######## block 1 ########
Figure 1. Ports around the boundary (block 1).
(4 px per um) Pins as bars across the die edge, other pins in gray.
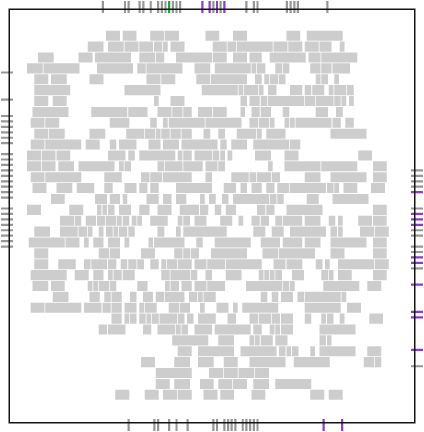

$ cat src/rtl/fetch_branch_unit.sv
`default_nettype none
// ============================================================================
// Module      : fetch_branch_unit
// Description : Fetches the instruction at the current PC over a req/ack
//               handshake, resolves BR/BRZ/BRN branches with clamped
//               targets and issues a one-cycle advance pulse to the PC
//               block. Halts on a sequential step past LAST_ADDR and flags
//               a sticky error when the memory never acknowledges.
// Ports       : clk, fetch_reset_n (async, active-low), cpu_enable,
//               pc_in[15:0], zero_flag, neg_flag,
//               imem_req, imem_addr[15:0], imem_ack, imem_data[15:0],
//               pc_advance, jump_flag, next[15:0], instr_out[15:0],
//               instr_valid, halted, fetch_err
// Revision    : 1.0  initial release
// ============================================================================
module fetch_branch_unit #(
    parameter int LAST_ADDR   = 27,
    parameter int ACK_TIMEOUT = 15
) (
    input  logic        clk,
    input  logic        fetch_reset_n,
    input  logic        cpu_enable,
    input  logic [15:0] pc_in,
    input  logic        zero_flag,
    input  logic        neg_flag,
    output logic        imem_req,
    output logic [15:0] imem_addr,
    input  logic        imem_ack,
    input  logic [15:0] imem_data,
    output logic        pc_advance,
    output logic        jump_flag,
    output logic [15:0] next,
    output logic [15:0] instr_out,
    output logic        instr_valid,
    output logic        halted,
    output logic        fetch_err
);

    localparam int CNT_W = $clog2(ACK_TIMEOUT + 1);

    localparam logic [CNT_W-1:0]   C_TIMEOUT = CNT_W'(ACK_TIMEOUT);
    localparam logic [15:0]        C_LAST16  = 16'(LAST_ADDR);
    localparam logic signed [16:0] C_LAST17  = 17'(LAST_ADDR);

    localparam logic [3:0] C_OP_BR  = 4'hC;
    localparam logic [3:0] C_OP_BRZ = 4'hD;
    localparam logic [3:0] C_OP_BRN = 4'hE;

    typedef enum logic [2:0] {
        S_IDLE  = 3'd0,
        S_REQ   = 3'd1,
        S_ISSUE = 3'd2,
        S_HALT  = 3'd3,
        S_ERR   = 3'd4
    } state_t;

    state_t             state_q, state_d;
    logic [CNT_W-1:0]   cnt_q, cnt_d;
    logic               req_q, req_d;
    logic [15:0]        addr_q, addr_d;
    logic               adv_q, adv_d;
    logic               jump_q, jump_d;
    logic [15:0]        next_q, next_d;
    logic [15:0]        instr_q, instr_d;
    logic               halted_q, halted_d;
    logic               err_q, err_d;

    // ------------------------------------------------------------------
    // Branch resolution on the held instruction
    // ------------------------------------------------------------------
    logic [3:0]         w_opcode;
    logic signed [16:0] w_off;
    logic signed [16:0] w_sum;
    logic [15:0]        w_target;
    logic               w_taken;
    logic [CNT_W-1:0]   w_cnt_inc;

    assign w_opcode  = instr_q[15:12];
    assign w_off     = {{8{instr_q[8]}}, instr_q[8:0]};
    assign w_sum     = $signed({1'b0, addr_q}) + w_off;
    assign w_cnt_inc = cnt_q + 1'b1;

    always_comb begin
        w_target = w_sum[15:0];
        if (w_sum < 17'sd0) begin
            w_target = 16'd0;
        end else if (w_sum > C_LAST17) begin
            w_target = C_LAST16;
        end
    end

    always_comb begin
        w_taken = 1'b0;
        case (w_opcode)
            C_OP_BR:  w_taken = 1'b1;
            C_OP_BRZ: w_taken = zero_flag;
            C_OP_BRN: w_taken = neg_flag;
            default:  w_taken = 1'b0;
        endcase
    end

    // ------------------------------------------------------------------
    // Next-state and output logic
    // ------------------------------------------------------------------
    always_comb begin
        state_d  = state_q;
        cnt_d    = cnt_q;
        req_d    = req_q;
        addr_d   = addr_q;
        adv_d    = 1'b0;       // pulses default low every cycle
        jump_d   = 1'b0;
        next_d   = next_q;
        instr_d  = instr_q;
        halted_d = halted_q;
        err_d    = err_q;

        case (state_q)
            S_IDLE: begin
                if (cpu_enable) begin
                    addr_d  = pc_in;
                    req_d   = 1'b1;
                    cnt_d   = '0;
                    state_d = S_REQ;
                end
            end
            S_REQ: begin
                // cpu_enable is deliberately not consulted: a fetch in flight
                // always runs to ack or timeout.
                if (imem_ack) begin
                    instr_d = imem_data;
                    req_d   = 1'b0;
                    state_d = S_ISSUE;
                end else begin
                    cnt_d = w_cnt_inc;
                    if (w_cnt_inc == C_TIMEOUT) begin
                        req_d   = 1'b0;
                        err_d   = 1'b1;
                        state_d = S_ERR;
                    end
                end
            end
            S_ISSUE: begin
                if (cpu_enable) begin
                    adv_d = 1'b1;
                    if (w_taken) begin
                        jump_d  = 1'b1;
                        next_d  = w_target;
                        state_d = S_IDLE;
                    end else begin
                        next_d  = addr_q + 16'd1;
                        // A sequential step off the last address ends the
                        // program; a taken branch there keeps running.
                        state_d = (addr_q == C_LAST16) ? S_HALT : S_IDLE;
                    end
                end
            end
            S_HALT: begin
                halted_d = 1'b1;
            end
            S_ERR: begin
                err_d = 1'b1;
            end
            default: begin
                state_d = S_IDLE;
            end
        endcase
    end

    always_ff @(posedge clk or negedge fetch_reset_n) begin
        if (!fetch_reset_n) begin
            state_q  <= S_IDLE;
            cnt_q    <= '0;
            req_q    <= 1'b0;
            addr_q   <= 16'd0;
            adv_q    <= 1'b0;
            jump_q   <= 1'b0;
            next_q   <= 16'd0;
            instr_q  <= 16'd0;
            halted_q <= 1'b0;
            err_q    <= 1'b0;
        end else begin
            state_q  <= state_d;
            cnt_q    <= cnt_d;
            req_q    <= req_d;
            addr_q   <= addr_d;
            adv_q    <= adv_d;
            jump_q   <= jump_d;
            next_q   <= next_d;
            instr_q  <= instr_d;
            halted_q <= halted_d;
            err_q    <= err_d;
        end
    end

    assign imem_req    = req_q;
    assign imem_addr   = addr_q;
    assign pc_advance  = adv_q;
    assign instr_valid = adv_q;
    assign jump_flag   = jump_q;
    assign next        = next_q;
    assign instr_out   = instr_q;
    assign halted      = halted_q;
    assign fetch_err   = err_q;

endmodule
`default_nettype wire

$ cat config.mk
export PLATFORM = sky130hd
export DESIGN_NAME = fetch_branch_unit
export DESIGN_NICKNAME = d
export VERILOG_FILES = /design/src/rtl/fetch_branch_unit.sv
export SDC_FILE = /design/constraint.sdc
export NUM_CORES = 1
export LEC_CHECK = 0
export CAP_MARGIN = 0
export CORE_AREA = 4 4 97 99
export CTS_CLUSTER_DIAMETER = 150
export CTS_CLUSTER_SIZE = 28
export DETAILED_ROUTE_END_ITERATION = 8
export DIE_AREA = 0 0 101 103
export MAX_ROUTING_LAYER = met4
export PLACE_DENSITY = 0.72
export SLEW_MARGIN = 20
export SYNTH_ARGS = -nofsm -noshare
export SYNTH_HDL_FRONTEND = slang
export SYNTH_SLANG_ARGS = --single-unit
export TNS_END_PERCENT = 5
$ cat constraint.sdc
create_clock -name clk -period 5.9 [get_ports clk]
set_clock_uncertainty 0.1 [all_clocks]
set_input_delay 0.885 -clock clk [delete_from_list [all_inputs] [get_ports clk]]
set_output_delay 0.885 -clock clk [all_outputs]
set_load 0.01 [all_outputs]
######## block 2 ########
[config.mk]
export PLATFORM = sky130hd
export DESIGN_NAME = matmul_tick_ctrl_flat
export DESIGN_NICKNAME = d
export VERILOG_FILES = /design/src/rtl/matmul_tick_ctrl_pkg.sv /design/src/rtl/matmul_tick_ctrl_if.sv /design/src/rtl/matmul_tick_ctrl_mac_acc.sv /design/src/rtl/matmul_tick_ctrl.sv /design/src/flat_wrapper.sv
export SDC_FILE = /design/constraint.sdc
export NUM_CORES = 1
export LEC_CHECK = 0
export CORE_UTILIZATION = 63
export CTS_CLUSTER_SIZE = 8
export DETAILED_ROUTE_END_ITERATION = 8
export PLACE_DENSITY = 0.88
export SLEW_MARGIN = 15
export SYNTH_ARGS = -nofsm -noshare
export SYNTH_HDL_FRONTEND = slang
export SYNTH_SLANG_ARGS = --single-unit
[constraint.sdc]
create_clock -name clk -period 11.9 [get_ports clk]
set_clock_uncertainty 0.1 [all_clocks]
set_input_delay 1.785 -clock clk [delete_from_list [all_inputs] [get_ports clk]]
set_output_delay 1.785 -clock clk [all_outputs]
set_load 0.02 [all_outputs]
[src/rtl/matmul_tick_ctrl_pkg.sv]
// Shared definitions for the tick-stepped matrix-multiply controller:
// FSM state type, default geometry and the widths derived from it.
package matmul_pkg;

   localparam int N_DEF  = 4;
   localparam int DW_DEF = 8;

   // Index, address and accumulator widths for the default geometry.
   localparam int IDX_W  = $clog2(N_DEF);
   localparam int ADDR_W = 2 * IDX_W;
   localparam int ACC_W  = 2 * DW_DEF + IDX_W;

   typedef enum logic [2:0] {
      ST_IDLE  = 3'd0,
      ST_WAIT  = 3'd1,
      ST_FETCH = 3'd2,
      ST_MAC   = 3'd3,
      ST_WRITE = 3'd4,
      ST_DONE  = 3'd5
   } state_t;

endpackage

[src/rtl/matmul_tick_ctrl_if.sv]
// Memory-side bus of the matrix-multiply controller: synchronous-read
// ports for A and B, write port for C.
interface matmul_tick_ctrl_if
   import matmul_pkg::*;
#(
   parameter int N  = N_DEF,
   parameter int DW = DW_DEF
);

   localparam int AW = 2 * $clog2(N);
   localparam int CW = 2 * DW + $clog2(N);

   logic [AW-1:0] a_addr;
   logic [AW-1:0] b_addr;
   logic [DW-1:0] a_data;
   logic [DW-1:0] b_data;
   logic          c_we;
   logic [AW-1:0] c_addr;
   logic [CW-1:0] c_data;

   // Controller side drives addresses and the C write port.
   modport master (
      output a_addr, b_addr, c_we, c_addr, c_data,
      input  a_data, b_data
   );

   // Memory side returns read data and absorbs C writes.
   modport slave (
      input  a_addr, b_addr, c_we, c_addr, c_data,
      output a_data, b_data
   );

endinterface

[src/rtl/matmul_tick_ctrl_mac_acc.sv]
// Dot-product accumulator: holds the running sum for one C element and
// exposes the sum-with-current-product so the final value can be
// captured on the same edge as the last accumulate.
module mm_mac_acc
   import matmul_pkg::*;
#(
   parameter int DW = DW_DEF,
   parameter int CW = ACC_W
)
(
   input  logic          clk,
   input  logic          rst,
   input  logic          clr,
   input  logic          en,
   input  logic [DW-1:0] a,
   input  logic [DW-1:0] b,
   output logic [CW-1:0] acc_sum
);

   logic [CW-1:0] acc_r;

   // Product is formed at full 2*DW width and zero-extended before the add.
   function automatic logic [CW-1:0] mac_step(
      input logic [CW-1:0] acc_in,
      input logic [DW-1:0] a_in,
      input logic [DW-1:0] b_in
   );
      logic [2*DW-1:0] prod;
      prod = {{DW{1'b0}}, a_in} * {{DW{1'b0}}, b_in};
      return acc_in + CW'(prod);
   endfunction

   assign acc_sum = mac_step(acc_r, a, b);

   // Accumulator register: clear wins over accumulate.
   always_ff @(posedge clk or negedge rst) begin
      if (!rst) begin
         acc_r <= '0;
      end else if (clr) begin
         acc_r <= '0;
      end else if (en) begin
         acc_r <= acc_sum;
      end
   end

endmodule

[src/rtl/matmul_tick_ctrl.sv]
// Tick-stepped NxN matrix multiply controller. Each upstream tick advances
// one multiply-accumulate step; after N steps the finished C element is
// written, and after N*N elements a single done pulse is issued.
module matmul_tick_ctrl
   import matmul_pkg::*;
#(
   parameter int N  = N_DEF,
   parameter int DW = DW_DEF
)
(
   input  logic               clk,
   input  logic               rst,
   input  logic               tick,
   input  logic               start,
   output logic               busy,
   output logic               done,
   matmul_tick_ctrl_if.master mem
);

   localparam int IW = $clog2(N);
   localparam int AW = 2 * IW;
   localparam int CW = 2 * DW + IW;
   localparam logic [IW-1:0] IDX_MAX = IW'(N - 1);
   localparam logic [IW-1:0] IDX_ONE = IW'(1);

   state_t        state_r;
   state_t        state_s;
   logic [IW-1:0] i_r;
   logic [IW-1:0] j_r;
   logic [IW-1:0] k_r;
   logic          last_k_s;
   logic          last_elem_s;
   logic          acc_clr_s;
   logic          acc_en_s;
   logic [CW-1:0] acc_sum_s;
   logic [AW-1:0] a_addr_r;
   logic [AW-1:0] b_addr_r;
   logic          c_we_r;
   logic [AW-1:0] c_addr_r;
   logic [CW-1:0] c_data_r;
   logic          busy_r;
   logic          done_r;

   assign last_k_s    = (k_r == IDX_MAX);
   assign last_elem_s = (i_r == IDX_MAX) && (j_r == IDX_MAX);

   mm_mac_acc #(
      .DW (DW),
      .CW (CW)
   ) u_mac_acc (
      .clk     (clk),
      .rst     (rst),
      .clr     (acc_clr_s),
      .en      (acc_en_s),
      .a       (mem.a_data),
      .b       (mem.b_data),
      .acc_sum (acc_sum_s)
   );

   // State register.
   always_ff @(posedge clk or negedge rst) begin
      if (!rst) begin
         state_r <= ST_IDLE;
      end else begin
         state_r <= state_s;
      end
   end

   // Next-state decode and accumulator control; ticks outside WAIT are dropped.
   always_comb begin
      state_s   = state_r;
      acc_clr_s = 1'b0;
      acc_en_s  = 1'b0;
      case (state_r)
         ST_IDLE: begin
            if (start) begin
               state_s   = ST_WAIT;
               acc_clr_s = 1'b1;
            end else begin
               state_s = ST_IDLE;
            end
         end
         ST_WAIT: begin
            if (tick) begin
               state_s = ST_FETCH;
            end else begin
               state_s = ST_WAIT;
            end
         end
         ST_FETCH: begin
            state_s = ST_MAC;
         end
         ST_MAC: begin
            acc_en_s = 1'b1;
            if (last_k_s) begin
               state_s = ST_WRITE;
            end else begin
               state_s = ST_WAIT;
            end
         end
         ST_WRITE: begin
            acc_clr_s = 1'b1;
            if (last_elem_s) begin
               state_s = ST_DONE;
            end else begin
               state_s = ST_WAIT;
            end
         end
         ST_DONE: begin
            state_s = ST_IDLE;
         end
         default: begin
            state_s = ST_IDLE;
         end
      endcase
   end

   // Index counters, read addresses and registered outputs.
   always_ff @(posedge clk or negedge rst) begin
      if (!rst) begin
         i_r      <= '0;
         j_r      <= '0;
         k_r      <= '0;
         a_addr_r <= '0;
         b_addr_r <= '0;
         c_we_r   <= 1'b0;
         c_addr_r <= '0;
         c_data_r <= '0;
         busy_r   <= 1'b0;
         done_r   <= 1'b0;
      end else begin
         c_we_r <= 1'b0;
         done_r <= 1'b0;
         case (state_r)
            ST_IDLE: begin
               if (start) begin
                  i_r    <= '0;
                  j_r    <= '0;
                  k_r    <= '0;
                  busy_r <= 1'b1;
               end
            end
            ST_WAIT: begin
               if (tick) begin
                  // Row-major addressing: concatenation equals i*N+k and k*N+j.
                  a_addr_r <= {i_r, k_r};
                  b_addr_r <= {k_r, j_r};
               end
            end
            ST_MAC: begin
               if (last_k_s) begin
                  // Capture the finished element together with the last product.
                  c_we_r   <= 1'b1;
                  c_addr_r <= {i_r, j_r};
                  c_data_r <= acc_sum_s;
               end else begin
                  k_r <= k_r + IDX_ONE;
               end
            end
            ST_WRITE: begin
               k_r <= '0;
               if (j_r != IDX_MAX) begin
                  j_r <= j_r + IDX_ONE;
               end else begin
                  j_r <= '0;
                  i_r <= i_r + IDX_ONE;
               end
               if (last_elem_s) begin
                  busy_r <= 1'b0;
                  done_r <= 1'b1;
               end
            end
            default: begin
            end
         endcase
      end
   end

   assign busy       = busy_r;
   assign done       = done_r;
   assign mem.a_addr = a_addr_r;
   assign mem.b_addr = b_addr_r;
   assign mem.c_we   = c_we_r;
   assign mem.c_addr = c_addr_r;
   assign mem.c_data = c_data_r;

endmodule

[src/flat_wrapper.sv]
// flat-port wrapper written by rule: the top's interface ports become plain ports
module matmul_tick_ctrl_flat import matmul_pkg::*;
#(
   parameter int N  = N_DEF,
   parameter int DW = DW_DEF
)
  (clk, rst, tick, start, busy, done, mem_a_addr, mem_b_addr, mem_c_we, mem_c_addr, mem_c_data, mem_a_data, mem_b_data);
  matmul_tick_ctrl_if #(.N(N), .DW(DW)) mem_i ();
  input  logic clk;
  input  logic rst;
  input  logic tick;
  input  logic start;
  output logic busy;
  output logic done;
  output wire logic [$bits(mem_i.a_addr)-1:0] mem_a_addr;
  output wire logic [$bits(mem_i.b_addr)-1:0] mem_b_addr;
  output wire logic [$bits(mem_i.c_we)-1:0] mem_c_we;
  output wire logic [$bits(mem_i.c_addr)-1:0] mem_c_addr;
  output wire logic [$bits(mem_i.c_data)-1:0] mem_c_data;
  input wire logic [$bits(mem_i.a_data)-1:0] mem_a_data;
  input wire logic [$bits(mem_i.b_data)-1:0] mem_b_data;
  assign mem_a_addr = mem_i.a_addr;
  assign mem_b_addr = mem_i.b_addr;
  assign mem_c_we = mem_i.c_we;
  assign mem_c_addr = mem_i.c_addr;
  assign mem_c_data = mem_i.c_data;
  assign mem_i.a_data = mem_a_data;
  assign mem_i.b_data = mem_b_data;
  matmul_tick_ctrl #(.N(N), .DW(DW)) u_core (.clk(clk), .rst(rst), .tick(tick), .start(start), .busy(busy), .done(done), .mem(mem_i));
endmodule
######## block 3 ########
**src/rtl/alu_arbiter.sv**
```systemverilog
// alu_arbiter: shares one ALU (registered operands, late combinational ctrl) among N_REQ requesters.
// Define ALU_ARB_FIXED_PRIO_EN for fixed lowest-index-wins priority instead of round robin.
module alu_arbiter #(
    parameter int DATA_WIDTH = 32,
    parameter int N_REQ      = 4,
    parameter int ID_WIDTH   = 2
) (
    input  logic                        clk,
    input  logic                        reset,
    input  logic                        hold,
    input  logic [N_REQ-1:0]            req_valid,
    output logic [N_REQ-1:0]            req_ready,
    input  logic [3*N_REQ-1:0]          req_ctrl,
    input  logic [DATA_WIDTH*N_REQ-1:0] req_in0,
    input  logic [DATA_WIDTH*N_REQ-1:0] req_in1,
    output logic [N_REQ-1:0]            resp_valid,
    output logic [DATA_WIDTH-1:0]       resp_data,
    output logic [DATA_WIDTH-1:0]       alu_in0,
    output logic [DATA_WIDTH-1:0]       alu_in1,
    output logic [2:0]                  alu_ctrl,
    input  logic [DATA_WIDTH-1:0]       alu_out
);

    localparam logic [2:0] CTRL_NOP = 3'd7;

    if (N_REQ < 2 || N_REQ > 16 || ID_WIDTH != $clog2(N_REQ)) begin : g_bad_cfg
        $error("alu_arbiter: inconsistent N_REQ / ID_WIDTH");
    end

    logic [ID_WIDTH-1:0]   rr_ptr;
    logic [N_REQ-1:0]      gnt;
    logic [ID_WIDTH-1:0]   gnt_id;
    logic                  gnt_found;
    logic                  fire;

    logic [DATA_WIDTH-1:0] sel_in0;
    logic [DATA_WIDTH-1:0] sel_in1;
    logic [2:0]            sel_ctrl;

    logic [DATA_WIDTH-1:0] alu_in0_q, alu_in0_d;
    logic [DATA_WIDTH-1:0] alu_in1_q, alu_in1_d;
    logic [2:0]            alu_ctrl_q, alu_ctrl_d;
    logic                  s1_valid_q, s1_valid_d;
    logic [2:0]            s1_ctrl_q, s1_ctrl_d;
    logic [ID_WIDTH-1:0]   s1_id_q, s1_id_d;
    logic                  s2_valid_q, s2_valid_d;
    logic [ID_WIDTH-1:0]   s2_id_q, s2_id_d;
    logic [N_REQ-1:0]      resp_valid_q, resp_valid_d;
    logic [DATA_WIDTH-1:0] resp_data_q, resp_data_d;

`ifdef ALU_ARB_FIXED_PRIO_EN
    assign rr_ptr = '0;
`else
    logic [ID_WIDTH-1:0] rr_ptr_q, rr_ptr_d;

    assign rr_ptr = rr_ptr_q;

    // Wrap on N_REQ, not 2^ID_WIDTH, so odd requester counts rotate correctly.
    always_comb begin
        rr_ptr_d = rr_ptr_q;
        if (fire) begin
            if (int'(gnt_id) + 1 >= N_REQ) begin
                rr_ptr_d = '0;
            end else begin
                rr_ptr_d = gnt_id + ID_WIDTH'(1);
            end
        end
    end

    always_ff @(posedge clk or posedge reset) begin
        if (reset) begin
            rr_ptr_q <= '0;
        end else begin
            rr_ptr_q <= rr_ptr_d;
        end
    end
`endif

    always_comb begin
        int idx;
        idx       = 0;
        gnt_found = 1'b0;
        gnt_id    = '0;
        for (int k = 0; k < N_REQ; k++) begin
            idx = int'(rr_ptr) + k;
            if (idx >= N_REQ) begin
                idx = idx - N_REQ;
            end
            if (!gnt_found && req_valid[idx]) begin
                gnt_found = 1'b1;
                gnt_id    = ID_WIDTH'(idx);
            end
        end
    end

    always_comb begin
        gnt = '0;
        if (gnt_found && !hold && !reset) begin
            gnt[gnt_id] = 1'b1;
        end
    end

    assign fire = |gnt;

    always_comb begin
        sel_in0  = req_in0[int'(gnt_id)*DATA_WIDTH +: DATA_WIDTH];
        sel_in1  = req_in1[int'(gnt_id)*DATA_WIDTH +: DATA_WIDTH];
        sel_ctrl = req_ctrl[int'(gnt_id)*3 +: 3];
    end

    // Operands hold across bubbles; the NOP ctrl keeps the ALU output at zero.
    always_comb begin
        alu_in0_d  = alu_in0_q;
        alu_in1_d  = alu_in1_q;
        if (fire) begin
            alu_in0_d = sel_in0;
            alu_in1_d = sel_in1;
        end
        s1_valid_d = fire;
        s1_ctrl_d  = fire ? sel_ctrl : CTRL_NOP;
        s1_id_d    = gnt_id;
        s2_valid_d = s1_valid_q;
        s2_id_d    = s1_id_q;
        alu_ctrl_d = s1_valid_q ? s1_ctrl_q : CTRL_NOP;
        resp_data_d = alu_out;
    end

    always_comb begin
        resp_valid_d = '0;
        if (s2_valid_q) begin
            resp_valid_d[s2_id_q] = 1'b1;
        end
    end

    always_ff @(posedge clk or posedge reset) begin
        if (reset) begin
            alu_in0_q    <= '0;
            alu_in1_q    <= '0;
            alu_ctrl_q   <= CTRL_NOP;
            s1_valid_q   <= 1'b0;
            s1_ctrl_q    <= CTRL_NOP;
            s1_id_q      <= '0;
            s2_valid_q   <= 1'b0;
            s2_id_q      <= '0;
            resp_valid_q <= '0;
            resp_data_q  <= '0;
        end else begin
            alu_in0_q    <= alu_in0_d;
            alu_in1_q    <= alu_in1_d;
            alu_ctrl_q   <= alu_ctrl_d;
            s1_valid_q   <= s1_valid_d;
            s1_ctrl_q    <= s1_ctrl_d;
            s1_id_q      <= s1_id_d;
            s2_valid_q   <= s2_valid_d;
            s2_id_q      <= s2_id_d;
            resp_valid_q <= resp_valid_d;
            resp_data_q  <= resp_data_d;
        end
    end

    assign req_ready  = gnt;
    assign resp_valid = resp_valid_q;
    assign resp_data  = resp_data_q;
    assign alu_in0    = alu_in0_q;
    assign alu_in1    = alu_in1_q;
    assign alu_ctrl   = alu_ctrl_q;

endmodule

```
**config.mk**
```make
export PLATFORM = sky130hd
export DESIGN_NAME = alu_arbiter
export DESIGN_NICKNAME = d
export VERILOG_FILES = /design/src/rtl/alu_arbiter.sv
export SDC_FILE = /design/constraint.sdc
export NUM_CORES = 1
export LEC_CHECK = 0
export CAP_MARGIN = 20
export CORE_AREA = 2 2 159 161
export CTS_BUF_LIST = sky130_fd_sc_hd__clkbuf_16
export DETAILED_ROUTE_END_ITERATION = 8
export DIE_AREA = 0 0 161 163
export HOLD_SLACK_MARGIN = 0.06
export PLACE_DENSITY = 0.67
export SYNTH_ARGS = -nofsm -noshare
export SYNTH_HDL_FRONTEND = slang
export SYNTH_SLANG_ARGS = --single-unit
```
**constraint.sdc**
```tcl
create_clock -name clk -period 4.9 [get_ports clk]
set_clock_uncertainty 0.05 [all_clocks]
set_input_delay 0.735 -clock clk [delete_from_list [all_inputs] [get_ports clk]]
set_output_delay 0.735 -clock clk [all_outputs]
set_load 0.02 [all_outputs]
```
######## block 4 ########
--- src/rtl/sram_port_arbiter.sv ---
// Shares the single SRAM_Controller port among N clients via req/grant (fixed or round-robin, burst preemption).
// Grant latency 1 cycle; read data is tagged to the issuing client READ_LATENCY cycles after the address is issued.
module sram_port_arbiter #(
  parameter int N_CLIENTS      = 4,
  parameter int ADDR_W         = 18,
  parameter int DATA_W         = 16,
  parameter int READ_LATENCY   = 2,
  parameter int MAX_BURST      = 64,
  parameter int DEFAULT_CLIENT = 0
) (
  input  logic                          CLOCK_50_I,
  input  logic                          resetn,
  input  logic                          arb_mode_rr,
  input  logic [N_CLIENTS-1:0]          client_req,
  input  logic [N_CLIENTS*ADDR_W-1:0]   client_address,
  input  logic [N_CLIENTS*DATA_W-1:0]   client_write_data,
  input  logic [N_CLIENTS-1:0]          client_we_n,
  output logic [N_CLIENTS-1:0]          client_grant,
  output logic [N_CLIENTS-1:0]          client_rd_valid,
  output logic [N_CLIENTS-1:0]          conflict_flag,
  input  logic                          conflict_clear,
  output logic [2:0]                    owner_id,
  output logic                          bus_busy,
  output logic [ADDR_W-1:0]             SRAM_address,
  output logic [DATA_W-1:0]             SRAM_write_data,
  output logic                          SRAM_we_n,
  input  logic [DATA_W-1:0]             SRAM_read_data
);

  localparam int BURST_W = (MAX_BURST > 1) ? $clog2(MAX_BURST + 1) : 1;
  localparam logic [BURST_W-1:0] BURST_LAST = BURST_W'((MAX_BURST > 0) ? MAX_BURST - 1 : 0);

  typedef enum logic {S_IDLE, S_OWNED} state_t;

  state_t               state_q, state_d;
  logic [2:0]           owner_q, owner_d;
  logic [2:0]           last_q, last_d;
  logic [BURST_W-1:0]   burst_q, burst_d;
  logic [N_CLIENTS-1:0] grant_q, grant_d;
  logic [N_CLIENTS-1:0] others;
  logic [3:0]           pick_all, pick_oth, win;
  logic [2:0]           rr_start;
  logic                 preempt, hold;

  logic                 own_req, own_we_n;
  logic [ADDR_W-1:0]    own_addr;
  logic [DATA_W-1:0]    own_wdata;

  logic [READ_LATENCY-1:0] pipe_vld;
  logic [2:0]              pipe_id [READ_LATENCY];
  logic                    rd_push;

  // Read data is broadcast to clients outside this block.
  logic unused_rd_data;
  assign unused_rd_data = ^SRAM_read_data;

  // Returns {found, index}; round-robin rotates the candidates so the search begins at start.
  function automatic logic [3:0] pick(input logic [N_CLIENTS-1:0] cand, input logic rr,
                                      input logic [2:0] start);
    logic [2*N_CLIENTS-1:0] dbl;
    logic [N_CLIENTS-1:0]   rot;
    logic [3:0]             pos, idx;
    logic                   found;
    dbl   = {cand, cand} >> (rr ? start : 3'd0);
    rot   = dbl[N_CLIENTS-1:0];
    found = 1'b0;
    pos   = 4'd0;
    for (int k = 0; k < N_CLIENTS; k++) begin
      if (!found && rot[k]) begin
        found = 1'b1;
        pos   = 4'(k);
      end
    end
    idx = pos + (rr ? {1'b0, start} : 4'd0);
    if (idx >= 4'(N_CLIENTS)) idx = idx - 4'(N_CLIENTS);
    return {found, idx[2:0]};
  endfunction

  always_comb begin
    own_req   = 1'b0;
    own_we_n  = 1'b1;
    own_addr  = '0;
    own_wdata = '0;
    for (int i = 0; i < N_CLIENTS; i++) begin
      if (owner_q == 3'(i)) begin
        own_req   = client_req[i];
        own_we_n  = client_we_n[i];
        own_addr  = client_address[i*ADDR_W +: ADDR_W];
        own_wdata = client_write_data[i*DATA_W +: DATA_W];
      end
    end
  end

  assign rr_start = (last_q == 3'(N_CLIENTS - 1)) ? 3'd0 : last_q + 3'd1;
  assign others   = client_req & ~grant_q;
  assign pick_all = pick(client_req, arb_mode_rr, rr_start);
  assign pick_oth = pick(others, arb_mode_rr, rr_start);
  // Counter saturates, so a waiter arriving after the limit still forces a handover.
  assign preempt  = (MAX_BURST != 0) && (burst_q >= BURST_LAST) && (|others);

  always_comb begin
    state_d = state_q;
    owner_d = owner_q;
    last_d  = last_q;
    burst_d = burst_q;
    grant_d = grant_q;
    win     = (state_q == S_OWNED) ? pick_oth : pick_all;
    hold    = (state_q == S_OWNED) && own_req && !preempt;
    if (hold) begin
      burst_d = (&burst_q) ? burst_q : burst_q + 1'b1;
    end else if (win[3]) begin
      state_d = S_OWNED;
      owner_d = win[2:0];
      last_d  = win[2:0];
      burst_d = '0;
      grant_d = {{(N_CLIENTS-1){1'b0}}, 1'b1} << win[2:0];
    end else begin
      state_d = S_IDLE;
      grant_d = '0;
    end
  end

  always_ff @(posedge CLOCK_50_I or negedge resetn) begin
    if (!resetn) begin
      state_q <= S_IDLE;
      owner_q <= 3'd0;
      last_q  <= 3'(N_CLIENTS - 1);
      burst_q <= '0;
      grant_q <= '0;
    end else begin
      state_q <= state_d;
      owner_q <= owner_d;
      last_q  <= last_d;
      burst_q <= burst_d;
      grant_q <= grant_d;
    end
  end

  assign client_grant = grant_q;
  assign bus_busy     = (state_q == S_OWNED);
  assign owner_id     = owner_q;

  always_comb begin
    if (state_q == S_OWNED) begin
      SRAM_address    = own_addr;
      SRAM_write_data = own_wdata;
      SRAM_we_n       = own_we_n | ~own_req;
    end else begin
      SRAM_address    = client_address[DEFAULT_CLIENT*ADDR_W +: ADDR_W];
      SRAM_write_data = '0;
      SRAM_we_n       = 1'b1;
    end
  end

  assign rd_push = (state_q == S_OWNED) && own_req && own_we_n;

  always_ff @(posedge CLOCK_50_I or negedge resetn) begin
    if (!resetn) begin
      pipe_vld <= '0;
      for (int s = 0; s < READ_LATENCY; s++) pipe_id[s] <= 3'd0;
    end else begin
      for (int s = READ_LATENCY - 1; s > 0; s--) begin
        pipe_vld[s] <= pipe_vld[s-1];
        pipe_id[s]  <= pipe_id[s-1];
      end
      pipe_vld[0] <= rd_push;
      pipe_id[0]  <= owner_q;
    end
  end

  always_comb begin
    client_rd_valid = '0;
    for (int i = 0; i < N_CLIENTS; i++)
      client_rd_valid[i] = pipe_vld[READ_LATENCY-1] && (pipe_id[READ_LATENCY-1] == 3'(i));
  end

  // A new conflict in the same cycle as a clear keeps its flag.
  always_ff @(posedge CLOCK_50_I or negedge resetn) begin
    if (!resetn) conflict_flag <= '0;
    else         conflict_flag <= (conflict_flag & ~{N_CLIENTS{conflict_clear}})
                                  | (client_req & ~client_we_n & ~grant_q);
  end

endmodule
--- config.mk ---
export PLATFORM = sky130hd
export DESIGN_NAME = sram_port_arbiter
export DESIGN_NICKNAME = d
export VERILOG_FILES = /design/src/rtl/sram_port_arbiter.sv
export SDC_FILE = /design/constraint.sdc
export NUM_CORES = 1
export LEC_CHECK = 0
export ABC_AREA = 1
export CAP_MARGIN = 20
export CORE_MARGIN = 3
export CORE_UTILIZATION = 36
export DETAILED_ROUTE_END_ITERATION = 12
export GPL_ROUTABILITY_DRIVEN = 0
export GPL_TIMING_DRIVEN = 0
export PLACE_DENSITY = 0.88
export REMOVE_ABC_BUFFERS = 1
export SLEW_MARGIN = 10
export SYNTH_ARGS = -nofsm -noshare
export SYNTH_HDL_FRONTEND = slang
export SYNTH_SLANG_ARGS = --single-unit
--- constraint.sdc ---
create_clock -name CLOCK_50_I -period 3.9 [get_ports CLOCK_50_I]
set_input_delay 0.39 -clock CLOCK_50_I [delete_from_list [all_inputs] [get_ports CLOCK_50_I]]
set_output_delay 0.39 -clock CLOCK_50_I [all_outputs]
set_load 0.005 [all_outputs]

==> screenshots <==
M4 wires.
(a)
(4 px per um)
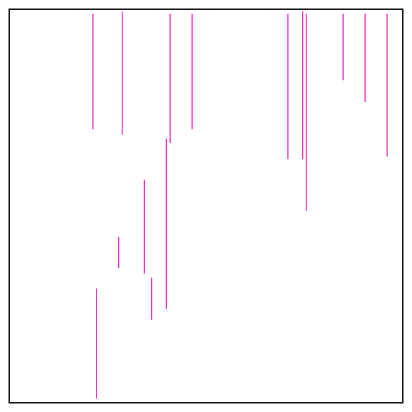
(b)
(4 px per um)
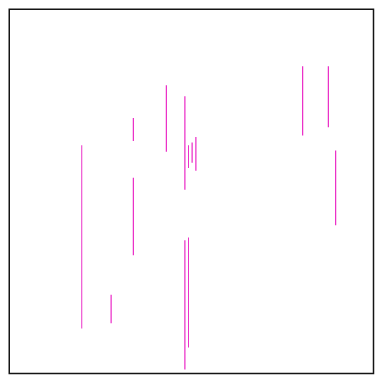
(c)
(2 px per um)
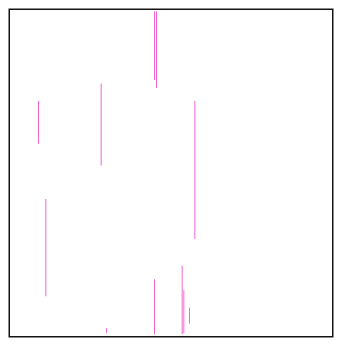
- smallest die: (b)
- largest die: (c)
- (b) = block 2
- (c) = block 3
- (a) = block 4

Figure 2. Clock routing (block 2).
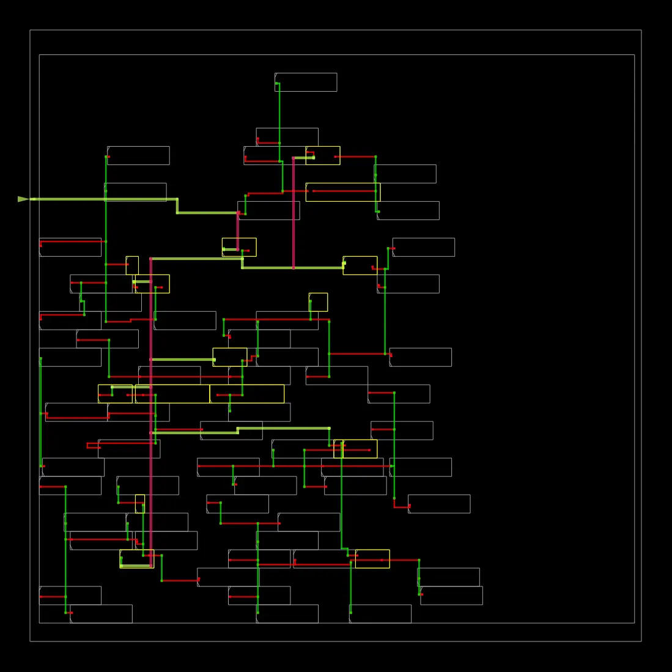
layout clock buffer count: 11
Clock Power: 218 uW
# clock sinks: 58

==> run notes, block 2 <==
fresh numbers from the pnr run: initial antenna violation count 0, clk latency of the worst-skew pair 0.34 ns, number of OpenROAD warnings 26, most common cell in the synthesized netlist inv_1, final hold viol count 0, Buffers on Ports 52, Die Ht 90.7 um, P_leak 2.94 nW, CTS tree done, Resized cells post-CTS 0, Area leader share 0.293, post-route ant nets 0, GRT Total Usage 0.295, Synth area leader dfrtp_1, largest fanout on the critical path 8, hold_buf cts 0, postcts setup bufs 0, status complete, no violations, # IOs 53, Post-layout nets 665, Synthesized Nets 616, final std cells w/o fill 656, Crit Path Class input pin to flip-flop, total negative slack 0 ns, Max Slew Vio Count 0, CP most frequent cell fa_1, fraction of layout cells with a size suffix above 1 0.0826, Yosys Chip Area 4960 um^2, total power draw 1.59 mW, yosys xor share 0.0222, post-synthesis sequential area ratio 0.293, top cells, area dfrtp_1 (29%), fa_1 (20%), ha_1 (11%), Highest Signal Layer met4, Die X 90.7 um, yosys stat cell total 503, R2R depth 15, VDD IR max 0.000163 V, hpwl dp 8.50 mm, Async SR Flop Fraction 1.00, ANT cells 0
[block 2: area by class of cell]
class                   instances  area, um^2  share of cell area
multi-input cells             334        3060               0.532
flip-flops and latches         58        1450               0.252
repair buffers                 53         523              0.0908
inverters                      96         360              0.0626
clock buffers                  11         131              0.0228
well taps                      99         124              0.0215
clock inverters                 5         103              0.0178
[block 2: where the power goes]
part	switching [mW]	internal (mW)
clock	0.0794	0.139
sequential	0.0461	0.262
combinational	0.622	0.443
[block 2: metal layers]
layer,track usage,vias to the layer above
met5,0,-
met1,0.369,1858
met4,0.0793,0
li1,-,1702
met3,0.0598,32
met2,0.520,140
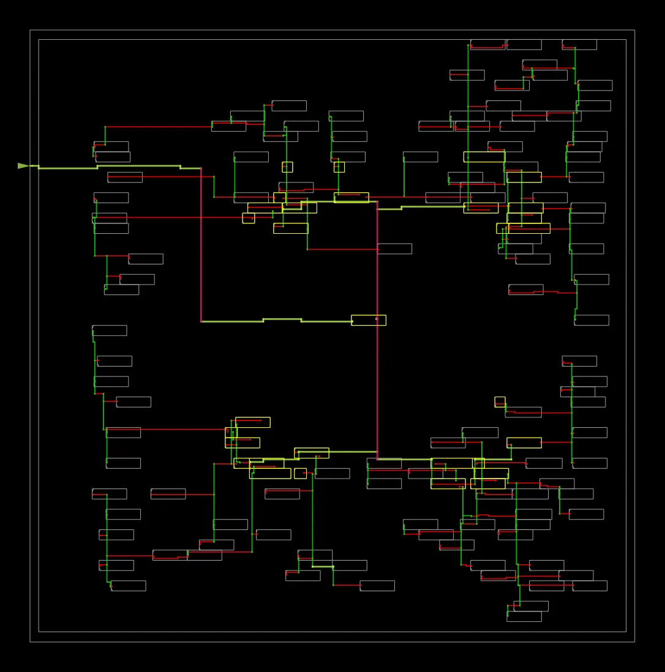
Figure 3: block 3, clock routing.
# clock sinks: 114
seq_cells: 114
Inserted Clock Buffers: 17

==> run notes, block 3 <==
fresh numbers from the pnr run: CP Data Required Time 4.12 ns, yosys xor share 0, fmax 253 MHz, Distinct lib cells used 35, total negative slack 0 ns, Synth Area in Compound Gates 0.185, GRT Total Usage 0.173, seq pwr 1.46 mW, Die Ht 163 um, fraction of area in registers 0.268, htree depth 4, status complete, no violations, CP arrival 3.16 ns, M1 GR Usage 0.195, Non-Clock Buffer Count 424, Final Wtd Congestion 0.824
## block 3: cell usage after synthesis, drive strengths merged (3+ instances only)
master / instances / share of area
nand2: 334 / 0.22
nor3: 4 / 0.0056
a21oi: 65 / 0.058
clkbuf: 35 / 0.023
a21o: 4 / 0.0054
dfstp: 6 / 0.028
nand2b: 3 / 0.0033
dfrtp: 108 / 0.48
buf: 17 / 0.018
nor2: 3 / 0.0020
inv: 8 / 0.0054
nand3: 6 / 0.0054
a221o: 64 / 0.11
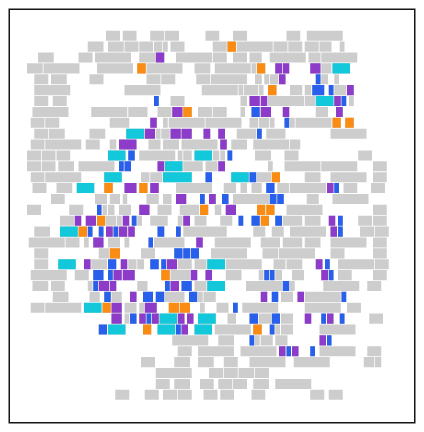
Figure 4: block 1, gate-type map.
(4 px per um)
legend:
  blue:
    family: nand cells
    cells: 69
  orange:
    family: and/or cells
    cells: 23
  purple:
    family: aoi and oai cells
    cells: 69
  cyan:
    family: fa/ha/maj cells
    cells: 20

## Picture notes: Figure 1
legend:
  purple:
    port: next
    pins: 16
    direction: output
    edge: 10 east, 4 north, 2 south
  green:
    port: neg_flag
    pins: 1
    direction: input
    edge: north
all pins by edge: 27 north, 25 west, 21 east, 19 south
Die X: 101 um
Buffers on Ports: 91
Die Ht: 103 um

==> run notes, block 1 <==
fresh numbers from the pnr run: Non-clock buffer share 0.188, total power draw 3.11 mW, fraction of layout cells with a size suffix above 1 0.113, Final Wtd Congestion 0.974, htree depth 3, DRT Wirelength 9.48 mm, Synth Area per Inst 9.60 um^2, placed cell area 4700 um^2, Clock power frac 0.120, Final Cycle Share 0.492, global-route wire length before repair 15.3 mm, cell count after synthesis 389, relative slew slack 0.470, finished layout cell area 4890 um^2, CTS tree done, FP Rows 34, fillers 772, seq_cells 60, CP Data Required Time 6.06 ns, CTS clk-pin slew, worst paths 0.07 ns, initial antenna violation count 0, Worst path depth 11, post-layout util 0.572, most common cell in the synthesized netlist dfrtp_1, net switching power 1.34 mW, crit-path max cell delay 0.51 ns, status complete, no violations, hold crit path type flip-flop to flip-flop, Mapped Area 3740 um^2, VDD IR max 0.000320 V
[block 1: cell families (layout without fill, tap and decap cells)]
group	after synthesis	count (layout)	synth area share
AOI/OAI and AO/OA	84	84	0.143
xor gates and xnor gates	23	23	0.0539
adders and majority gates	20	20	0.0690
buffers and inverters	29	118	0.0345
DFF	60	60	0.402
muxes	33	33	0.0985
and+or+nand+nor	140	140	0.199
[block 1: layer usage]
metal | global-route usage | part of all wire | up-vias
met1 | 0.254 | 0.45 | 1557
met4 | 0.0450 | 0.011 | 0
met3 | 0.0433 | 0.061 | 12
met2 | 0.296 | 0.48 | 85
li1 | - | - | 1570
met5 | - | 0 | -
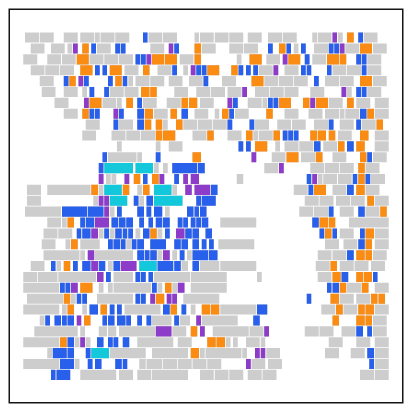
Figure 5: block 4, gate-type map.
(4 px per um)
legend:
  cyan:
    family: fa/ha/maj cells
    cells: 8
  orange:
    family: aoi and oai cells
    cells: 110
    where: widely spread
  purple:
    family: nor cells
    cells: 50
  blue:
    family: nand cells
    cells: 200
    where: widely spread

==> run notes, block 4 <==
fresh numbers from the pnr run: status complete, no violations, Die Ht 98.0 um, hpwl dp 10.4 mm, met2 usage 0.481, post-synthesis sequential area ratio 0.239, Iteration-0 DRC Markers 281, CTS clk-pin slew, worst paths 0.06 ns, Crit Path Class flip-flop to flip-flop, reg-to-reg critical path startpoint last_q[0], fillers 652, HP Start pipe_vld[0], Inserted Clock Buffers 5, post-layout util 0.657, Comb pwr share 0.757, setup ws final 0.328 ns, placed cell area 5060 um^2, # clock sinks 29, largest net degree at the start of global routing 38, relative slew slack 0.435, Area leader share 0.222, CTS Root Cell clkbuf_8, Comb. pwr 2.71 mW, Distinct lib cells used 35, P_leak 2.35 nW, Hold WS 0.353 ns, synthesized flop and latch total 29, EDFF count, synth 0, max_cap viols 0, Clock Power 370 uW, vias in the first global route 4,158, global-route wire length before repair 21.1 mm, CTS max path bufs 2, Worst path depth 18, Tightest Pin Transition 0.845 ns
==> block 4: synthesized netlist by cell type, types with 5 or more instances <==
cell,count
ha_1,6
inv_1,58
a221oi_1,18
clkbuf_1,16
a31oi_1,16
o21ai_0,48
inv_2,7
nand2_1,128
dfrtp_1,27
o22ai_1,6
nand3_1,54
nand4_1,5
a21oi_1,18
nor3_1,8
nor2_1,36
==> block 4: sequential cells by signal, summed over array words and instances (netlist names) <==
register / flops
client_grant: 4
conflict_flag: 4
last_q: 2
burst_q: 7
pipe_id: 6
owner_id: 3
bus_busy: 1
pipe_vld: 2

######## block 5 ########
Figure 6. Gate-type map (block 5).
(6 px per um)
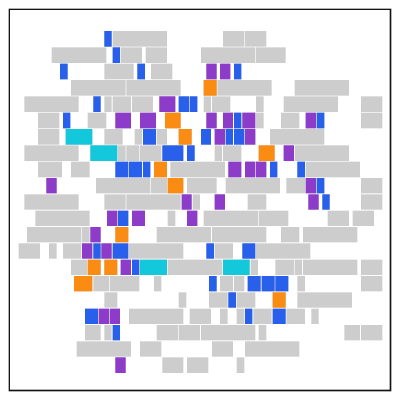

File: src/rtl/u_bipolar_decoder.sv
// Bipolar unary-to-binary decoder: counts ones over a window of 2^BWIDTH
// enabled samples and presents 2*ones - 2^BWIDTH behind a valid/ready handshake.
module u_bipolar_decoder #(
    parameter int BWIDTH = 8
) (
    input  logic              iClk,
    input  logic              iRstN,
    input  logic              iStart,
    input  logic              iEn,
    input  logic              iBit,
    input  logic              iReady,
    output logic              oBusy,
    output logic              oValid,
    output logic [BWIDTH:0]   oOnes,
    output logic [BWIDTH+1:0] oValue
);

    typedef enum logic [1:0] {
        ST_IDLE = 2'd0,
        ST_ACC  = 2'd1,
        ST_HOLD = 2'd2
    } state_e;

    // Index of the last sample in a window and the bipolar zero offset.
    localparam logic [BWIDTH:0]   LAST_IDX = {1'b0, {BWIDTH{1'b1}}};
    localparam logic [BWIDTH+1:0] OFFSET   = {2'b01, {BWIDTH{1'b0}}};

    state_e              state_q, state_d;
    logic [BWIDTH:0]     cnt_q, cnt_d;
    logic [BWIDTH:0]     acc_q, acc_d;
    logic [BWIDTH:0]     ones_q, ones_d;
    logic [BWIDTH+1:0]   value_q, value_d;
    logic                busy_q, busy_d;
    logic                valid_q, valid_d;
    logic [BWIDTH:0]     acc_inc;

    assign acc_inc = acc_q + {{BWIDTH{1'b0}}, iBit};

    always_comb begin
        state_d = state_q;
        cnt_d   = cnt_q;
        acc_d   = acc_q;
        ones_d  = ones_q;
        value_d = value_q;
        busy_d  = busy_q;
        valid_d = valid_q;
        unique case (state_q)
            ST_IDLE: begin
                if (iStart) begin
                    state_d = ST_ACC;
                    cnt_d   = '0;
                    acc_d   = '0;
                    busy_d  = 1'b1;
                end
            end
            ST_ACC: begin
                if (iEn) begin
                    acc_d = acc_inc;
                    cnt_d = cnt_q + 1'b1;
                    if (cnt_q == LAST_IDX) begin
                        // Final sample: publish including this bit.
                        ones_d  = acc_inc;
                        value_d = {acc_inc, 1'b0} - OFFSET;
                        state_d = ST_HOLD;
                        busy_d  = 1'b0;
                        valid_d = 1'b1;
                    end
                end
            end
            ST_HOLD: begin
                if (iReady) begin
                    valid_d = 1'b0;
                    if (iStart) begin
                        state_d = ST_ACC;
                        cnt_d   = '0;
                        acc_d   = '0;
                        busy_d  = 1'b1;
                    end else begin
                        state_d = ST_IDLE;
                    end
                end
            end
            default: begin
                state_d = ST_IDLE;
                busy_d  = 1'b0;
                valid_d = 1'b0;
            end
        endcase
    end

    always_ff @(posedge iClk or negedge iRstN) begin
        if (!iRstN) begin
            state_q <= ST_IDLE;
            cnt_q   <= '0;
            acc_q   <= '0;
            ones_q  <= '0;
            value_q <= '0;
            busy_q  <= 1'b0;
            valid_q <= 1'b0;
        end else begin
            state_q <= state_d;
            cnt_q   <= cnt_d;
            acc_q   <= acc_d;
            ones_q  <= ones_d;
            value_q <= value_d;
            busy_q  <= busy_d;
            valid_q <= valid_d;
        end
    end

    assign oBusy  = busy_q;
    assign oValid = valid_q;
    assign oOnes  = ones_q;
    assign oValue = value_q;

endmodule

File: config.mk
export PLATFORM = sky130hd
export DESIGN_NAME = u_bipolar_decoder
export DESIGN_NICKNAME = d
export VERILOG_FILES = /design/src/rtl/u_bipolar_decoder.sv
export SDC_FILE = /design/constraint.sdc
export NUM_CORES = 1
export LEC_CHECK = 0
export CAP_MARGIN = 20
export CORE_UTILIZATION = 45
export DETAILED_ROUTE_END_ITERATION = 12
export HOLD_SLACK_MARGIN = 0.1
export PLACE_DENSITY = 0.69
export SLEW_MARGIN = 10
export SYNTH_ARGS = -nofsm -noshare
export SYNTH_HDL_FRONTEND = slang
export SYNTH_SLANG_ARGS = --single-unit
export TNS_END_PERCENT = 1
File: constraint.sdc
create_clock -name iClk -period 3 [get_ports iClk]
set_input_delay 0.6 -clock iClk [delete_from_list [all_inputs] [get_ports iClk]]
set_output_delay 0.6 -clock iClk [all_outputs]
set_load 0.01 [all_outputs]
######## block 6 ########
## src/rtl/sys_defs.sv

```systemverilog
// Shared machine-wide widths and the ROB-head / commit-packet record formats.
package sys_defs;

  localparam int XLEN = 32;

  typedef struct packed {
    logic            valid;
    logic [XLEN-1:0] PC;
    logic [4:0]      dest_reg;
    logic [XLEN-1:0] value;
    logic            wr_mem;
    logic            rd_mem;
    logic [XLEN-1:0] mem_addr;
    logic [XLEN-1:0] mem_data;
    logic            mispredict;
    logic [XLEN-1:0] target_pc;
    logic            halt;
    logic            illegal;
  } ROB_ENTRY;

  typedef struct packed {
    logic            valid;
    logic            rob_pop;
    logic [XLEN-1:0] PC;
    logic [4:0]      dest_reg;
    logic [XLEN-1:0] value;
    logic            reg_wr_en;
    logic            mem_wr_en;
    logic [XLEN-1:0] mem_addr;
    logic [XLEN-1:0] mem_data;
    logic            flush;
    logic [XLEN-1:0] flush_pc;
    logic            halt;
    logic            illegal;
    logic [XLEN-1:0] retire_count;
  } COMMIT_PACKET;

endpackage

```

## src/rtl/commit_stage.sv

```systemverilog
// In-order commit: retires at most one ROB head per cycle into a registered
// commit packet; a retired halt or illegal instruction freezes retirement until reset.
module commit_stage
  import sys_defs::*;
#(
  parameter int XLEN = sys_defs::XLEN
) (
  input  logic         clock,
  input  logic         reset,
  input  ROB_ENTRY     head_entry,
  input  logic         head_ready,
  output COMMIT_PACKET cmt_packet_out
);

  typedef enum logic {RUN, HALTED} state_e;

  state_e       state, state_nxt;
  COMMIT_PACKET pkt_nxt;
  logic         commit_fire;

  // The packet's retire_count doubles as the running retirement counter.
  always_comb begin
    commit_fire = head_entry.valid & head_ready & (state == RUN);
    state_nxt   = state;
    pkt_nxt     = cmt_packet_out;

    pkt_nxt.valid     = commit_fire;
    pkt_nxt.rob_pop   = commit_fire;
    pkt_nxt.reg_wr_en = commit_fire & ~head_entry.wr_mem & (head_entry.dest_reg != 5'd0);
    pkt_nxt.mem_wr_en = commit_fire & head_entry.wr_mem;
    pkt_nxt.flush     = commit_fire & head_entry.mispredict;
    pkt_nxt.halt      = commit_fire & head_entry.halt;
    pkt_nxt.illegal   = commit_fire & head_entry.illegal;

    if (commit_fire) begin
      pkt_nxt.PC           = head_entry.PC;
      pkt_nxt.dest_reg     = head_entry.dest_reg;
      pkt_nxt.value        = head_entry.value;
      pkt_nxt.mem_addr     = head_entry.mem_addr;
      pkt_nxt.mem_data     = head_entry.mem_data;
      pkt_nxt.flush_pc     = head_entry.target_pc;
      pkt_nxt.retire_count = cmt_packet_out.retire_count + {{(XLEN-1){1'b0}}, 1'b1};
      if (head_entry.halt | head_entry.illegal)
        state_nxt = HALTED;
    end
  end

  always_ff @(posedge clock or posedge reset) begin
    if (reset) begin
      state          <= RUN;
      cmt_packet_out <= '0;
    end else begin
      state          <= state_nxt;
      cmt_packet_out <= pkt_nxt;
    end
  end

endmodule

```

## config.mk

```make
export PLATFORM = sky130hd
export DESIGN_NAME = commit_stage
export DESIGN_NICKNAME = d
export VERILOG_FILES = /design/src/rtl/sys_defs.sv /design/src/rtl/commit_stage.sv
export SDC_FILE = /design/constraint.sdc
export NUM_CORES = 1
export LEC_CHECK = 0
export CAP_MARGIN = 30
export CORE_AREA = 4 4 146 148
export CTS_CLUSTER_SIZE = 40
export DETAILED_ROUTE_END_ITERATION = 8
export DIE_AREA = 0 0 150 152
export DONT_BUFFER_PORTS = 1
export SLEW_MARGIN = 10
export SYNTH_ARGS = -nofsm -noshare
export SYNTH_HDL_FRONTEND = slang
export SYNTH_SLANG_ARGS = --single-unit
```

## constraint.sdc

```tcl
create_clock -name clock -period 9.1 [get_ports clock]
set_input_delay 2.275 -clock clock [delete_from_list [all_inputs] [get_ports clock]]
set_output_delay 2.275 -clock clock [all_outputs]
set_load 0.005 [all_outputs]
```


==> layout pictures side by side <==
Clock routing.
panel A
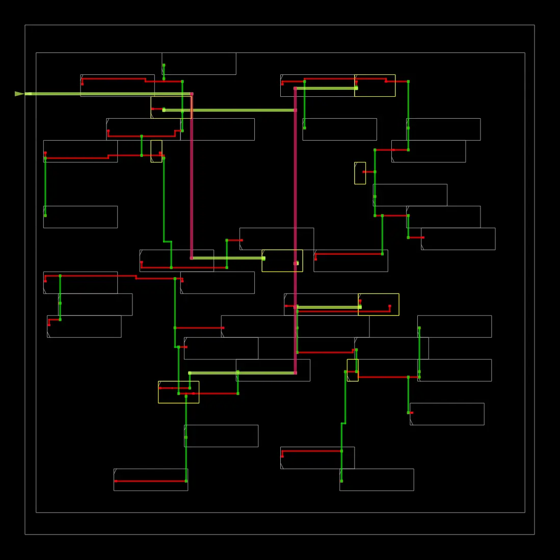
panel B
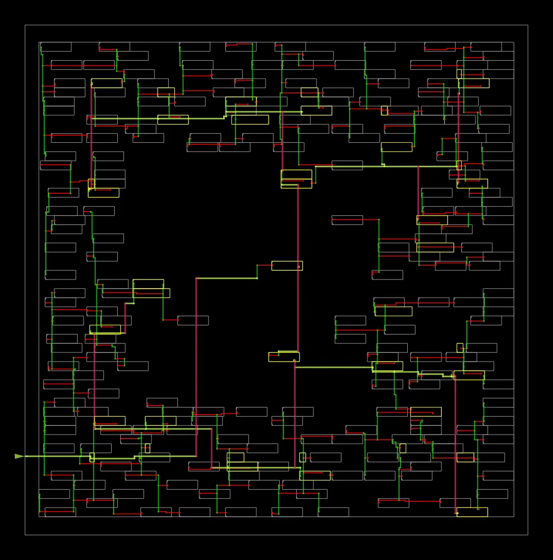
Of these, most clock buffers: panel B
block 5: panel A
block 6: panel B

Figure 7. Routed metal, one color a layer (block 5).
(4 px per um) Two of the layers only.
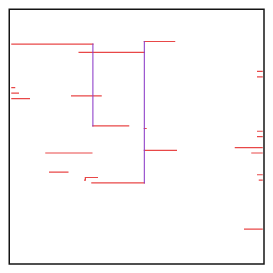
legend:
  purple:
    layer: metal 4
    wire_length: 55.8 um
  red:
    layer: metal 3
    wire_length: 129 um

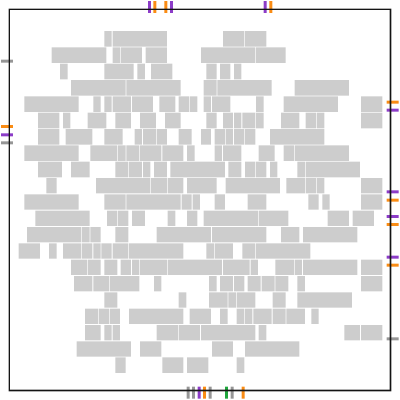
Figure 8: block 5, ports around the boundary.
(6 px per um) Pins as bars across the die edge, other pins in gray.
legend:
  green:
    port: iReady
    pins: 1
    direction: input
    edge: south
  purple:
    port: oOnes
    pins: 9
    direction: output
    edge: 4 east, 3 north, 1 south, 1 west
  orange:
    port: oValue
    pins: 10
    direction: output
    edge: 4 east, 3 north, 2 south, 1 west

## Picture notes: Figure 6
legend:
  blue:
    family: nand cells
    cells: 39
  purple:
    family: aoi and oai cells
    cells: 30
  cyan:
    family: fa/ha/maj cells
    cells: 4
  orange:
    family: and/or cells
    cells: 11
highest-count logic cell in the final layout: dfrtp_1
combinational share of cell area: 0.369
final std cells w/o fill: 245

==> run notes, block 5 <==
fresh numbers from the pnr run: CP Cell Sequence ha_1 > nand2_1 > nor3_1 > ha_1 > and2_1 > and3_1 > mux2_2, Area Overhead vs Synth 18.4%, finished layout cell area 2000 um^2, Comb gates 124, status complete, no violations, unrepaired setup endpoints after global routing no, sequential share of power 0.536, placed cell area 1920 um^2, setup ws final 0.844 ns, layout clock buffer count 8, most common logic cells in the final layout dfrtp_1 (33), clkdlybuf4s50_1 (25), nand2_1 (24), Layout clock area frac 0.0400, CTS tree done, Synthesized Nets 190, Reg2Reg Setup Slack 0.84 ns, fillers 310, Buf+Inv Stages, Crit Path 0
block 5: Yosys cell counts, drive strengths merged, types with 2 or more instances:
cell    count
xnor2       7
dfrtp      33
clkbuf      5
buf        13
nand4       6
a22o        4
nor2b       2
o21ai      18
and3        6
inv         5
ha          4
a31oi       2
nand2b      3
nand3       5
nor2       13
nand2      24
a21oi       6
nor3        2
and2        2
xor2        5
block 5: layer usage:
metal	routed length [um]	share of wire
met2	1580	0.47
met5	0	0
met4	55	0.017
met1	1570	0.47
met3	128	0.038
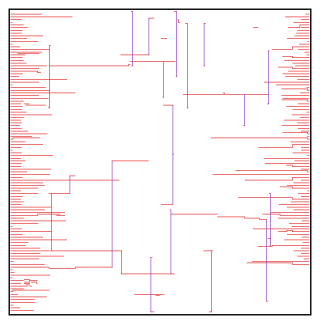
Figure 9: block 6, routed metal, one color a layer.
(2 px per um) Two of the layers only.
legend:
  red:
    layer: metal 3
    wire_length: 2,730 um
  purple:
    layer: metal 4
    wire_length: 541 um

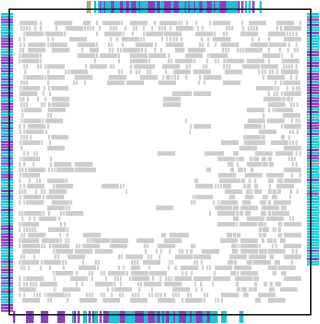
Figure 10: block 6, ports around the boundary.
(2 px per um) Pins as bars across the die edge, other pins in gray.
legend:
  cyan:
    port: cmt_packet_out
    pins: 204
    direction: output
    edge: 62 east, 59 west, 43 north, 40 south
  purple:
    port: head_entry
    pins: 171
    direction: input
    edge: 50 south, 50 west, 41 north, 30 east
  orange:
    port: reset
    pins: 1
    direction: input
    edge: north
Die Ht: 152 um
Die X: 150 um
Buffers on Ports: 0

==> run notes, block 6 <==
fresh numbers from the pnr run: fraction of layout cells with a size suffix above 1 0.0624, drt first pass iters 4, Comb. pwr 363 uW, cell family with most CP delay simple AND/OR/NAND/NOR gates, number of OpenROAD warnings 30, global-route wire length before repair 31.0 mm, total power density per cell area 325 nW/um^2, crit-path max cell delay 0.85 ns, vias post-DR 5,453, Final Cycle Share 0.401, Resized cells post-CTS 0, Non-Clock Buffer Count 7, initial antenna violation count 0, simple share 0.289, Yosys Chip Area 7830 um^2, Synthesized Nets 1,015, CP Data Required Time 9.47 ns, Non-clock buffer share 0.0126, Reg2Reg Setup Slack 6.77 ns, yosys xor share 0.0347, CTS tree done, unrepaired setup endpoints after global routing no, vias in the first global route 5,558, status complete, no violations, highest-count logic cell in the final layout nand2_1, Worst Skew 0.0162 ns, Distinct lib cells used 28, switching share of power 0.306, Logic family by area simple AND/OR/NAND/NOR gates, Area leader share 0.652, final std cells w/o fill 1,119, dpl ws 4.47 ns, ANT cells 0, met2 usage 0.278, net switching power 889 uW, Worst path depth 5, RR Endpoint cmt_packet_out[21], CTS max path bufs 3, relative slew slack 0.404, CP Cell Sequence nand3b_1 > buf_4 > nor4_1 > nand3_1 > xnor2_1, post-layout min period 3.65 ns
==> block 6: cells in the mapped netlist, drive strengths merged <==
library cell / n
a211oi: 1
and2: 4
and3: 6
and4: 1
buf: 10
clkbuf: 28
dfrtp: 204
ha: 1
inv: 4
nand2: 507
nand3: 12
nand3b: 1
nand4: 11
nand4b: 1
nor2: 4
nor3: 5
nor4: 5
or2: 1
or3: 2
or4: 1
xnor2: 25
xor2: 6
==> block 6: state kept, by name (all words and copies together), names as in the netlist <==
name,count
cmt_packet_out,203
state,1

######## block 7 ########
Figure 11. Clock routing (block 7).
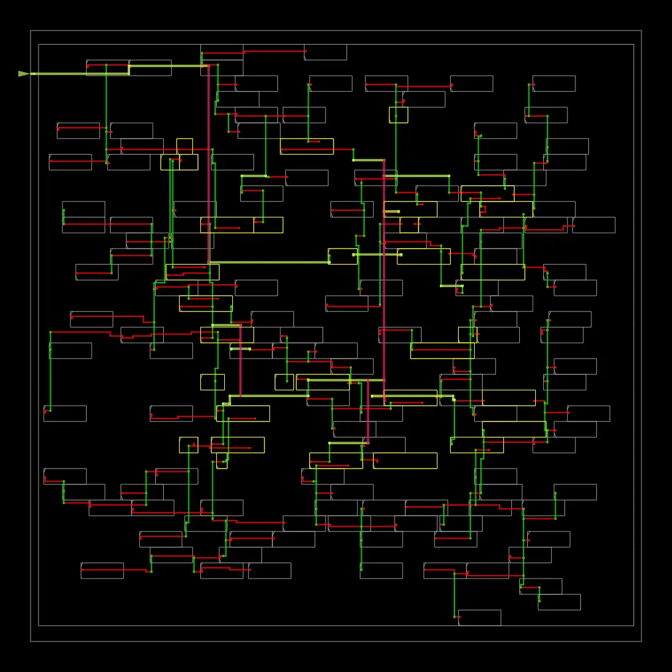

==> config.mk <==
export PLATFORM = sky130hd
export DESIGN_NAME = tlk2711_link_test_ctrl
export DESIGN_NICKNAME = d
export VERILOG_FILES = /design/src/rtl/tlk2711_pkg.sv /design/src/rtl/tlk2711_sat_cnt.sv /design/src/rtl/tlk2711_link_test_ctrl.sv
export SDC_FILE = /design/constraint.sdc
export NUM_CORES = 1
export LEC_CHECK = 0
export CAP_MARGIN = 5
export CORE_UTILIZATION = 58
export DETAILED_ROUTE_END_ITERATION = 8
export PLACE_DENSITY = 0.85
export SLEW_MARGIN = 20
export SYNTH_ARGS = -nofsm -noshare
export SYNTH_HDL_FRONTEND = slang
export SYNTH_SLANG_ARGS = --single-unit
==> constraint.sdc <==
create_clock -name clk -period 3.79 [get_ports clk]
set_input_delay 1.137 -clock clk [delete_from_list [all_inputs] [get_ports clk]]
set_output_delay 1.137 -clock clk [all_outputs]
set_load 0.005 [all_outputs]
==> src/rtl/tlk2711_pkg.sv <==
// Shared definitions for the TLK2711 link self-test controller.
// Holds the controller state encodings, result codes, the 8b/10b control
// and data characters used on the link, and the frame header words.
package tlk2711_pkg;

  typedef enum logic [2:0] {
    ST_IDLE  = 3'd0,
    ST_RESET = 3'd1,
    ST_LOCK  = 3'd2,
    ST_RUN   = 3'd3,
    ST_DONE  = 3'd4
  } state_e;

  typedef enum logic [1:0] {
    RES_PASS     = 2'd0,
    RES_DATA_ERR = 2'd1,
    RES_TIMEOUT  = 2'd2,
    RES_ABORT    = 2'd3
  } result_e;

  // 8b/10b characters (unencoded byte values)
  localparam logic [7:0] K28_5 = 8'hBC;
  localparam logic [7:0] D5_6  = 8'hC5;
  localparam logic [7:0] K27_7 = 8'hFB;
  localparam logic [7:0] K28_2 = 8'h5C;
  localparam logic [7:0] K30_7 = 8'hFE;
  localparam logic [7:0] K29_7 = 8'hFD;

  // Idle/sync word and frame header words sent by the test generator
  localparam logic [15:0] SYNC_WORD = {D5_6, K28_5};
  localparam logic [15:0] HEAD_0    = 16'hEB90;
  localparam logic [15:0] HEAD_1    = 16'h146F;

  // Longest allowed run of cycles between sync pulses while locking
  localparam logic [6:0] SYNC_GAP_MAX = 7'd64;

endpackage

==> src/rtl/tlk2711_sat_cnt.sv <==
// Saturating up-counter with synchronous clear.
// Ports: clk, rst (sync, active-high), clr_i (clear, wins over enable),
//        en_i (count enable), cnt_o (registered count, holds at all-ones).
module tlk2711_sat_cnt #(
  parameter int unsigned WIDTH = 16
) (
  input  logic             clk,
  input  logic             rst,
  input  logic             clr_i,
  input  logic             en_i,
  output logic [WIDTH-1:0] cnt_o
);

  logic [WIDTH-1:0] cnt_q, cnt_d;

  always_comb begin
    cnt_d = cnt_q;
    if (clr_i) begin
      cnt_d = '0;
    end else if (en_i && (cnt_q != '1)) begin
      cnt_d = cnt_q + WIDTH'(1);
    end
  end

  always_ff @(posedge clk) begin
    if (rst) cnt_q <= '0;
    else     cnt_q <= cnt_d;
  end

  assign cnt_o = cnt_q;

endmodule

==> src/rtl/tlk2711_link_test_ctrl.sv <==
// TLK2711 link self-test sequencer for one channel.
// Resets the rx checker, enables tx test frames, waits for sync lock, then
// checks a programmed number of frames, counting checker errors.
// Ports: clk/rst (sync, active-high); i_start/i_stop control pulses;
//   i_frame_num (0 = continuous), i_timeout (0 = disabled) latched at start;
//   i_sync_det/i_frame_done/i_check_error/i_error_status from the checker;
//   o_soft_rst/o_tx_test_en/o_rx_start_test to generator/checker;
//   o_busy/o_done/o_result/o_frame_cnt/o_err_cnt/o_first_err/o_state status.
module tlk2711_link_test_ctrl
  import tlk2711_pkg::*;
#(
  parameter int unsigned RST_CYCLES = 16,
  parameter int unsigned LOCK_SYNCS = 8,
  parameter int unsigned TMO_WIDTH  = 24
) (
  input  logic                 clk,
  input  logic                 rst,
  input  logic                 i_start,
  input  logic                 i_stop,
  input  logic [15:0]          i_frame_num,
  input  logic [TMO_WIDTH-1:0] i_timeout,
  input  logic                 i_sync_det,
  input  logic                 i_frame_done,
  input  logic                 i_check_error,
  input  logic [3:0]           i_error_status,
  output logic                 o_soft_rst,
  output logic                 o_tx_test_en,
  output logic                 o_rx_start_test,
  output logic                 o_busy,
  output logic                 o_done,
  output logic [1:0]           o_result,
  output logic [15:0]          o_frame_cnt,
  output logic [15:0]          o_err_cnt,
  output logic [3:0]           o_first_err,
  output logic [2:0]           o_state
);

  localparam int unsigned RCW = (RST_CYCLES > 1) ? $clog2(RST_CYCLES) : 1;
  localparam int unsigned SCW = $clog2(LOCK_SYNCS + 1);
  localparam logic [RCW-1:0] RST_LAST  = RCW'(RST_CYCLES - 1);
  localparam logic [SCW-1:0] SYNC_LOCK = SCW'(LOCK_SYNCS);

  state_e               state_q, state_d;
  result_e              result_q, result_d;
  logic [15:0]          frame_num_q, frame_num_d;
  logic [TMO_WIDTH-1:0] tmo_lim_q, tmo_lim_d;
  logic [TMO_WIDTH-1:0] tmo_cnt_q, tmo_cnt_d;
  logic [15:0]          frame_cnt_q, frame_cnt_d;
  logic [3:0]           first_err_q, first_err_d;
  logic [RCW-1:0]       rst_cnt_q, rst_cnt_d;
  logic [SCW-1:0]       sync_cnt_q, sync_cnt_d;
  logic [6:0]           gap_cnt_q, gap_cnt_d;
  logic                 err_prev_q, err_prev_d;
  logic                 soft_rst_q, tx_en_q, rx_en_q, busy_q, done_q;
  logic                 err_edge, err_clr, tmo_hit;

  assign err_edge = (state_q == ST_RUN) && i_check_error && !err_prev_q;
  assign tmo_hit  = (tmo_lim_q != '0) && (tmo_cnt_q == tmo_lim_q);

  always_comb begin
    state_d     = state_q;
    result_d    = result_q;
    frame_num_d = frame_num_q;
    tmo_lim_d   = tmo_lim_q;
    tmo_cnt_d   = tmo_cnt_q;
    frame_cnt_d = frame_cnt_q;
    first_err_d = first_err_q;
    rst_cnt_d   = rst_cnt_q;
    sync_cnt_d  = sync_cnt_q;
    gap_cnt_d   = gap_cnt_q;
    err_prev_d  = err_prev_q;
    err_clr     = 1'b0;
    case (state_q)
      ST_IDLE, ST_DONE: begin
        if (i_start) begin
          state_d     = ST_RESET;
          frame_num_d = i_frame_num;
          tmo_lim_d   = i_timeout;
          frame_cnt_d = '0;
          first_err_d = '0;
          result_d    = RES_PASS;
          err_clr     = 1'b1;
          rst_cnt_d   = '0;
        end
      end
      ST_RESET: begin
        rst_cnt_d = rst_cnt_q + RCW'(1);
        if (i_stop) begin
          state_d  = ST_DONE;
          result_d = RES_ABORT;
        end else if (rst_cnt_q == RST_LAST) begin
          state_d    = ST_LOCK;
          sync_cnt_d = '0;
          gap_cnt_d  = '0;
          tmo_cnt_d  = '0;
        end
      end
      ST_LOCK: begin
        tmo_cnt_d = tmo_cnt_q + TMO_WIDTH'(1);
        gap_cnt_d = (gap_cnt_q == SYNC_GAP_MAX) ? gap_cnt_q : gap_cnt_q + 7'd1;
        if (i_sync_det) begin
          sync_cnt_d = sync_cnt_q + SCW'(1);
          gap_cnt_d  = '0;
          tmo_cnt_d  = '0;
        end else if (gap_cnt_q == SYNC_GAP_MAX) begin
          sync_cnt_d = '0;
        end
        if (i_frame_done) sync_cnt_d = '0;
        if (i_stop) begin
          state_d  = ST_DONE;
          result_d = RES_ABORT;
        end else if (sync_cnt_q == SYNC_LOCK) begin
          state_d    = ST_RUN;
          tmo_cnt_d  = '0;
          err_prev_d = 1'b0;
        end else if (tmo_hit) begin
          state_d  = ST_DONE;
          result_d = RES_TIMEOUT;
        end
      end
      ST_RUN: begin
        tmo_cnt_d  = tmo_cnt_q + TMO_WIDTH'(1);
        err_prev_d = i_check_error;
        if (err_edge && (o_err_cnt == '0)) first_err_d = i_error_status;
        if (i_frame_done) begin
          tmo_cnt_d = '0;
          // Only continuous mode may wrap; a programmed run stops at its target.
          if ((frame_num_q == '0) || (frame_cnt_q != '1)) frame_cnt_d = frame_cnt_q + 16'd1;
        end
        if (i_stop) begin
          state_d  = ST_DONE;
          result_d = RES_ABORT;
        end else if (i_frame_done && (frame_num_q != '0) &&
                     ((frame_cnt_q + 16'd1) == frame_num_q)) begin
          state_d  = ST_DONE;
          // Include an error edge arriving on the final frame's cycle.
          result_d = ((o_err_cnt != '0) || err_edge) ? RES_DATA_ERR : RES_PASS;
        end else if (tmo_hit) begin
          state_d  = ST_DONE;
          result_d = RES_TIMEOUT;
        end
      end
      default: state_d = ST_IDLE;
    endcase
  end

  always_ff @(posedge clk) begin
    if (rst) begin
      state_q     <= ST_IDLE;
      result_q    <= RES_PASS;
      frame_num_q <= '0;
      tmo_lim_q   <= '0;
      tmo_cnt_q   <= '0;
      frame_cnt_q <= '0;
      first_err_q <= '0;
      rst_cnt_q   <= '0;
      sync_cnt_q  <= '0;
      gap_cnt_q   <= '0;
      err_prev_q  <= 1'b0;
      soft_rst_q  <= 1'b0;
      tx_en_q     <= 1'b0;
      rx_en_q     <= 1'b0;
      busy_q      <= 1'b0;
      done_q      <= 1'b0;
    end else begin
      state_q     <= state_d;
      result_q    <= result_d;
      frame_num_q <= frame_num_d;
      tmo_lim_q   <= tmo_lim_d;
      tmo_cnt_q   <= tmo_cnt_d;
      frame_cnt_q <= frame_cnt_d;
      first_err_q <= first_err_d;
      rst_cnt_q   <= rst_cnt_d;
      sync_cnt_q  <= sync_cnt_d;
      gap_cnt_q   <= gap_cnt_d;
      err_prev_q  <= err_prev_d;
      // Control outputs are decoded from the next state so they change on
      // the same edge as the state register.
      soft_rst_q  <= (state_d == ST_RESET);
      tx_en_q     <= (state_d == ST_LOCK) || (state_d == ST_RUN);
      rx_en_q     <= (state_d == ST_RUN);
      busy_q      <= (state_d == ST_RESET) || (state_d == ST_LOCK) || (state_d == ST_RUN);
      done_q      <= (state_d == ST_DONE) && (state_q != ST_DONE);
    end
  end

  tlk2711_sat_cnt #(.WIDTH(16)) u_err_cnt (
    .clk   (clk),
    .rst   (rst),
    .clr_i (err_clr),
    .en_i  (err_edge),
    .cnt_o (o_err_cnt)
  );

  assign o_soft_rst      = soft_rst_q;
  assign o_tx_test_en    = tx_en_q;
  assign o_rx_start_test = rx_en_q;
  assign o_busy          = busy_q;
  assign o_done          = done_q;
  assign o_result        = result_q;
  assign o_frame_cnt     = frame_cnt_q;
  assign o_first_err     = first_err_q;
  assign o_state         = state_q;

endmodule
######## block 8 ########
File: config.mk
export PLATFORM = sky130hd
export DESIGN_NAME = ddr_test_rw_scheduler
export DESIGN_NICKNAME = d
export VERILOG_FILES = /design/src/rtl/ddr_test_pkg.sv /design/src/rtl/ddr_test_rw_scheduler.sv
export SDC_FILE = /design/constraint.sdc
export NUM_CORES = 1
export LEC_CHECK = 0
export CORE_ASPECT_RATIO = 1.75
export CORE_MARGIN = 1.5
export CORE_UTILIZATION = 60
export DETAILED_ROUTE_END_ITERATION = 6
export HOLD_SLACK_MARGIN = 0.02
export PLACE_DENSITY = 0.81
export SETUP_SLACK_MARGIN = 0.3
export SKIP_LAST_GASP = 1
export SLEW_MARGIN = 20
export SYNTH_ARGS = -nofsm -noshare
export SYNTH_HDL_FRONTEND = slang
export SYNTH_SLANG_ARGS = --single-unit
File: constraint.sdc
create_clock -name clk -period 5.4 [get_ports clk]
set_input_delay 0.54 -clock clk [delete_from_list [all_inputs] [get_ports clk]]
set_output_delay 0.54 -clock clk [all_outputs]
set_load 0.02 [all_outputs]
File: src/rtl/ddr_test_pkg.sv
// Shared definitions for the DDR3 self-test read/write scheduler:
// MIG command codes, FSM state encoding and default burst geometry.
package ddr_test_pkg;

    localparam logic [2:0] CMD_WR = 3'b000;
    localparam logic [2:0] CMD_RD = 3'b001;

    localparam int ADDR_STEP_DEF = 8;
    localparam int BURST_LEN_DEF = 64;

    typedef enum logic [2:0] {
        S_IDLE     = 3'd0,
        S_ARB      = 3'd1,
        S_WR_BURST = 3'd2,
        S_RD_BURST = 3'd3,
        S_DRAIN    = 3'd4,
        S_DONE     = 3'd5
    } state_t;

endpackage

File: src/rtl/ddr_test_rw_scheduler.sv
// Drives DDR3 self-test traffic on the MIG app_* interface: fixed-length write bursts
// fed from the test FIFO, interleaved round-robin with read-back bursts of written data.
module ddr_test_rw_scheduler
    import ddr_test_pkg::*;
#(
    parameter int ADDR_W      = 28,
    parameter int BASE_ADDR   = 0,
    parameter int ADDR_STEP   = ADDR_STEP_DEF,
    parameter int BURST_LEN   = BURST_LEN_DEF,
    parameter int TOTAL_BEATS = 4096
) (
    input  logic              clk,
    input  logic              rst,
    input  logic              ddr3_init_done,
    input  logic              test_start,
    input  logic [8:0]        wr_data_count,
    output logic              ddr_wr_en,
    output logic              app_en,
    output logic [2:0]        app_cmd,
    output logic [ADDR_W-1:0] app_addr,
    input  logic              app_rdy,
    output logic              app_wdf_wren,
    output logic              app_wdf_end,
    input  logic              app_wdf_rdy,
    input  logic              app_rd_data_valid,
    output logic              ddr_rd_en,
    output logic              busy,
    output logic              done,
    output logic              rd_unexpected,
    output state_t            state
);

    localparam int CW = $clog2(TOTAL_BEATS + 1);
    localparam int BW = $clog2(BURST_LEN + 1);

    localparam logic [CW-1:0]     TOTAL_C = CW'(TOTAL_BEATS);
    localparam logic [CW-1:0]     BL_C    = CW'(BURST_LEN);
    localparam logic [BW-1:0]     BL_B    = BW'(BURST_LEN);
    localparam logic [8:0]        BL_F    = 9'(BURST_LEN);
    localparam logic [ADDR_W-1:0] BASE_A  = ADDR_W'(BASE_ADDR);
    localparam logic [ADDR_W-1:0] STEP_A  = ADDR_W'(ADDR_STEP);

    logic [CW-1:0] wr_cmd_cnt, wr_dat_cnt, rd_cmd_cnt, rd_ret_cnt;
    logic [BW-1:0] burst_cmd, burst_dat;
    logic          last_was_wr;

    logic in_wr, in_rd, cmd_acc, dat_acc, wr_elig, rd_elig;

    function automatic logic [ADDR_W-1:0] addr_of(input logic [CW-1:0] cnt);
        return BASE_A + ADDR_W'(cnt) * STEP_A;
    endfunction

    assign in_wr        = (state == S_WR_BURST);
    assign in_rd        = (state == S_RD_BURST);
    assign app_en       = (in_wr || in_rd) && (burst_cmd < BL_B);
    assign app_wdf_wren = in_wr && (burst_dat < BL_B);
    assign app_wdf_end  = app_wdf_wren;
    assign ddr_wr_en    = app_wdf_wren & app_wdf_rdy;
    assign ddr_rd_en    = app_rd_data_valid;
    assign cmd_acc      = app_en & app_rdy;
    assign dat_acc      = ddr_wr_en;

    // Reads may only target beats whose data has already been accepted by the MIG.
    assign wr_elig = (wr_cmd_cnt < TOTAL_C) && (wr_data_count >= BL_F);
    assign rd_elig = ((wr_dat_cnt - rd_cmd_cnt) >= BL_C);

    always_ff @(posedge clk or posedge rst) begin
        if (rst) begin
            state         <= S_IDLE;
            wr_cmd_cnt    <= '0;
            wr_dat_cnt    <= '0;
            rd_cmd_cnt    <= '0;
            rd_ret_cnt    <= '0;
            burst_cmd     <= '0;
            burst_dat     <= '0;
            last_was_wr   <= 1'b0;
            app_addr      <= '0;
            app_cmd       <= '0;
            busy          <= 1'b0;
            done          <= 1'b0;
            rd_unexpected <= 1'b0;
        end else begin
            // A return with nothing outstanding is flagged but not counted, so the
            // return counter never overtakes the command counter.
            if (app_rd_data_valid) begin
                if (rd_ret_cnt == rd_cmd_cnt)
                    rd_unexpected <= 1'b1;
                else
                    rd_ret_cnt <= rd_ret_cnt + 1'b1;
            end

            if (!ddr3_init_done) begin
                state      <= S_IDLE;
                wr_cmd_cnt <= '0;
                wr_dat_cnt <= '0;
                rd_cmd_cnt <= '0;
                rd_ret_cnt <= '0;
                burst_cmd  <= '0;
                burst_dat  <= '0;
                busy       <= 1'b0;
            end else begin
                case (state)
                    S_IDLE, S_DONE: begin
                        if (test_start) begin
                            state       <= S_ARB;
                            wr_cmd_cnt  <= '0;
                            wr_dat_cnt  <= '0;
                            rd_cmd_cnt  <= '0;
                            rd_ret_cnt  <= '0;
                            burst_cmd   <= '0;
                            burst_dat   <= '0;
                            last_was_wr <= 1'b0;
                            busy        <= 1'b1;
                            done        <= 1'b0;
                        end
                    end
                    S_ARB: begin
                        burst_cmd <= '0;
                        burst_dat <= '0;
                        if (wr_elig && (!rd_elig || !last_was_wr)) begin
                            state       <= S_WR_BURST;
                            app_cmd     <= CMD_WR;
                            app_addr    <= addr_of(wr_cmd_cnt);
                            last_was_wr <= 1'b1;
                        end else if (rd_elig) begin
                            state       <= S_RD_BURST;
                            app_cmd     <= CMD_RD;
                            app_addr    <= addr_of(rd_cmd_cnt);
                            last_was_wr <= 1'b0;
                        end else if (rd_cmd_cnt == TOTAL_C) begin
                            state <= S_DRAIN;
                        end
                    end
                    S_WR_BURST: begin
                        if (cmd_acc) begin
                            burst_cmd  <= burst_cmd + 1'b1;
                            wr_cmd_cnt <= wr_cmd_cnt + 1'b1;
                            app_addr   <= app_addr + STEP_A;
                        end
                        if (dat_acc) begin
                            burst_dat  <= burst_dat + 1'b1;
                            wr_dat_cnt <= wr_dat_cnt + 1'b1;
                        end
                        if ((burst_cmd == BL_B) && (burst_dat == BL_B))
                            state <= S_ARB;
                    end
                    S_RD_BURST: begin
                        if (cmd_acc) begin
                            burst_cmd  <= burst_cmd + 1'b1;
                            rd_cmd_cnt <= rd_cmd_cnt + 1'b1;
                            app_addr   <= app_addr + STEP_A;
                        end
                        if (burst_cmd == BL_B)
                            state <= S_ARB;
                    end
                    S_DRAIN: begin
                        if (rd_ret_cnt == TOTAL_C) begin
                            state <= S_DONE;
                            busy  <= 1'b0;
                            done  <= 1'b1;
                        end
                    end
                    default: state <= S_IDLE;
                endcase
            end
        end
    end

endmodule

######## block 9 ########
## src/rtl/pmalu_pkg.sv

```systemverilog
// Shared state encodings and opcode constants for the poor-man's ALU board.
package pmalu_pkg;

    typedef enum logic [1:0] {
        S_A   = 2'b00,
        S_B   = 2'b01,
        S_OP  = 2'b10,
        S_RES = 2'b11
    } state_t;

    localparam logic [2:0] OP_ADD  = 3'd0;
    localparam logic [2:0] OP_SUB  = 3'd1;
    localparam logic [2:0] OP_AND  = 3'd2;
    localparam logic [2:0] OP_OR   = 3'd3;
    localparam logic [2:0] OP_XOR  = 3'd4;
    localparam logic [2:0] OP_NOTA = 3'd5;
    localparam logic [2:0] OP_SHL  = 3'd6;
    localparam logic [2:0] OP_SHR  = 3'd7;

endpackage

```

## src/rtl/key_debouncer.sv

```systemverilog
// Pushbutton synchronizer, debouncer and press-edge pulse generator.
// Counter-based debouncing is enabled by PMALU_DEBOUNCE_EN; otherwise the synchronized level is used directly.
module key_debouncer #(
    parameter int DEBOUNCE_CYCLES = 500000
) (
    input  logic clk,
    input  logic rst,
    input  logic key_n,
    output logic step
);

    if (DEBOUNCE_CYCLES < 2) begin : g_param_check
        $error("DEBOUNCE_CYCLES must be at least 2");
    end

    logic key_p0, key_p1;
    logic deb, deb_q;

    // Synchronizer stage: both flops reset to the released level
    always_ff @(posedge clk or posedge rst) begin
        if (rst) begin
            key_p0 <= 1'b1;
            key_p1 <= 1'b1;
        end else begin
            key_p0 <= key_n;
            key_p1 <= key_p0;
        end
    end

`ifdef PMALU_DEBOUNCE_EN
    localparam int CNT_W = $clog2(DEBOUNCE_CYCLES);
    logic [CNT_W-1:0] cnt;

    // Debounce stage: level is accepted after DEBOUNCE_CYCLES consecutive differing samples
    always_ff @(posedge clk or posedge rst) begin
        if (rst) begin
            deb <= 1'b1;
            cnt <= '0;
        end else if (key_p1 == deb) begin
            cnt <= '0;
        end else if (cnt == CNT_W'(DEBOUNCE_CYCLES - 1)) begin
            deb <= key_p1;
            cnt <= '0;
        end else begin
            cnt <= cnt + 1'b1;
        end
    end
`else
    assign deb = key_p1;
`endif

    // Edge stage: one pulse per released-to-pressed transition
    always_ff @(posedge clk or posedge rst) begin
        if (rst) deb_q <= 1'b1;
        else     deb_q <= deb;
    end

    assign step = deb_q & ~deb;

endmodule

```

## src/rtl/alu_entry_sequencer.sv

```systemverilog
// Operand/opcode entry sequencer and 4-bit ALU for the poor-man's ALU board.
// Key debouncing is controlled by the PMALU_DEBOUNCE_EN macro inside key_debouncer.
module alu_entry_sequencer
    import pmalu_pkg::*;
#(
    parameter int DEBOUNCE_CYCLES = 500000
) (
    input  logic       clk,
    input  logic       rst,
    input  logic [3:0] sw,
    input  logic       key_n,
    output logic [3:0] bcd,
    output logic [1:0] phase,
    output logic       carry,
    output logic       zero,
    output logic       result_valid
);

    state_t     state, state_next;
    logic       step;
    logic [3:0] a_reg, b_reg, res_reg;
    logic [2:0] op;
    logic [4:0] alu_out;

    // Returns {flag, result}; 5-bit subtraction leaves the borrow in bit 4
    function automatic logic [4:0] alu(input logic [3:0] a, input logic [3:0] b,
                                       input logic [2:0] opc);
        logic [4:0] r;
        case (opc)
            OP_ADD:  r = {1'b0, a} + {1'b0, b};
            OP_SUB:  r = {1'b0, a} - {1'b0, b};
            OP_AND:  r = {1'b0, a & b};
            OP_OR:   r = {1'b0, a | b};
            OP_XOR:  r = {1'b0, a ^ b};
            OP_NOTA: r = {1'b0, ~a};
            OP_SHL:  r = {a[3], a[2:0], 1'b0};
            default: r = {a[0], 1'b0, a[3:1]};
        endcase
        return r;
    endfunction

    key_debouncer #(
        .DEBOUNCE_CYCLES(DEBOUNCE_CYCLES)
    ) u_deb (
        .clk  (clk),
        .rst  (rst),
        .key_n(key_n),
        .step (step)
    );

    assign op      = sw[2:0];
    assign alu_out = alu(a_reg, b_reg, op);

    always_ff @(posedge clk or posedge rst) begin
        if (rst) state <= S_A;
        else     state <= state_next;
    end

    always_comb begin
        state_next = state;
        if (step) begin
            case (state)
                S_A:     state_next = S_B;
                S_B:     state_next = S_OP;
                S_OP:    state_next = S_RES;
                default: state_next = S_A;
            endcase
        end
    end

    // Operand capture, result/flag registers and the registered display value
    always_ff @(posedge clk or posedge rst) begin
        if (rst) begin
            a_reg   <= '0;
            b_reg   <= '0;
            res_reg <= '0;
            carry   <= 1'b0;
            zero    <= 1'b0;
            bcd     <= '0;
        end else begin
            if (step) begin
                case (state)
                    S_A: a_reg <= sw;
                    S_B: b_reg <= sw;
                    S_OP: begin
                        res_reg <= alu_out[3:0];
                        carry   <= alu_out[4];
                        zero    <= (alu_out[3:0] == 4'd0);
                    end
                    default: begin
                        a_reg   <= '0;
                        b_reg   <= '0;
                        res_reg <= '0;
                        carry   <= 1'b0;
                        zero    <= 1'b0;
                    end
                endcase
            end
            bcd <= (state == S_RES) ? res_reg : sw;
        end
    end

    assign phase        = state;
    assign result_valid = (state == S_RES);

endmodule
```

## config.mk

```make
export PLATFORM = sky130hd
export DESIGN_NAME = alu_entry_sequencer
export DESIGN_NICKNAME = d
export VERILOG_FILES = /design/src/rtl/pmalu_pkg.sv /design/src/rtl/key_debouncer.sv /design/src/rtl/alu_entry_sequencer.sv
export SDC_FILE = /design/constraint.sdc
export NUM_CORES = 1
export LEC_CHECK = 0
export CAP_MARGIN = 30
export CELL_PAD_IN_SITES_DETAIL_PLACEMENT = 0
export CELL_PAD_IN_SITES_GLOBAL_PLACEMENT = 1
export CORE_ASPECT_RATIO = 0.7
export CORE_MARGIN = 5
export CORE_UTILIZATION = 39
export CTS_CLUSTER_DIAMETER = 200
export DETAILED_ROUTE_END_ITERATION = 6
export GPL_TIMING_DRIVEN = 1
export MAX_ROUTING_LAYER = met4
export PLACE_DENSITY_LB_ADDON = 0.1
export SLEW_MARGIN = 20
export SYNTH_ARGS = -nofsm -noshare
export SYNTH_HDL_FRONTEND = slang
export SYNTH_HIERARCHICAL = 1
export SYNTH_SLANG_ARGS = --single-unit
```

## constraint.sdc

```tcl
create_clock -name clk -period 2.05 [get_ports clk]
set_input_delay 0.205 -clock clk [delete_from_list [all_inputs] [get_ports clk]]
set_output_delay 0.205 -clock clk [all_outputs]
set_load 0.01 [all_outputs]
```

Figure 12. Gate-type map (block 9).
(4 px per um)
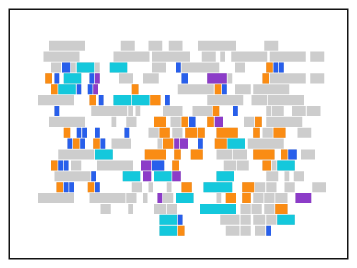
legend:
  blue:
    family: nand cells
    cells: 33
  purple:
    family: nor cells
    cells: 11
  orange:
    family: aoi and oai cells
    cells: 40
  cyan:
    family: fa/ha/maj cells
    cells: 18
combinational share of cell area: 0.454
final std cells w/o fill: 249

==> run notes, block 9 <==
fresh numbers from the pnr run: status finished, violations left, failing checks negative setup slack, Pint 1.84 mW, setup ws final -0.120 ns, post-route ant nets 0, seq pwr 744 uW, routed wl met3 240 um, Async SR Flop Fraction 1.00, Buf+Inv Stages, Crit Path 3, Largest cell class logic gates, Die X 84.3 um, cell count after synthesis 162, hold crit path type input pin to async pin, Non-Clock Buffer Count 38, largest fanout on the critical path 2, layout clock buffer count 4, Yosys Chip Area 1510 um^2, adder-cell area share of the yosys netlist 0.155, Non-clock buffer share 0.165, final setup fails 3, crit end category flip-flop, postcts setup bufs 3, Clock power frac 0.091
block 9: path summary, 6_finish.rpt:
kind | start | end | slack, ns | cells past startpoint
setup / recovery | b_reg[1] | carry | -0.12 | 11
setup reg to reg | b_reg[1] | carry | -0.12 | 11
min in group clk | key_n | u_deb/key_p0 | 0.35 | 1
max in group asynchronous | rst | a_reg[0] | 1.54 | 3
hold reg to reg | u_deb/key_p0 | u_deb/deb | 0.36 | 0
hold / removal | rst | bcd[1] | 0.30 | 3
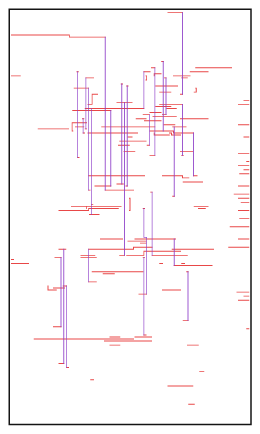
Figure 13: block 8, routed metal, one color a layer.
(3 px per um) Two of the layers only.
legend:
  red:
    layer: metal 3
    wire_length: 732 um
  purple:
    layer: metal 4
    wire_length: 683 um
GRT Total Usage: 0.297
Avg WL per Cell: 18.0 um
vias post-DR: 5,546

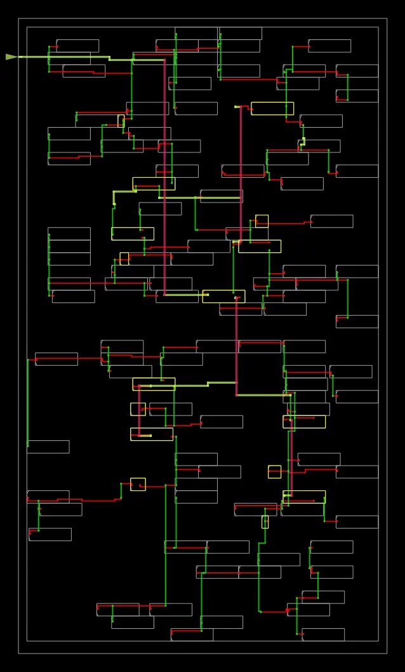
Figure 14: block 8, clock routing.
seq_cells: 99
# clock sinks: 99
Worst Skew: 0.0101 ns
layout clock buffer count: 11
Inserted Clock Buffers: 9

==> run notes, block 8 <==
fresh numbers from the pnr run: status complete, no violations, placed cell area 6720 um^2, total grt overflow 0, CP Cell Sequence inv_1 > ha_1 > nor2b_4 > o31ai_1 > a311o_1 > a21oi_1 > a2111oi_2 > nand4_1 > nand2_2 > nor2_1 > a221o_1, mux share 0.0337, Comb. pwr 597 uW, Synth Area in Compound Gates 0.157, Area leader share 0.397, top cells by count dfrtp_1 (99), nor2_1 (83), nand2_1 (66), Yosys Chip Area 6240 um^2, GR Layer Usage met3 0.0368, fraction of area in registers 0.355, relative slew slack 0.319, final std cells w/o fill 882, cell count after synthesis 722, Synth area leader dfrtp_1, post-synthesis sequential area ratio 0.397, total power density per cell area 300 nW/um^2, finished layout cell area 6990 um^2, Slowest cell on crit path dfrtp_1, CTS max path bufs 2, top cells, area dfrtp_1 (40%), nor2_1 (5.0%), ha_1 (4.6%), startpoint class of the critical path flip-flop, fraction of layout cells with a size suffix above 1 0.0556, ANT cells 0, hold_buf cts 0, Met2 Wirelength 8.29 mm, hold crit path type flip-flop to flip-flop, EDFF count, synth 0, most common logic cells in the final layout dfrtp_1 (99), nor2_1 (83), nand2_1 (66), DRC 0, Final Cycle Share 0.695, Max Slew Vio Count 0, met1 WL 6.19 mm, Area Overhead vs Synth 12.0%, hpwl dp 11.5 mm, met2 usage 0.531, net switching power 730 uW, max reg flops 25, yosys xor share 0.0730, Post-layout nets 789, htree depth 3, Logic family by area simple AND/OR/NAND/NOR gates
==> block 8: worst max-delay path by stage <==
stage / slack [ns] / from / endpoint / depth (start not counted)
finish: 1.65 / rd_cmd_cnt[1] / app_addr[3] / 11
detailed placement: 1.69 / rd_cmd_cnt[1] / app_addr[3] / 11
floorplan: 2.27 / rst / app_addr[10] / 1
global placement: 1.73 / test_start / wr_cmd_cnt[11] / 10
global route: 1.38 / rd_cmd_cnt[8] / app_addr[8] / 11
CTS: 1.68 / rd_cmd_cnt[1] / app_addr[3] / 11
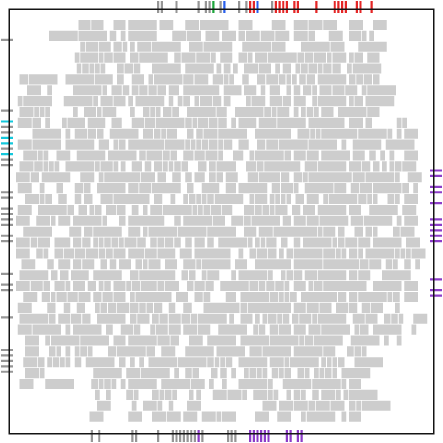
Figure 15: block 7, ports around the boundary.
(4 px per um) Pins as bars across the die edge, other pins in gray.
legend:
  blue:
    port: o_result
    pins: 2
    direction: output
    edge: north
  purple:
    port: i_timeout
    pins: 24
    direction: input
    edge: 13 east, 11 south
  cyan:
    port: i_error_status
    pins: 4
    direction: input
    edge: west
  red:
    port: o_err_cnt
    pins: 16
    direction: output
    edge: north
  green:
    port: i_check_error
    pins: 1
    direction: input
    edge: north
Die Ht: 106 um
Buffers on Ports: 96
Die X: 106 um

About Figure 11:
Inserted Clock Buffers: 17
# clock sinks: 126

==> run notes, block 7 <==
fresh numbers from the pnr run: Crit Path Class input pin to flip-flop, Tightest Pin Transition 0.926 ns, CTS tree done, seq_cells 126, Clock Power 1.74 mW, crit-path max cell delay 0.55 ns, final setup fails 0, RR Endpoint o_frame_cnt[11], Post-layout nets 934, ANT cells 0, total power density per cell area 427 nW/um^2, Layout clock area frac 0.0800, Avg WL per Cell 16.7 um, Worst path depth 9, Hold WS 0.489 ns, EDFF count, synth 0, Iteration-0 DRC Markers 567, Non-clock buffer share 0.130, Well Taps 136, HP Start tmo_lim_q[3], GR Layer Usage met3 0.0656, crit end category flip-flop, yosys stat cell total 788, status complete, no violations, global-route wire length before repair 28.1 mm, most common cell in the synthesized netlist dfxtp_1, Most Crowded Layer GR met2, vias in the first global route 5,942, Pint 2.57 mW, Comb. pwr 240 uW, layout clock buffer count 18, Final Cycle Share 0.850, Highest Signal Layer met4, initial antenna violation count 0, relative slew slack 0.383, highest-count logic cell in the final layout dfxtp_1, CP most frequent cell nor2_1, top cells, area dfxtp_1 (40%), xor2_1 (8.0%), nand2_1 (7.0%), routed wl met3 1.32 mm, final hold viol count 0, P_leak 3.01 nW, CP startpoint i_stop, top cells by count dfxtp_1 (126), nand2_1 (116), nor2_1 (92), Hold Path Stages 2, Distinct lib cells used 60
==> block 7: tightest hold or removal path, stage by stage, from the launching register on <==
cell and delay [ns]:
dfxtp_1 0.33, nand2_1 0.06, a21oi_1 0.05
==> block 7: logic make-up after synthesis <==
group / share of synthesized area
compound gates: 0.143
mux: 0.00501
simple gates: 0.278
xor+xnor: 0.115
buf+inv: 0.0365
fa+ha+maj: 0.0180
flops: 0.404

######## block 10 ########
Figure 16. Gate-type map (block 10).
(3 px per um)
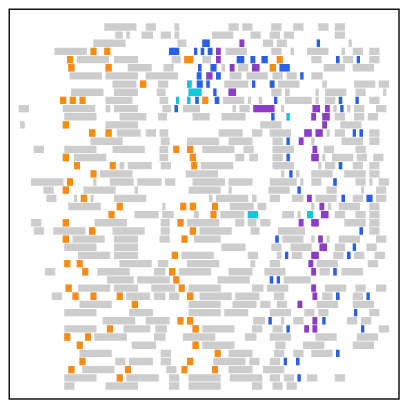

**src/rtl/operand_fetch_stage_pkg.sv**
```systemverilog
// Shared constants for the operand fetch stage: datapath sizes, B-source
// encodings and ALU opcodes, plus the B-operand selection helper.
package operand_fetch_stage_pkg;

    localparam int WORD_SIZE  = 16;
    localparam int NUM_REGS   = 4;
    localparam int REG_ADDR_W = 2;
    localparam int IMM_W      = 8;
    localparam int OP_W       = 4;

    typedef enum logic [1:0] {
        BSEL_REG  = 2'b00,
        BSEL_SEXT = 2'b01,
        BSEL_ZEXT = 2'b10,
        BSEL_ZERO = 2'b11
    } bsel_e;

    typedef enum logic [OP_W-1:0] {
        OP_ADD   = 4'h0,
        OP_SUB   = 4'h1,
        OP_AND   = 4'h2,
        OP_OR    = 4'h3,
        OP_XOR   = 4'h4,
        OP_NOT   = 4'h5,
        OP_SHL   = 4'h6,
        OP_SHR   = 4'h7,
        OP_PASSA = 4'h8,
        OP_PASSB = 4'h9
    } alu_op_e;

    // B operand: register value, sign/zero-extended immediate, or zero.
    function automatic logic [WORD_SIZE-1:0] select_b(
        input bsel_e                 sel,
        input logic [WORD_SIZE-1:0]  reg_val,
        input logic [IMM_W-1:0]      imm
    );
        logic [WORD_SIZE-1:0] result;
        case (sel)
            BSEL_REG:  result = reg_val;
            BSEL_SEXT: result = {{(WORD_SIZE-IMM_W){imm[IMM_W-1]}}, imm};
            BSEL_ZEXT: result = {{(WORD_SIZE-IMM_W){1'b0}}, imm};
            default:   result = '0;
        endcase
        return result;
    endfunction

endpackage

```
**src/rtl/operand_fetch_stage_reg_file.sv**
```systemverilog
// 4 x 16 architectural register file: two asynchronous read ports and one
// synchronous write port. Registers clear on reset, so this maps to flops.
module reg_file_2r1w
    import operand_fetch_stage_pkg::*;
(
    input  logic                  clk,
    input  logic                  reset_n,
    input  logic                  wr_en,
    input  logic [REG_ADDR_W-1:0] wr_addr,
    input  logic [WORD_SIZE-1:0]  wr_data,
    input  logic [REG_ADDR_W-1:0] rd_addr_a,
    input  logic [REG_ADDR_W-1:0] rd_addr_b,
    output logic [WORD_SIZE-1:0]  rd_data_a,
    output logic [WORD_SIZE-1:0]  rd_data_b
);

    logic [WORD_SIZE-1:0] r_regs [NUM_REGS];

    genvar gi;
    generate
        for (gi = 0; gi < NUM_REGS; gi++) begin : g_reg
            // Each register clears on reset and loads on a matching write.
            always_ff @(posedge clk) begin
                if (!reset_n) begin
                    r_regs[gi] <= '0;
                end else if (wr_en && (wr_addr == REG_ADDR_W'(gi))) begin
                    r_regs[gi] <= wr_data;
                end
            end
        end
    endgenerate

    assign rd_data_a = r_regs[rd_addr_a];
    assign rd_data_b = r_regs[rd_addr_b];

endmodule

```
**src/rtl/operand_fetch_stage.sv**
```systemverilog
// Operand fetch stage: reads A/B from the register file (with writeback
// bypass), extends the immediate, stalls on pending writes and hands the
// operands to the ALU through a one-entry valid/ready output register.
module operand_fetch_stage
    import operand_fetch_stage_pkg::*;
(
    input  logic                  clk,
    input  logic                  reset_n,
    input  logic                  in_valid,
    output logic                  in_ready,
    input  logic [REG_ADDR_W-1:0] rs,
    input  logic [REG_ADDR_W-1:0] rt,
    input  logic [REG_ADDR_W-1:0] rd,
    input  logic                  rd_writes,
    input  logic [IMM_W-1:0]      imm,
    input  logic [1:0]            b_sel,
    input  logic [OP_W-1:0]       op_in,
    output logic                  out_valid,
    input  logic                  out_ready,
    output logic [WORD_SIZE-1:0]  A_out,
    output logic [WORD_SIZE-1:0]  B_out,
    output logic [OP_W-1:0]       op_out,
    input  logic                  wr_en,
    input  logic [REG_ADDR_W-1:0] wr_addr,
    input  logic [WORD_SIZE-1:0]  wr_data
);

    logic                 r_out_valid;
    logic [WORD_SIZE-1:0] r_a;
    logic [WORD_SIZE-1:0] r_b;
    logic [OP_W-1:0]      r_op;
    logic [NUM_REGS-1:0]  r_pending;

    logic [WORD_SIZE-1:0] w_rf_a;
    logic [WORD_SIZE-1:0] w_rf_b;
    logic [WORD_SIZE-1:0] w_a;
    logic [WORD_SIZE-1:0] w_rt_val;
    logic [WORD_SIZE-1:0] w_b;
    logic [NUM_REGS-1:0]  w_clr;
    logic [NUM_REGS-1:0]  w_set;
    logic                 w_hazard;
    logic                 w_accept;

    reg_file_2r1w u_reg_file (
        .clk       (clk),
        .reset_n   (reset_n),
        .wr_en     (wr_en),
        .wr_addr   (wr_addr),
        .wr_data   (wr_data),
        .rd_addr_a (rs),
        .rd_addr_b (rt),
        .rd_data_a (w_rf_a),
        .rd_data_b (w_rf_b)
    );

    // A writeback landing this edge retires the pending bit of its register.
    genvar gi;
    generate
        for (gi = 0; gi < NUM_REGS; gi++) begin : g_clr
            assign w_clr[gi] = wr_en && (wr_addr == REG_ADDR_W'(gi));
        end
    endgenerate

    // RAW on rs/rt (rt only when B reads the register) and WAW on rd;
    // a write landing this cycle lifts the stall for its register.
    assign w_hazard = (r_pending[rs] & ~w_clr[rs])
                    | ((b_sel == BSEL_REG) & r_pending[rt] & ~w_clr[rt])
                    | (rd_writes & r_pending[rd] & ~w_clr[rd]);

    assign in_ready = reset_n & ~w_hazard & (~r_out_valid | out_ready);
    assign w_accept = in_valid & in_ready;

    // Same-cycle writeback is forwarded so the operand never sees a stale value.
    assign w_a      = (wr_en && (wr_addr == rs)) ? wr_data : w_rf_a;
    assign w_rt_val = (wr_en && (wr_addr == rt)) ? wr_data : w_rf_b;
    assign w_b      = select_b(bsel_e'(b_sel), w_rt_val, imm);

    assign w_set = (w_accept && rd_writes) ? (NUM_REGS'(1) << rd) : '0;

    // Output register and scoreboard; a new pending set beats a same-cycle clear.
    always_ff @(posedge clk) begin
        if (!reset_n) begin
            r_out_valid <= 1'b0;
            r_a         <= '0;
            r_b         <= '0;
            r_op        <= '0;
            r_pending   <= '0;
        end else begin
            if (w_accept) begin
                r_out_valid <= 1'b1;
                r_a         <= w_a;
                r_b         <= w_b;
                r_op        <= op_in;
            end else if (out_ready) begin
                r_out_valid <= 1'b0;
            end
            r_pending <= (r_pending & ~w_clr) | w_set;
        end
    end

    assign out_valid = r_out_valid;
    assign A_out     = r_a;
    assign B_out     = r_b;
    assign op_out    = r_op;

endmodule

```
**config.mk**
```make
export PLATFORM = sky130hd
export DESIGN_NAME = operand_fetch_stage
export DESIGN_NICKNAME = d
export VERILOG_FILES = /design/src/rtl/operand_fetch_stage_pkg.sv /design/src/rtl/operand_fetch_stage_reg_file.sv /design/src/rtl/operand_fetch_stage.sv
export SDC_FILE = /design/constraint.sdc
export NUM_CORES = 1
export LEC_CHECK = 0
export CELL_PAD_IN_SITES_DETAIL_PLACEMENT = 1
export CELL_PAD_IN_SITES_GLOBAL_PLACEMENT = 1
export CORE_MARGIN = 2
export CORE_UTILIZATION = 35
export DETAILED_ROUTE_END_ITERATION = 10
export GPL_TIMING_DRIVEN = 0
export MAX_ROUTING_LAYER = met4
export PLACE_DENSITY = 0.64
export SLEW_MARGIN = 20
export SYNTH_ARGS = -nofsm -noshare
export SYNTH_HDL_FRONTEND = slang
export SYNTH_SLANG_ARGS = --single-unit
```
**constraint.sdc**
```tcl
create_clock -name clk -period 6.1 [get_ports clk]
set_clock_uncertainty 0.1 [all_clocks]
set_input_delay 0.915 -clock clk [delete_from_list [all_inputs] [get_ports clk]]
set_output_delay 0.915 -clock clk [all_outputs]
set_load 0.01 [all_outputs]
```
######## block 11 ########
## src/rtl/seq_adder.sv

```systemverilog
// rtl/seq_adder.sv - chunk-serial adder/subtractor with valid/ready handshakes
module seq_adder #(
    parameter int WIDTH = 16,
    parameter int CHUNK = 4
) (
    input  logic             clk,
    input  logic             rst_n,
    input  logic             in_valid,
    output logic             in_ready,
    input  logic [WIDTH-1:0] A,
    input  logic [WIDTH-1:0] B,
    input  logic             cin,
    input  logic             sub,
    output logic             out_valid,
    input  logic             out_ready,
    output logic [WIDTH-1:0] sum,
    output logic             carry,
    output logic             overflow
);

    localparam int N  = WIDTH / CHUNK;
    localparam int KW = (N > 1) ? $clog2(N) : 1;

    typedef enum logic [1:0] {
        IDLE = 2'd0,
        RUN  = 2'd1,
        DONE = 2'd2
    } state_t;

    state_t            state_q, state_d;
    logic [KW-1:0]     k_q, k_d;
    logic [WIDTH-1:0]  a_q, a_d;
    logic [WIDTH-1:0]  b_q, b_d;
    logic              cr_q, cr_d;
    logic              sub_q, sub_d;
    logic [WIDTH-1:0]  sum_q, sum_d;
    logic              carry_q, carry_d;
    logic              ovf_q, ovf_d;
    logic              in_ready_q, in_ready_d;
    logic              out_valid_q, out_valid_d;

    int                lsb;
    logic [CHUNK-1:0]  ca;
    logic [CHUNK-1:0]  cb;
    logic [CHUNK:0]    chunk_res;
    logic              msb_cin;
    logic              last_chunk;

    // Select the current chunk of the latched operands and add it with the carry register.
    always_comb begin
        lsb        = int'(k_q) * CHUNK;
        ca         = a_q[lsb +: CHUNK];
        cb         = b_q[lsb +: CHUNK];
        chunk_res  = {1'b0, ca} + {1'b0, cb} + {{CHUNK{1'b0}}, cr_q};
        // Carry into the chunk MSB recovered from the MSB sum bit; on the last chunk this is the carry into bit WIDTH-1.
        msb_cin    = ca[CHUNK-1] ^ cb[CHUNK-1] ^ chunk_res[CHUNK-1];
        last_chunk = (k_q == KW'(N - 1));
    end

    // Next-state and datapath update for the IDLE/RUN/DONE sequence.
    always_comb begin
        state_d = state_q;
        k_d     = k_q;
        a_d     = a_q;
        b_d     = b_q;
        cr_d    = cr_q;
        sub_d   = sub_q;
        sum_d   = sum_q;
        carry_d = carry_q;
        ovf_d   = ovf_q;
        case (state_q)
            IDLE: begin
                if (in_valid) begin
                    // Subtraction is A + ~B + 1 - cin, so B is inverted and the borrow-in becomes an inverted carry-in.
                    a_d     = A;
                    b_d     = B ^ {WIDTH{sub}};
                    cr_d    = cin ^ sub;
                    sub_d   = sub;
                    k_d     = '0;
                    state_d = RUN;
                end
            end
            RUN: begin
                sum_d[lsb +: CHUNK] = chunk_res[CHUNK-1:0];
                cr_d                = chunk_res[CHUNK];
                if (last_chunk) begin
                    carry_d = chunk_res[CHUNK] ^ sub_q;
                    ovf_d   = msb_cin ^ chunk_res[CHUNK];
                    state_d = DONE;
                end else begin
                    k_d = k_q + KW'(1);
                end
            end
            DONE: begin
                if (out_ready) begin
                    state_d = IDLE;
                end
            end
            default: begin
                state_d = IDLE;
            end
        endcase
        in_ready_d  = (state_d == IDLE);
        out_valid_d = (state_d == DONE);
    end

    // Register all state and outputs; reset wins over any handshake on the same edge.
    always_ff @(posedge clk) begin
        if (!rst_n) begin
            state_q     <= IDLE;
            k_q         <= '0;
            a_q         <= '0;
            b_q         <= '0;
            cr_q        <= 1'b0;
            sub_q       <= 1'b0;
            sum_q       <= '0;
            carry_q     <= 1'b0;
            ovf_q       <= 1'b0;
            in_ready_q  <= 1'b1;
            out_valid_q <= 1'b0;
        end else begin
            state_q     <= state_d;
            k_q         <= k_d;
            a_q         <= a_d;
            b_q         <= b_d;
            cr_q        <= cr_d;
            sub_q       <= sub_d;
            sum_q       <= sum_d;
            carry_q     <= carry_d;
            ovf_q       <= ovf_d;
            in_ready_q  <= in_ready_d;
            out_valid_q <= out_valid_d;
        end
    end

    assign in_ready  = in_ready_q;
    assign out_valid = out_valid_q;
    assign sum       = sum_q;
    assign carry     = carry_q;
    assign overflow  = ovf_q;

endmodule
```

## config.mk

```make
export PLATFORM = sky130hd
export DESIGN_NAME = seq_adder
export DESIGN_NICKNAME = d
export VERILOG_FILES = /design/src/rtl/seq_adder.sv
export SDC_FILE = /design/constraint.sdc
export NUM_CORES = 1
export LEC_CHECK = 0
export CAP_MARGIN = 20
export CELL_PAD_IN_SITES_DETAIL_PLACEMENT = 0
export CELL_PAD_IN_SITES_GLOBAL_PLACEMENT = 2
export CORE_ASPECT_RATIO = 1.5
export CORE_UTILIZATION = 34
export DETAILED_ROUTE_END_ITERATION = 6
export GPL_ROUTABILITY_DRIVEN = 0
export MAX_ROUTING_LAYER = met4
export PLACE_DENSITY_LB_ADDON = 0.3
export SKIP_CTS_REPAIR_TIMING = 1
export SKIP_LAST_GASP = 1
export SYNTH_ARGS = -nofsm -noshare
export SYNTH_HDL_FRONTEND = slang
export SYNTH_SLANG_ARGS = --single-unit
```

## constraint.sdc

```tcl
create_clock -name clk -period 7.7 [get_ports clk]
set_input_delay 1.54 -clock clk [delete_from_list [all_inputs] [get_ports clk]]
set_output_delay 1.54 -clock clk [all_outputs]
set_load 0.01 [all_outputs]
```

######## block 12 ########
--- config.mk ---
export PLATFORM = sky130hd
export DESIGN_NAME = itch_payload_assembler
export DESIGN_NICKNAME = d
export VERILOG_FILES = /design/src/rtl/itch_payload_assembler.sv
export SDC_FILE = /design/constraint.sdc
export NUM_CORES = 1
export LEC_CHECK = 0
export CELL_PAD_IN_SITES_DETAIL_PLACEMENT = 0
export CELL_PAD_IN_SITES_GLOBAL_PLACEMENT = 2
export CORE_AREA = 2 2 279 253
export DETAILED_ROUTE_END_ITERATION = 10
export DIE_AREA = 0 0 281 255
export PLACE_DENSITY_LB_ADDON = 0.1
export SLEW_MARGIN = 25
export SYNTH_ARGS = -nofsm -noshare
export SYNTH_HDL_FRONTEND = slang
export SYNTH_SLANG_ARGS = --single-unit
export TNS_END_PERCENT = 1
--- constraint.sdc ---
create_clock -name clk -period 26.3 [get_ports clk]
set_clock_uncertainty 0.15 [all_clocks]
set_input_delay 3.945 -clock clk [delete_from_list [all_inputs] [get_ports clk]]
set_output_delay 3.945 -clock clk [all_outputs]
set_load 0.01 [all_outputs]
--- src/rtl/itch_payload_assembler.sv ---
// Packs a framed ITCH byte stream into a left-aligned 512-bit payload word, checking
// each message length against a per-type table and dropping/counting bad messages.
module itch_payload_assembler #(
    parameter int MAX_BYTES = 64,
    parameter int CNT_W     = 16
) (
    input  logic                   clk,
    input  logic                   rst,
    input  logic                   in_valid,
    input  logic                   in_sof,
    input  logic                   in_eof,
    input  logic [7:0]             in_data,
    output logic [8*MAX_BYTES-1:0] payload,
    output logic                   payload_valid,
    output logic                   length_error,
    output logic                   unknown_type,
    output logic [CNT_W-1:0]       msg_count,
    output logic [CNT_W-1:0]       err_count
);

    localparam int LEN_W = $clog2(MAX_BYTES + 1);
    localparam int IDX_W = $clog2(MAX_BYTES);

    typedef enum logic [1:0] {
        S_IDLE,
        S_COLLECT,
        S_DROP
    } state_t;

    state_t                      r_state;
    logic [LEN_W-1:0]            r_count;
    logic [LEN_W-1:0]            r_exp_len;
    logic [MAX_BYTES-1:0][7:0]   r_payload;
    logic                        r_payload_valid;
    logic                        r_length_error;
    logic                        r_unknown_type;
    logic [CNT_W-1:0]            r_msg_count;
    logic [CNT_W-1:0]            r_err_count;

    state_t                      w_state_nxt;
    logic [LEN_W-1:0]            w_count_nxt;
    logic [LEN_W-1:0]            w_exp_nxt;
    logic [LEN_W-1:0]            w_type_len;
    logic [LEN_W-1:0]            w_count_inc;
    logic                        w_pv_nxt;
    logic                        w_le_nxt;
    logic                        w_ut_nxt;
    logic                        w_clear;
    logic                        w_wr;
    logic [IDX_W-1:0]            w_wr_idx;
    logic [1:0]                  w_err_inc;
    logic [CNT_W:0]              w_err_sum;

    // Zero marks a type byte that has no entry in the table.
    function automatic logic [LEN_W-1:0] type_len(input logic [7:0] t);
        case (t)
            8'h41:        return LEN_W'(26);
            8'h44:        return LEN_W'(9);
            8'h58, 8'h45: return LEN_W'(13);
            default:      return '0;
        endcase
    endfunction

    assign w_type_len  = type_len(in_data);
    assign w_count_inc = r_count + LEN_W'(1);
    assign w_wr_idx    = IDX_W'(MAX_BYTES - 1) - r_count[IDX_W-1:0];
    assign w_err_inc   = {1'b0, w_le_nxt} + {1'b0, w_ut_nxt};
    assign w_err_sum   = {1'b0, r_err_count} + (CNT_W+1)'(w_err_inc);

    // NOTE: every output of this block gets a default first so no path infers a latch.
    always_comb begin
        w_state_nxt = r_state;
        w_count_nxt = r_count;
        w_exp_nxt   = r_exp_len;
        w_pv_nxt    = 1'b0;
        w_le_nxt    = 1'b0;
        w_ut_nxt    = 1'b0;
        w_clear     = 1'b0;
        w_wr        = 1'b0;
        if (in_valid) begin
            if (in_sof) begin
                // A sof inside a live message truncates it, then starts the new one.
                if (r_state == S_COLLECT) w_le_nxt = 1'b1;
                w_clear     = 1'b1;
                w_count_nxt = LEN_W'(1);
                w_exp_nxt   = w_type_len;
                if (w_type_len == '0) begin
                    w_ut_nxt    = 1'b1;
                    w_state_nxt = in_eof ? S_IDLE : S_DROP;
                end else if (in_eof) begin
                    w_le_nxt    = 1'b1;
                    w_state_nxt = S_IDLE;
                end else begin
                    w_state_nxt = S_COLLECT;
                end
            end else begin
                case (r_state)
                    S_COLLECT: begin
                        if (w_count_inc > r_exp_len) begin
                            w_le_nxt    = 1'b1;
                            w_state_nxt = in_eof ? S_IDLE : S_DROP;
                        end else begin
                            w_wr        = 1'b1;
                            w_count_nxt = w_count_inc;
                            if (in_eof) begin
                                w_pv_nxt    = (w_count_inc == r_exp_len);
                                w_le_nxt    = (w_count_inc != r_exp_len);
                                w_state_nxt = S_IDLE;
                            end
                        end
                    end
                    S_DROP: begin
                        if (in_eof) w_state_nxt = S_IDLE;
                    end
                    default: ;
                endcase
            end
        end
    end

    // NOTE: sequential state uses non-blocking assignments only, so all registers
    // sample their inputs from the same pre-edge values.
    always_ff @(posedge clk or posedge rst) begin
        if (rst) begin
            r_state         <= S_IDLE;
            r_count         <= '0;
            r_exp_len       <= '0;
            r_payload_valid <= 1'b0;
            r_length_error  <= 1'b0;
            r_unknown_type  <= 1'b0;
            r_msg_count     <= '0;
            r_err_count     <= '0;
        end else begin
            r_state         <= w_state_nxt;
            r_count         <= w_count_nxt;
            r_exp_len       <= w_exp_nxt;
            r_payload_valid <= w_pv_nxt;
            r_length_error  <= w_le_nxt;
            r_unknown_type  <= w_ut_nxt;
            if (w_pv_nxt && (r_msg_count != '1)) r_msg_count <= r_msg_count + CNT_W'(1);
            r_err_count     <= w_err_sum[CNT_W] ? '1 : w_err_sum[CNT_W-1:0];
        end
    end

    // NOTE: the payload is a register bank, not a RAM, so it is reset and reads zero
    // after reset like every other output.
    always_ff @(posedge clk or posedge rst) begin
        if (rst) begin
            r_payload <= '0;
        end else if (w_clear) begin
            r_payload                <= '0;
            r_payload[MAX_BYTES-1]   <= in_data;
        end else if (w_wr) begin
            r_payload[w_wr_idx]      <= in_data;
        end
    end

    assign payload       = r_payload;
    assign payload_valid = r_payload_valid;
    assign length_error  = r_length_error;
    assign unknown_type  = r_unknown_type;
    assign msg_count     = r_msg_count;
    assign err_count     = r_err_count;

endmodule

Figure 17. Routed metal, one color a layer (block 12).
(1 px per um) Two of the layers only.
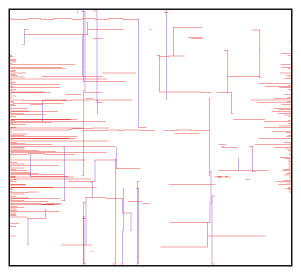
legend:
  red:
    layer: metal 3
    wire_length: 5,190 um
  purple:
    layer: metal 4
    wire_length: 1,750 um
GRT Total Usage: 0.191
Avg WL per Cell: 21.7 um
vias post-DR: 14,400
DRT Wirelength: 69.7 mm

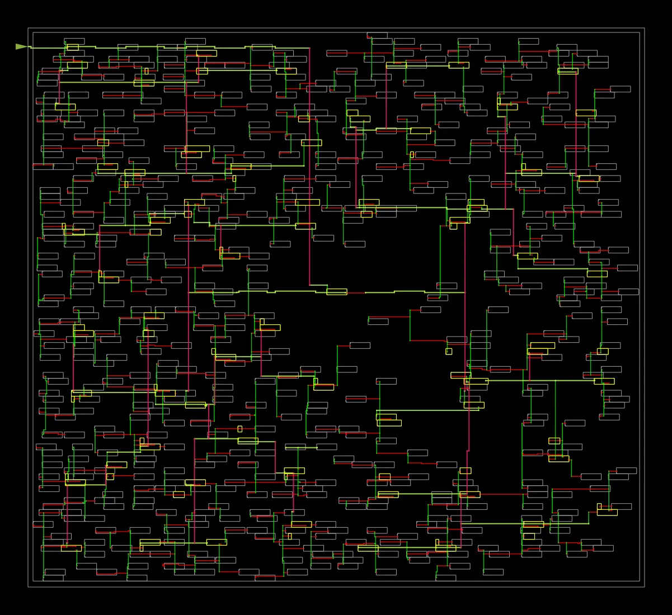
Figure 18: block 12, clock routing.
Clock Power: 868 uW
# clock sinks: 560
Inserted Clock Buffers: 61
seq_cells: 560
layout clock buffer count: 91

==> run notes, block 12 <==
fresh numbers from the pnr run: Non-clock buffer share 0.190, yosys xor share 0.0113, Crit Path Class input pin to flip-flop, top cells by count dfrtp_1 (560), nand2_1 (298), and2_1 (258), Die X 281 um, relative slew slack 0.369, adder-cell area share of the yosys netlist 0.00551, total power draw 1.82 mW, reg-to-reg critical path startpoint r_count[0], most common cell in the synthesized netlist dfrtp_1, dominant register cell dfrtp_1, Well Taps 940, fmax 135 MHz, status complete, no violations, Comb. pwr 81.1 uW, Top power group registers
-- block 12: per-layer routing --
| layer | wire (um) | vias up | global-route usage |
|---|---|---|---|
| met3 | 5190 | 91 | 0.0640 |
| met1 | 29100 | 7291 | 0.243 |
| met2 | 33700 | 360 | 0.312 |
| li1 | - | 6689 | - |
| met5 | 0 | - | 0 |
| met4 | 1750 | 0 | 0.0533 |
-- block 12: registers in the layout, indices dropped and copies added, names as in the netlist --
name	count
err_count	16
length_error	1
msg_count	16
payload	512
payload_valid	1
r_count	7
r_exp_len	4
r_state	2
unknown_type	1
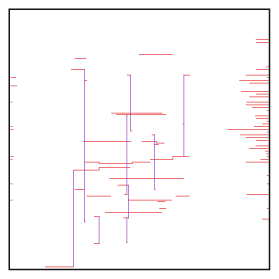
Figure 19: block 10, routed metal, one color a layer.
(2 px per um) Two of the layers only.
legend:
  purple:
    layer: metal 4
    wire_length: 302 um
  red:
    layer: metal 3
    wire_length: 608 um
GRT Total Usage: 0.192
vias post-DR: 3,804

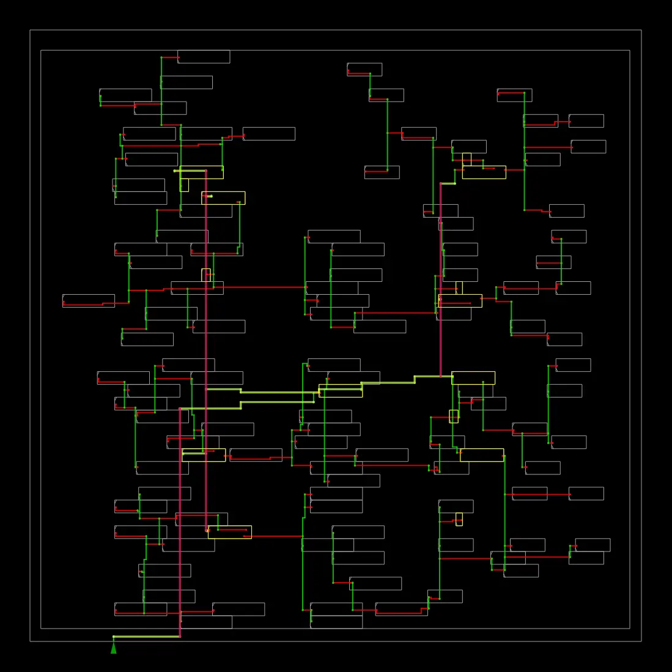
Figure 20: block 10, clock routing.
Inserted Clock Buffers: 9
layout clock buffer count: 10

Notes on Figure 16 above:
legend:
  orange:
    family: and/or cells
    cells: 68
  cyan:
    family: nor cells
    cells: 7
    where: north
  purple:
    family: aoi and oai cells
    cells: 34
    where: a column on the right
  blue:
    family: nand cells
    cells: 59

==> run notes, block 10 <==
fresh numbers from the pnr run: status complete, no violations, Synthesized Nets 481, Non-clock buffer share 0.132, CTS clk-pin slew, worst paths 0.07 ns, post-route ant nets 0, VDD IR max 0.000144 V, Buf+Inv Stages, Crit Path 2, CTS Root Cell clkbuf_16, yosys stat cell total 437, Core Box Area 15,300 um^2, Max Slew Vio Count 0, DRC 0, combinational share of cell area 0.378, fp_density 0.361, CTS tree done, met1 WL 6.93 mm, fillers 1,580, Non-Clock Buffer Count 104, # IOs 82, Logic family by area multiplexers, crit-path max cell delay 0.66 ns, Pint 1.23 mW, synthesized flop and latch total 105, Slowest cell on crit path clkdlybuf4s50_1, Mapped Area 5510 um^2, Top reg by flops u_reg_file.r_regs, hold_buf cts 0, postcts setup bufs 0, largest net degree at the start of global routing 17, R2R depth 7, Distinct lib cells used 41, CTS max path bufs 2, Final Cycle Share 0.665, Die X 129 um, mux share 0.252, FP Rows 45, HP Start B_out[9], Clock Power 525 uW, crit path capture in_ready, sequential share of power 0.503, hpwl dp 11.1 mm, net switching power 432 uW, logic area 2550 um^2, Async SR Flop Fraction 0
## block 10: placed cells by master (no fill, tap or decap), types with 7 or more instances in the layout
cell type	netlist	final
a211o_1	8	8
clkdlybuf4s50_1	0	73
clkbuf_16	0	9
o21ai_0	11	11
mux2_2	7	7
clkbuf_1	17	18
dfxtp_1	41	41
and2_1	65	65
inv_1	15	15
mux4_2	34	34
buf_2	7	7
edfxtp_1	64	64
a22oi_1	8	8
o31a_1	8	8
a21oi_1	10	10
mux2i_1	52	52
nand2_1	45	45
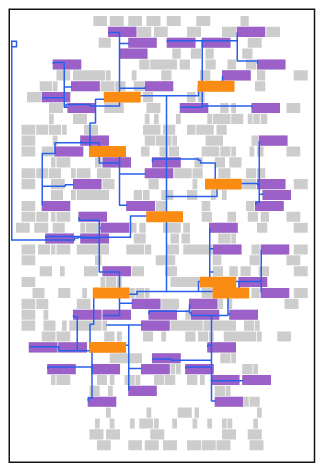
Figure 21: block 11, clock network drawn from the DEF.
(4 px per um)
legend:
  blue:
    item: clock wires
    length: 789 um
  purple:
    item: flip-flops
    count: 58
  orange:
    item: clock drivers
    count: 9
routed clock nets: 10
clk latency of the worst-skew pair: 0.32 ns
Clock Power: 355 uW
Worst Skew: 0.00685 ns
Clock power frac: 0.451

==> run notes, block 11 <==
fresh numbers from the pnr run: status complete, no violations, drt via density 4.76, max_cap viols 0, dominant register cell dfxtp_1, Synth area leader dfxtp_1, startpoint class of the critical path flip-flop, simple share 0.175, layout clock buffer count 11, logic area 1530 um^2, hold crit path type flip-flop to flip-flop, total power draw 788 uW, CP arrival 3.42 ns, P_leak 1.48 nW, number of OpenROAD warnings 31, sequential share of power 0.416, cell family with most CP delay flip-flops, setup ws final 4.46 ns, Yosys Chip Area 2790 um^2, final std cells w/o fill 446, fmax 309 MHz, final hold viol count 0, Top power group clock, ANT cells 0, CP Cell Sequence mux4_2 > fa_1 > fa_1 > a21o_1 > a21oi_1 > xor2_1 > a21oi_1, Mapped Area 2790 um^2, Synth Area in Compound Gates 0.181, mux share 0.0723, cell count after synthesis 285, largest fanout on the critical path 16, Non-Clock Buffer Count 59, hpwl dp 4.20 mm, Die Ht 113 um, Buf+Inv Stages, Crit Path 0, fillers 793, crit-path max cell delay 0.87 ns, Comb. pwr 105 uW, # clock sinks 58, Ys Warns 0, post-synthesis sequential area ratio 0.417, reg-to-reg critical path startpoint k_q[0], top cells, area dfxtp_1 (42%), nand2_1 (7.9%), mux4_2 (6.5%), post-layout util 0.464
## block 11: worst max-delay path by stage
stage                       from  endpoint  slack [ns]  depth (start not counted)
final                     k_q[0]  overflow        4.46                          7
after floorplan           k_q[0]  overflow        4.86                          8
after detailed placement     sub      cr_q        4.29                          5
after global routing      k_q[0]  overflow        4.25                          7
after global placement       sub      cr_q        4.34                          5
after CTS                 k_q[0]  overflow        4.38                          7
## block 11: routing by layer
layer  track usage  vias up
li1              -     1095
met1         0.180      975
met2         0.264       44
met3        0.0427        8
met4        0.0692        0
met5             -        -


==> layout pictures side by side <==
Gate-type map.
image #1
(2 px per um)
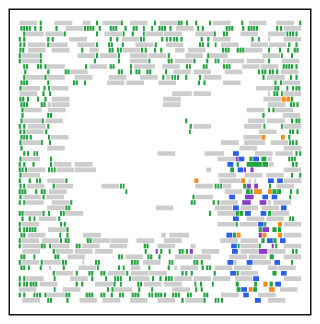
image #2
(4 px per um)
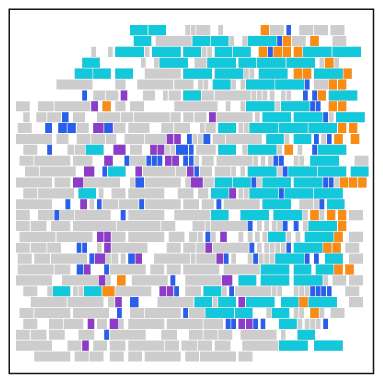
image #3
(1.5 px per um)
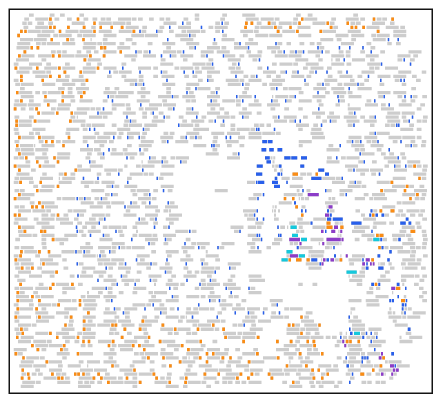
image #4
(3 px per um)
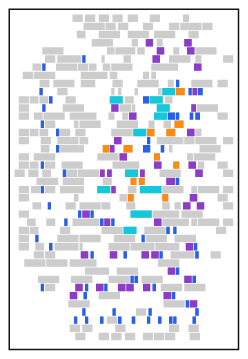
image #5
(4 px per um)
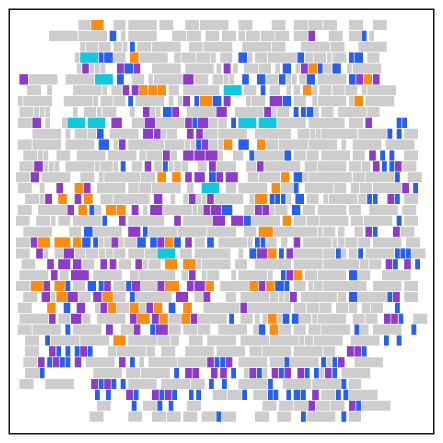
image #6
(2 px per um)
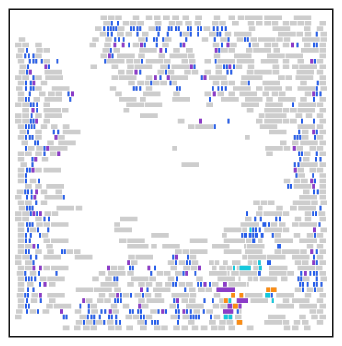
| from | picture |
|---|---|
| block 11 | image #4 |
| block 3 | image #6 |
| block 6 | image #1 |
| block 12 | image #3 |
| block 7 | image #5 |
| block 2 | image #2 |
- fewest cells: image #4


==> gallery <==
M4 wires.
Plate I
(2 px per um)
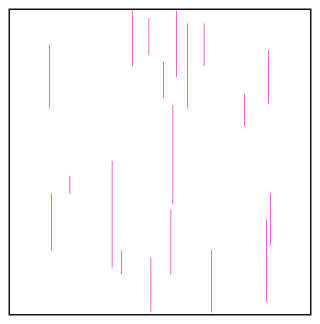
Plate II
(4 px per um)
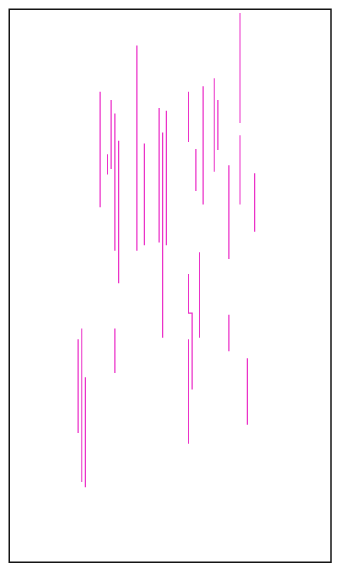
Plate III
(3 px per um)
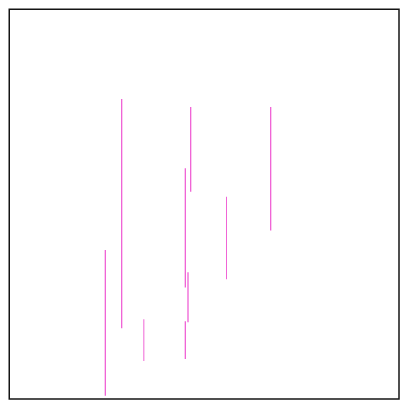
Plate IV
(1.5 px per um)
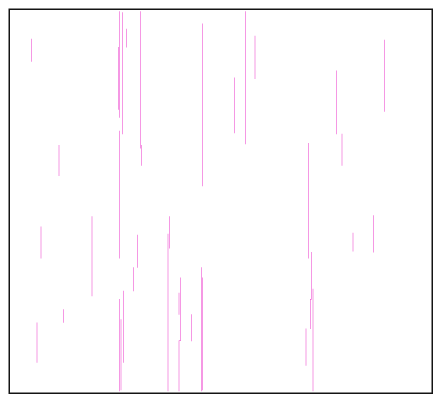
Plate V
(4 px per um)
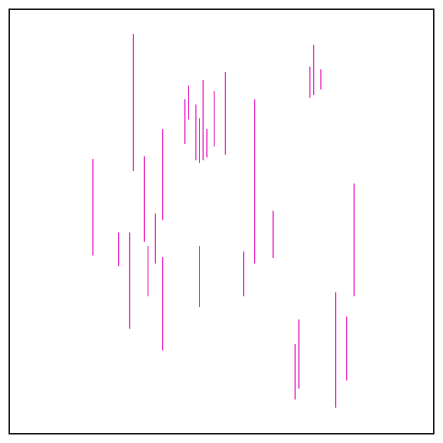
| from | picture |
|---|---|
| block 12 | Plate IV |
| block 8 | Plate II |
| block 6 | Plate I |
| block 10 | Plate III |
| block 7 | Plate V |

Power is estimated from default activity; no workload was simulated.
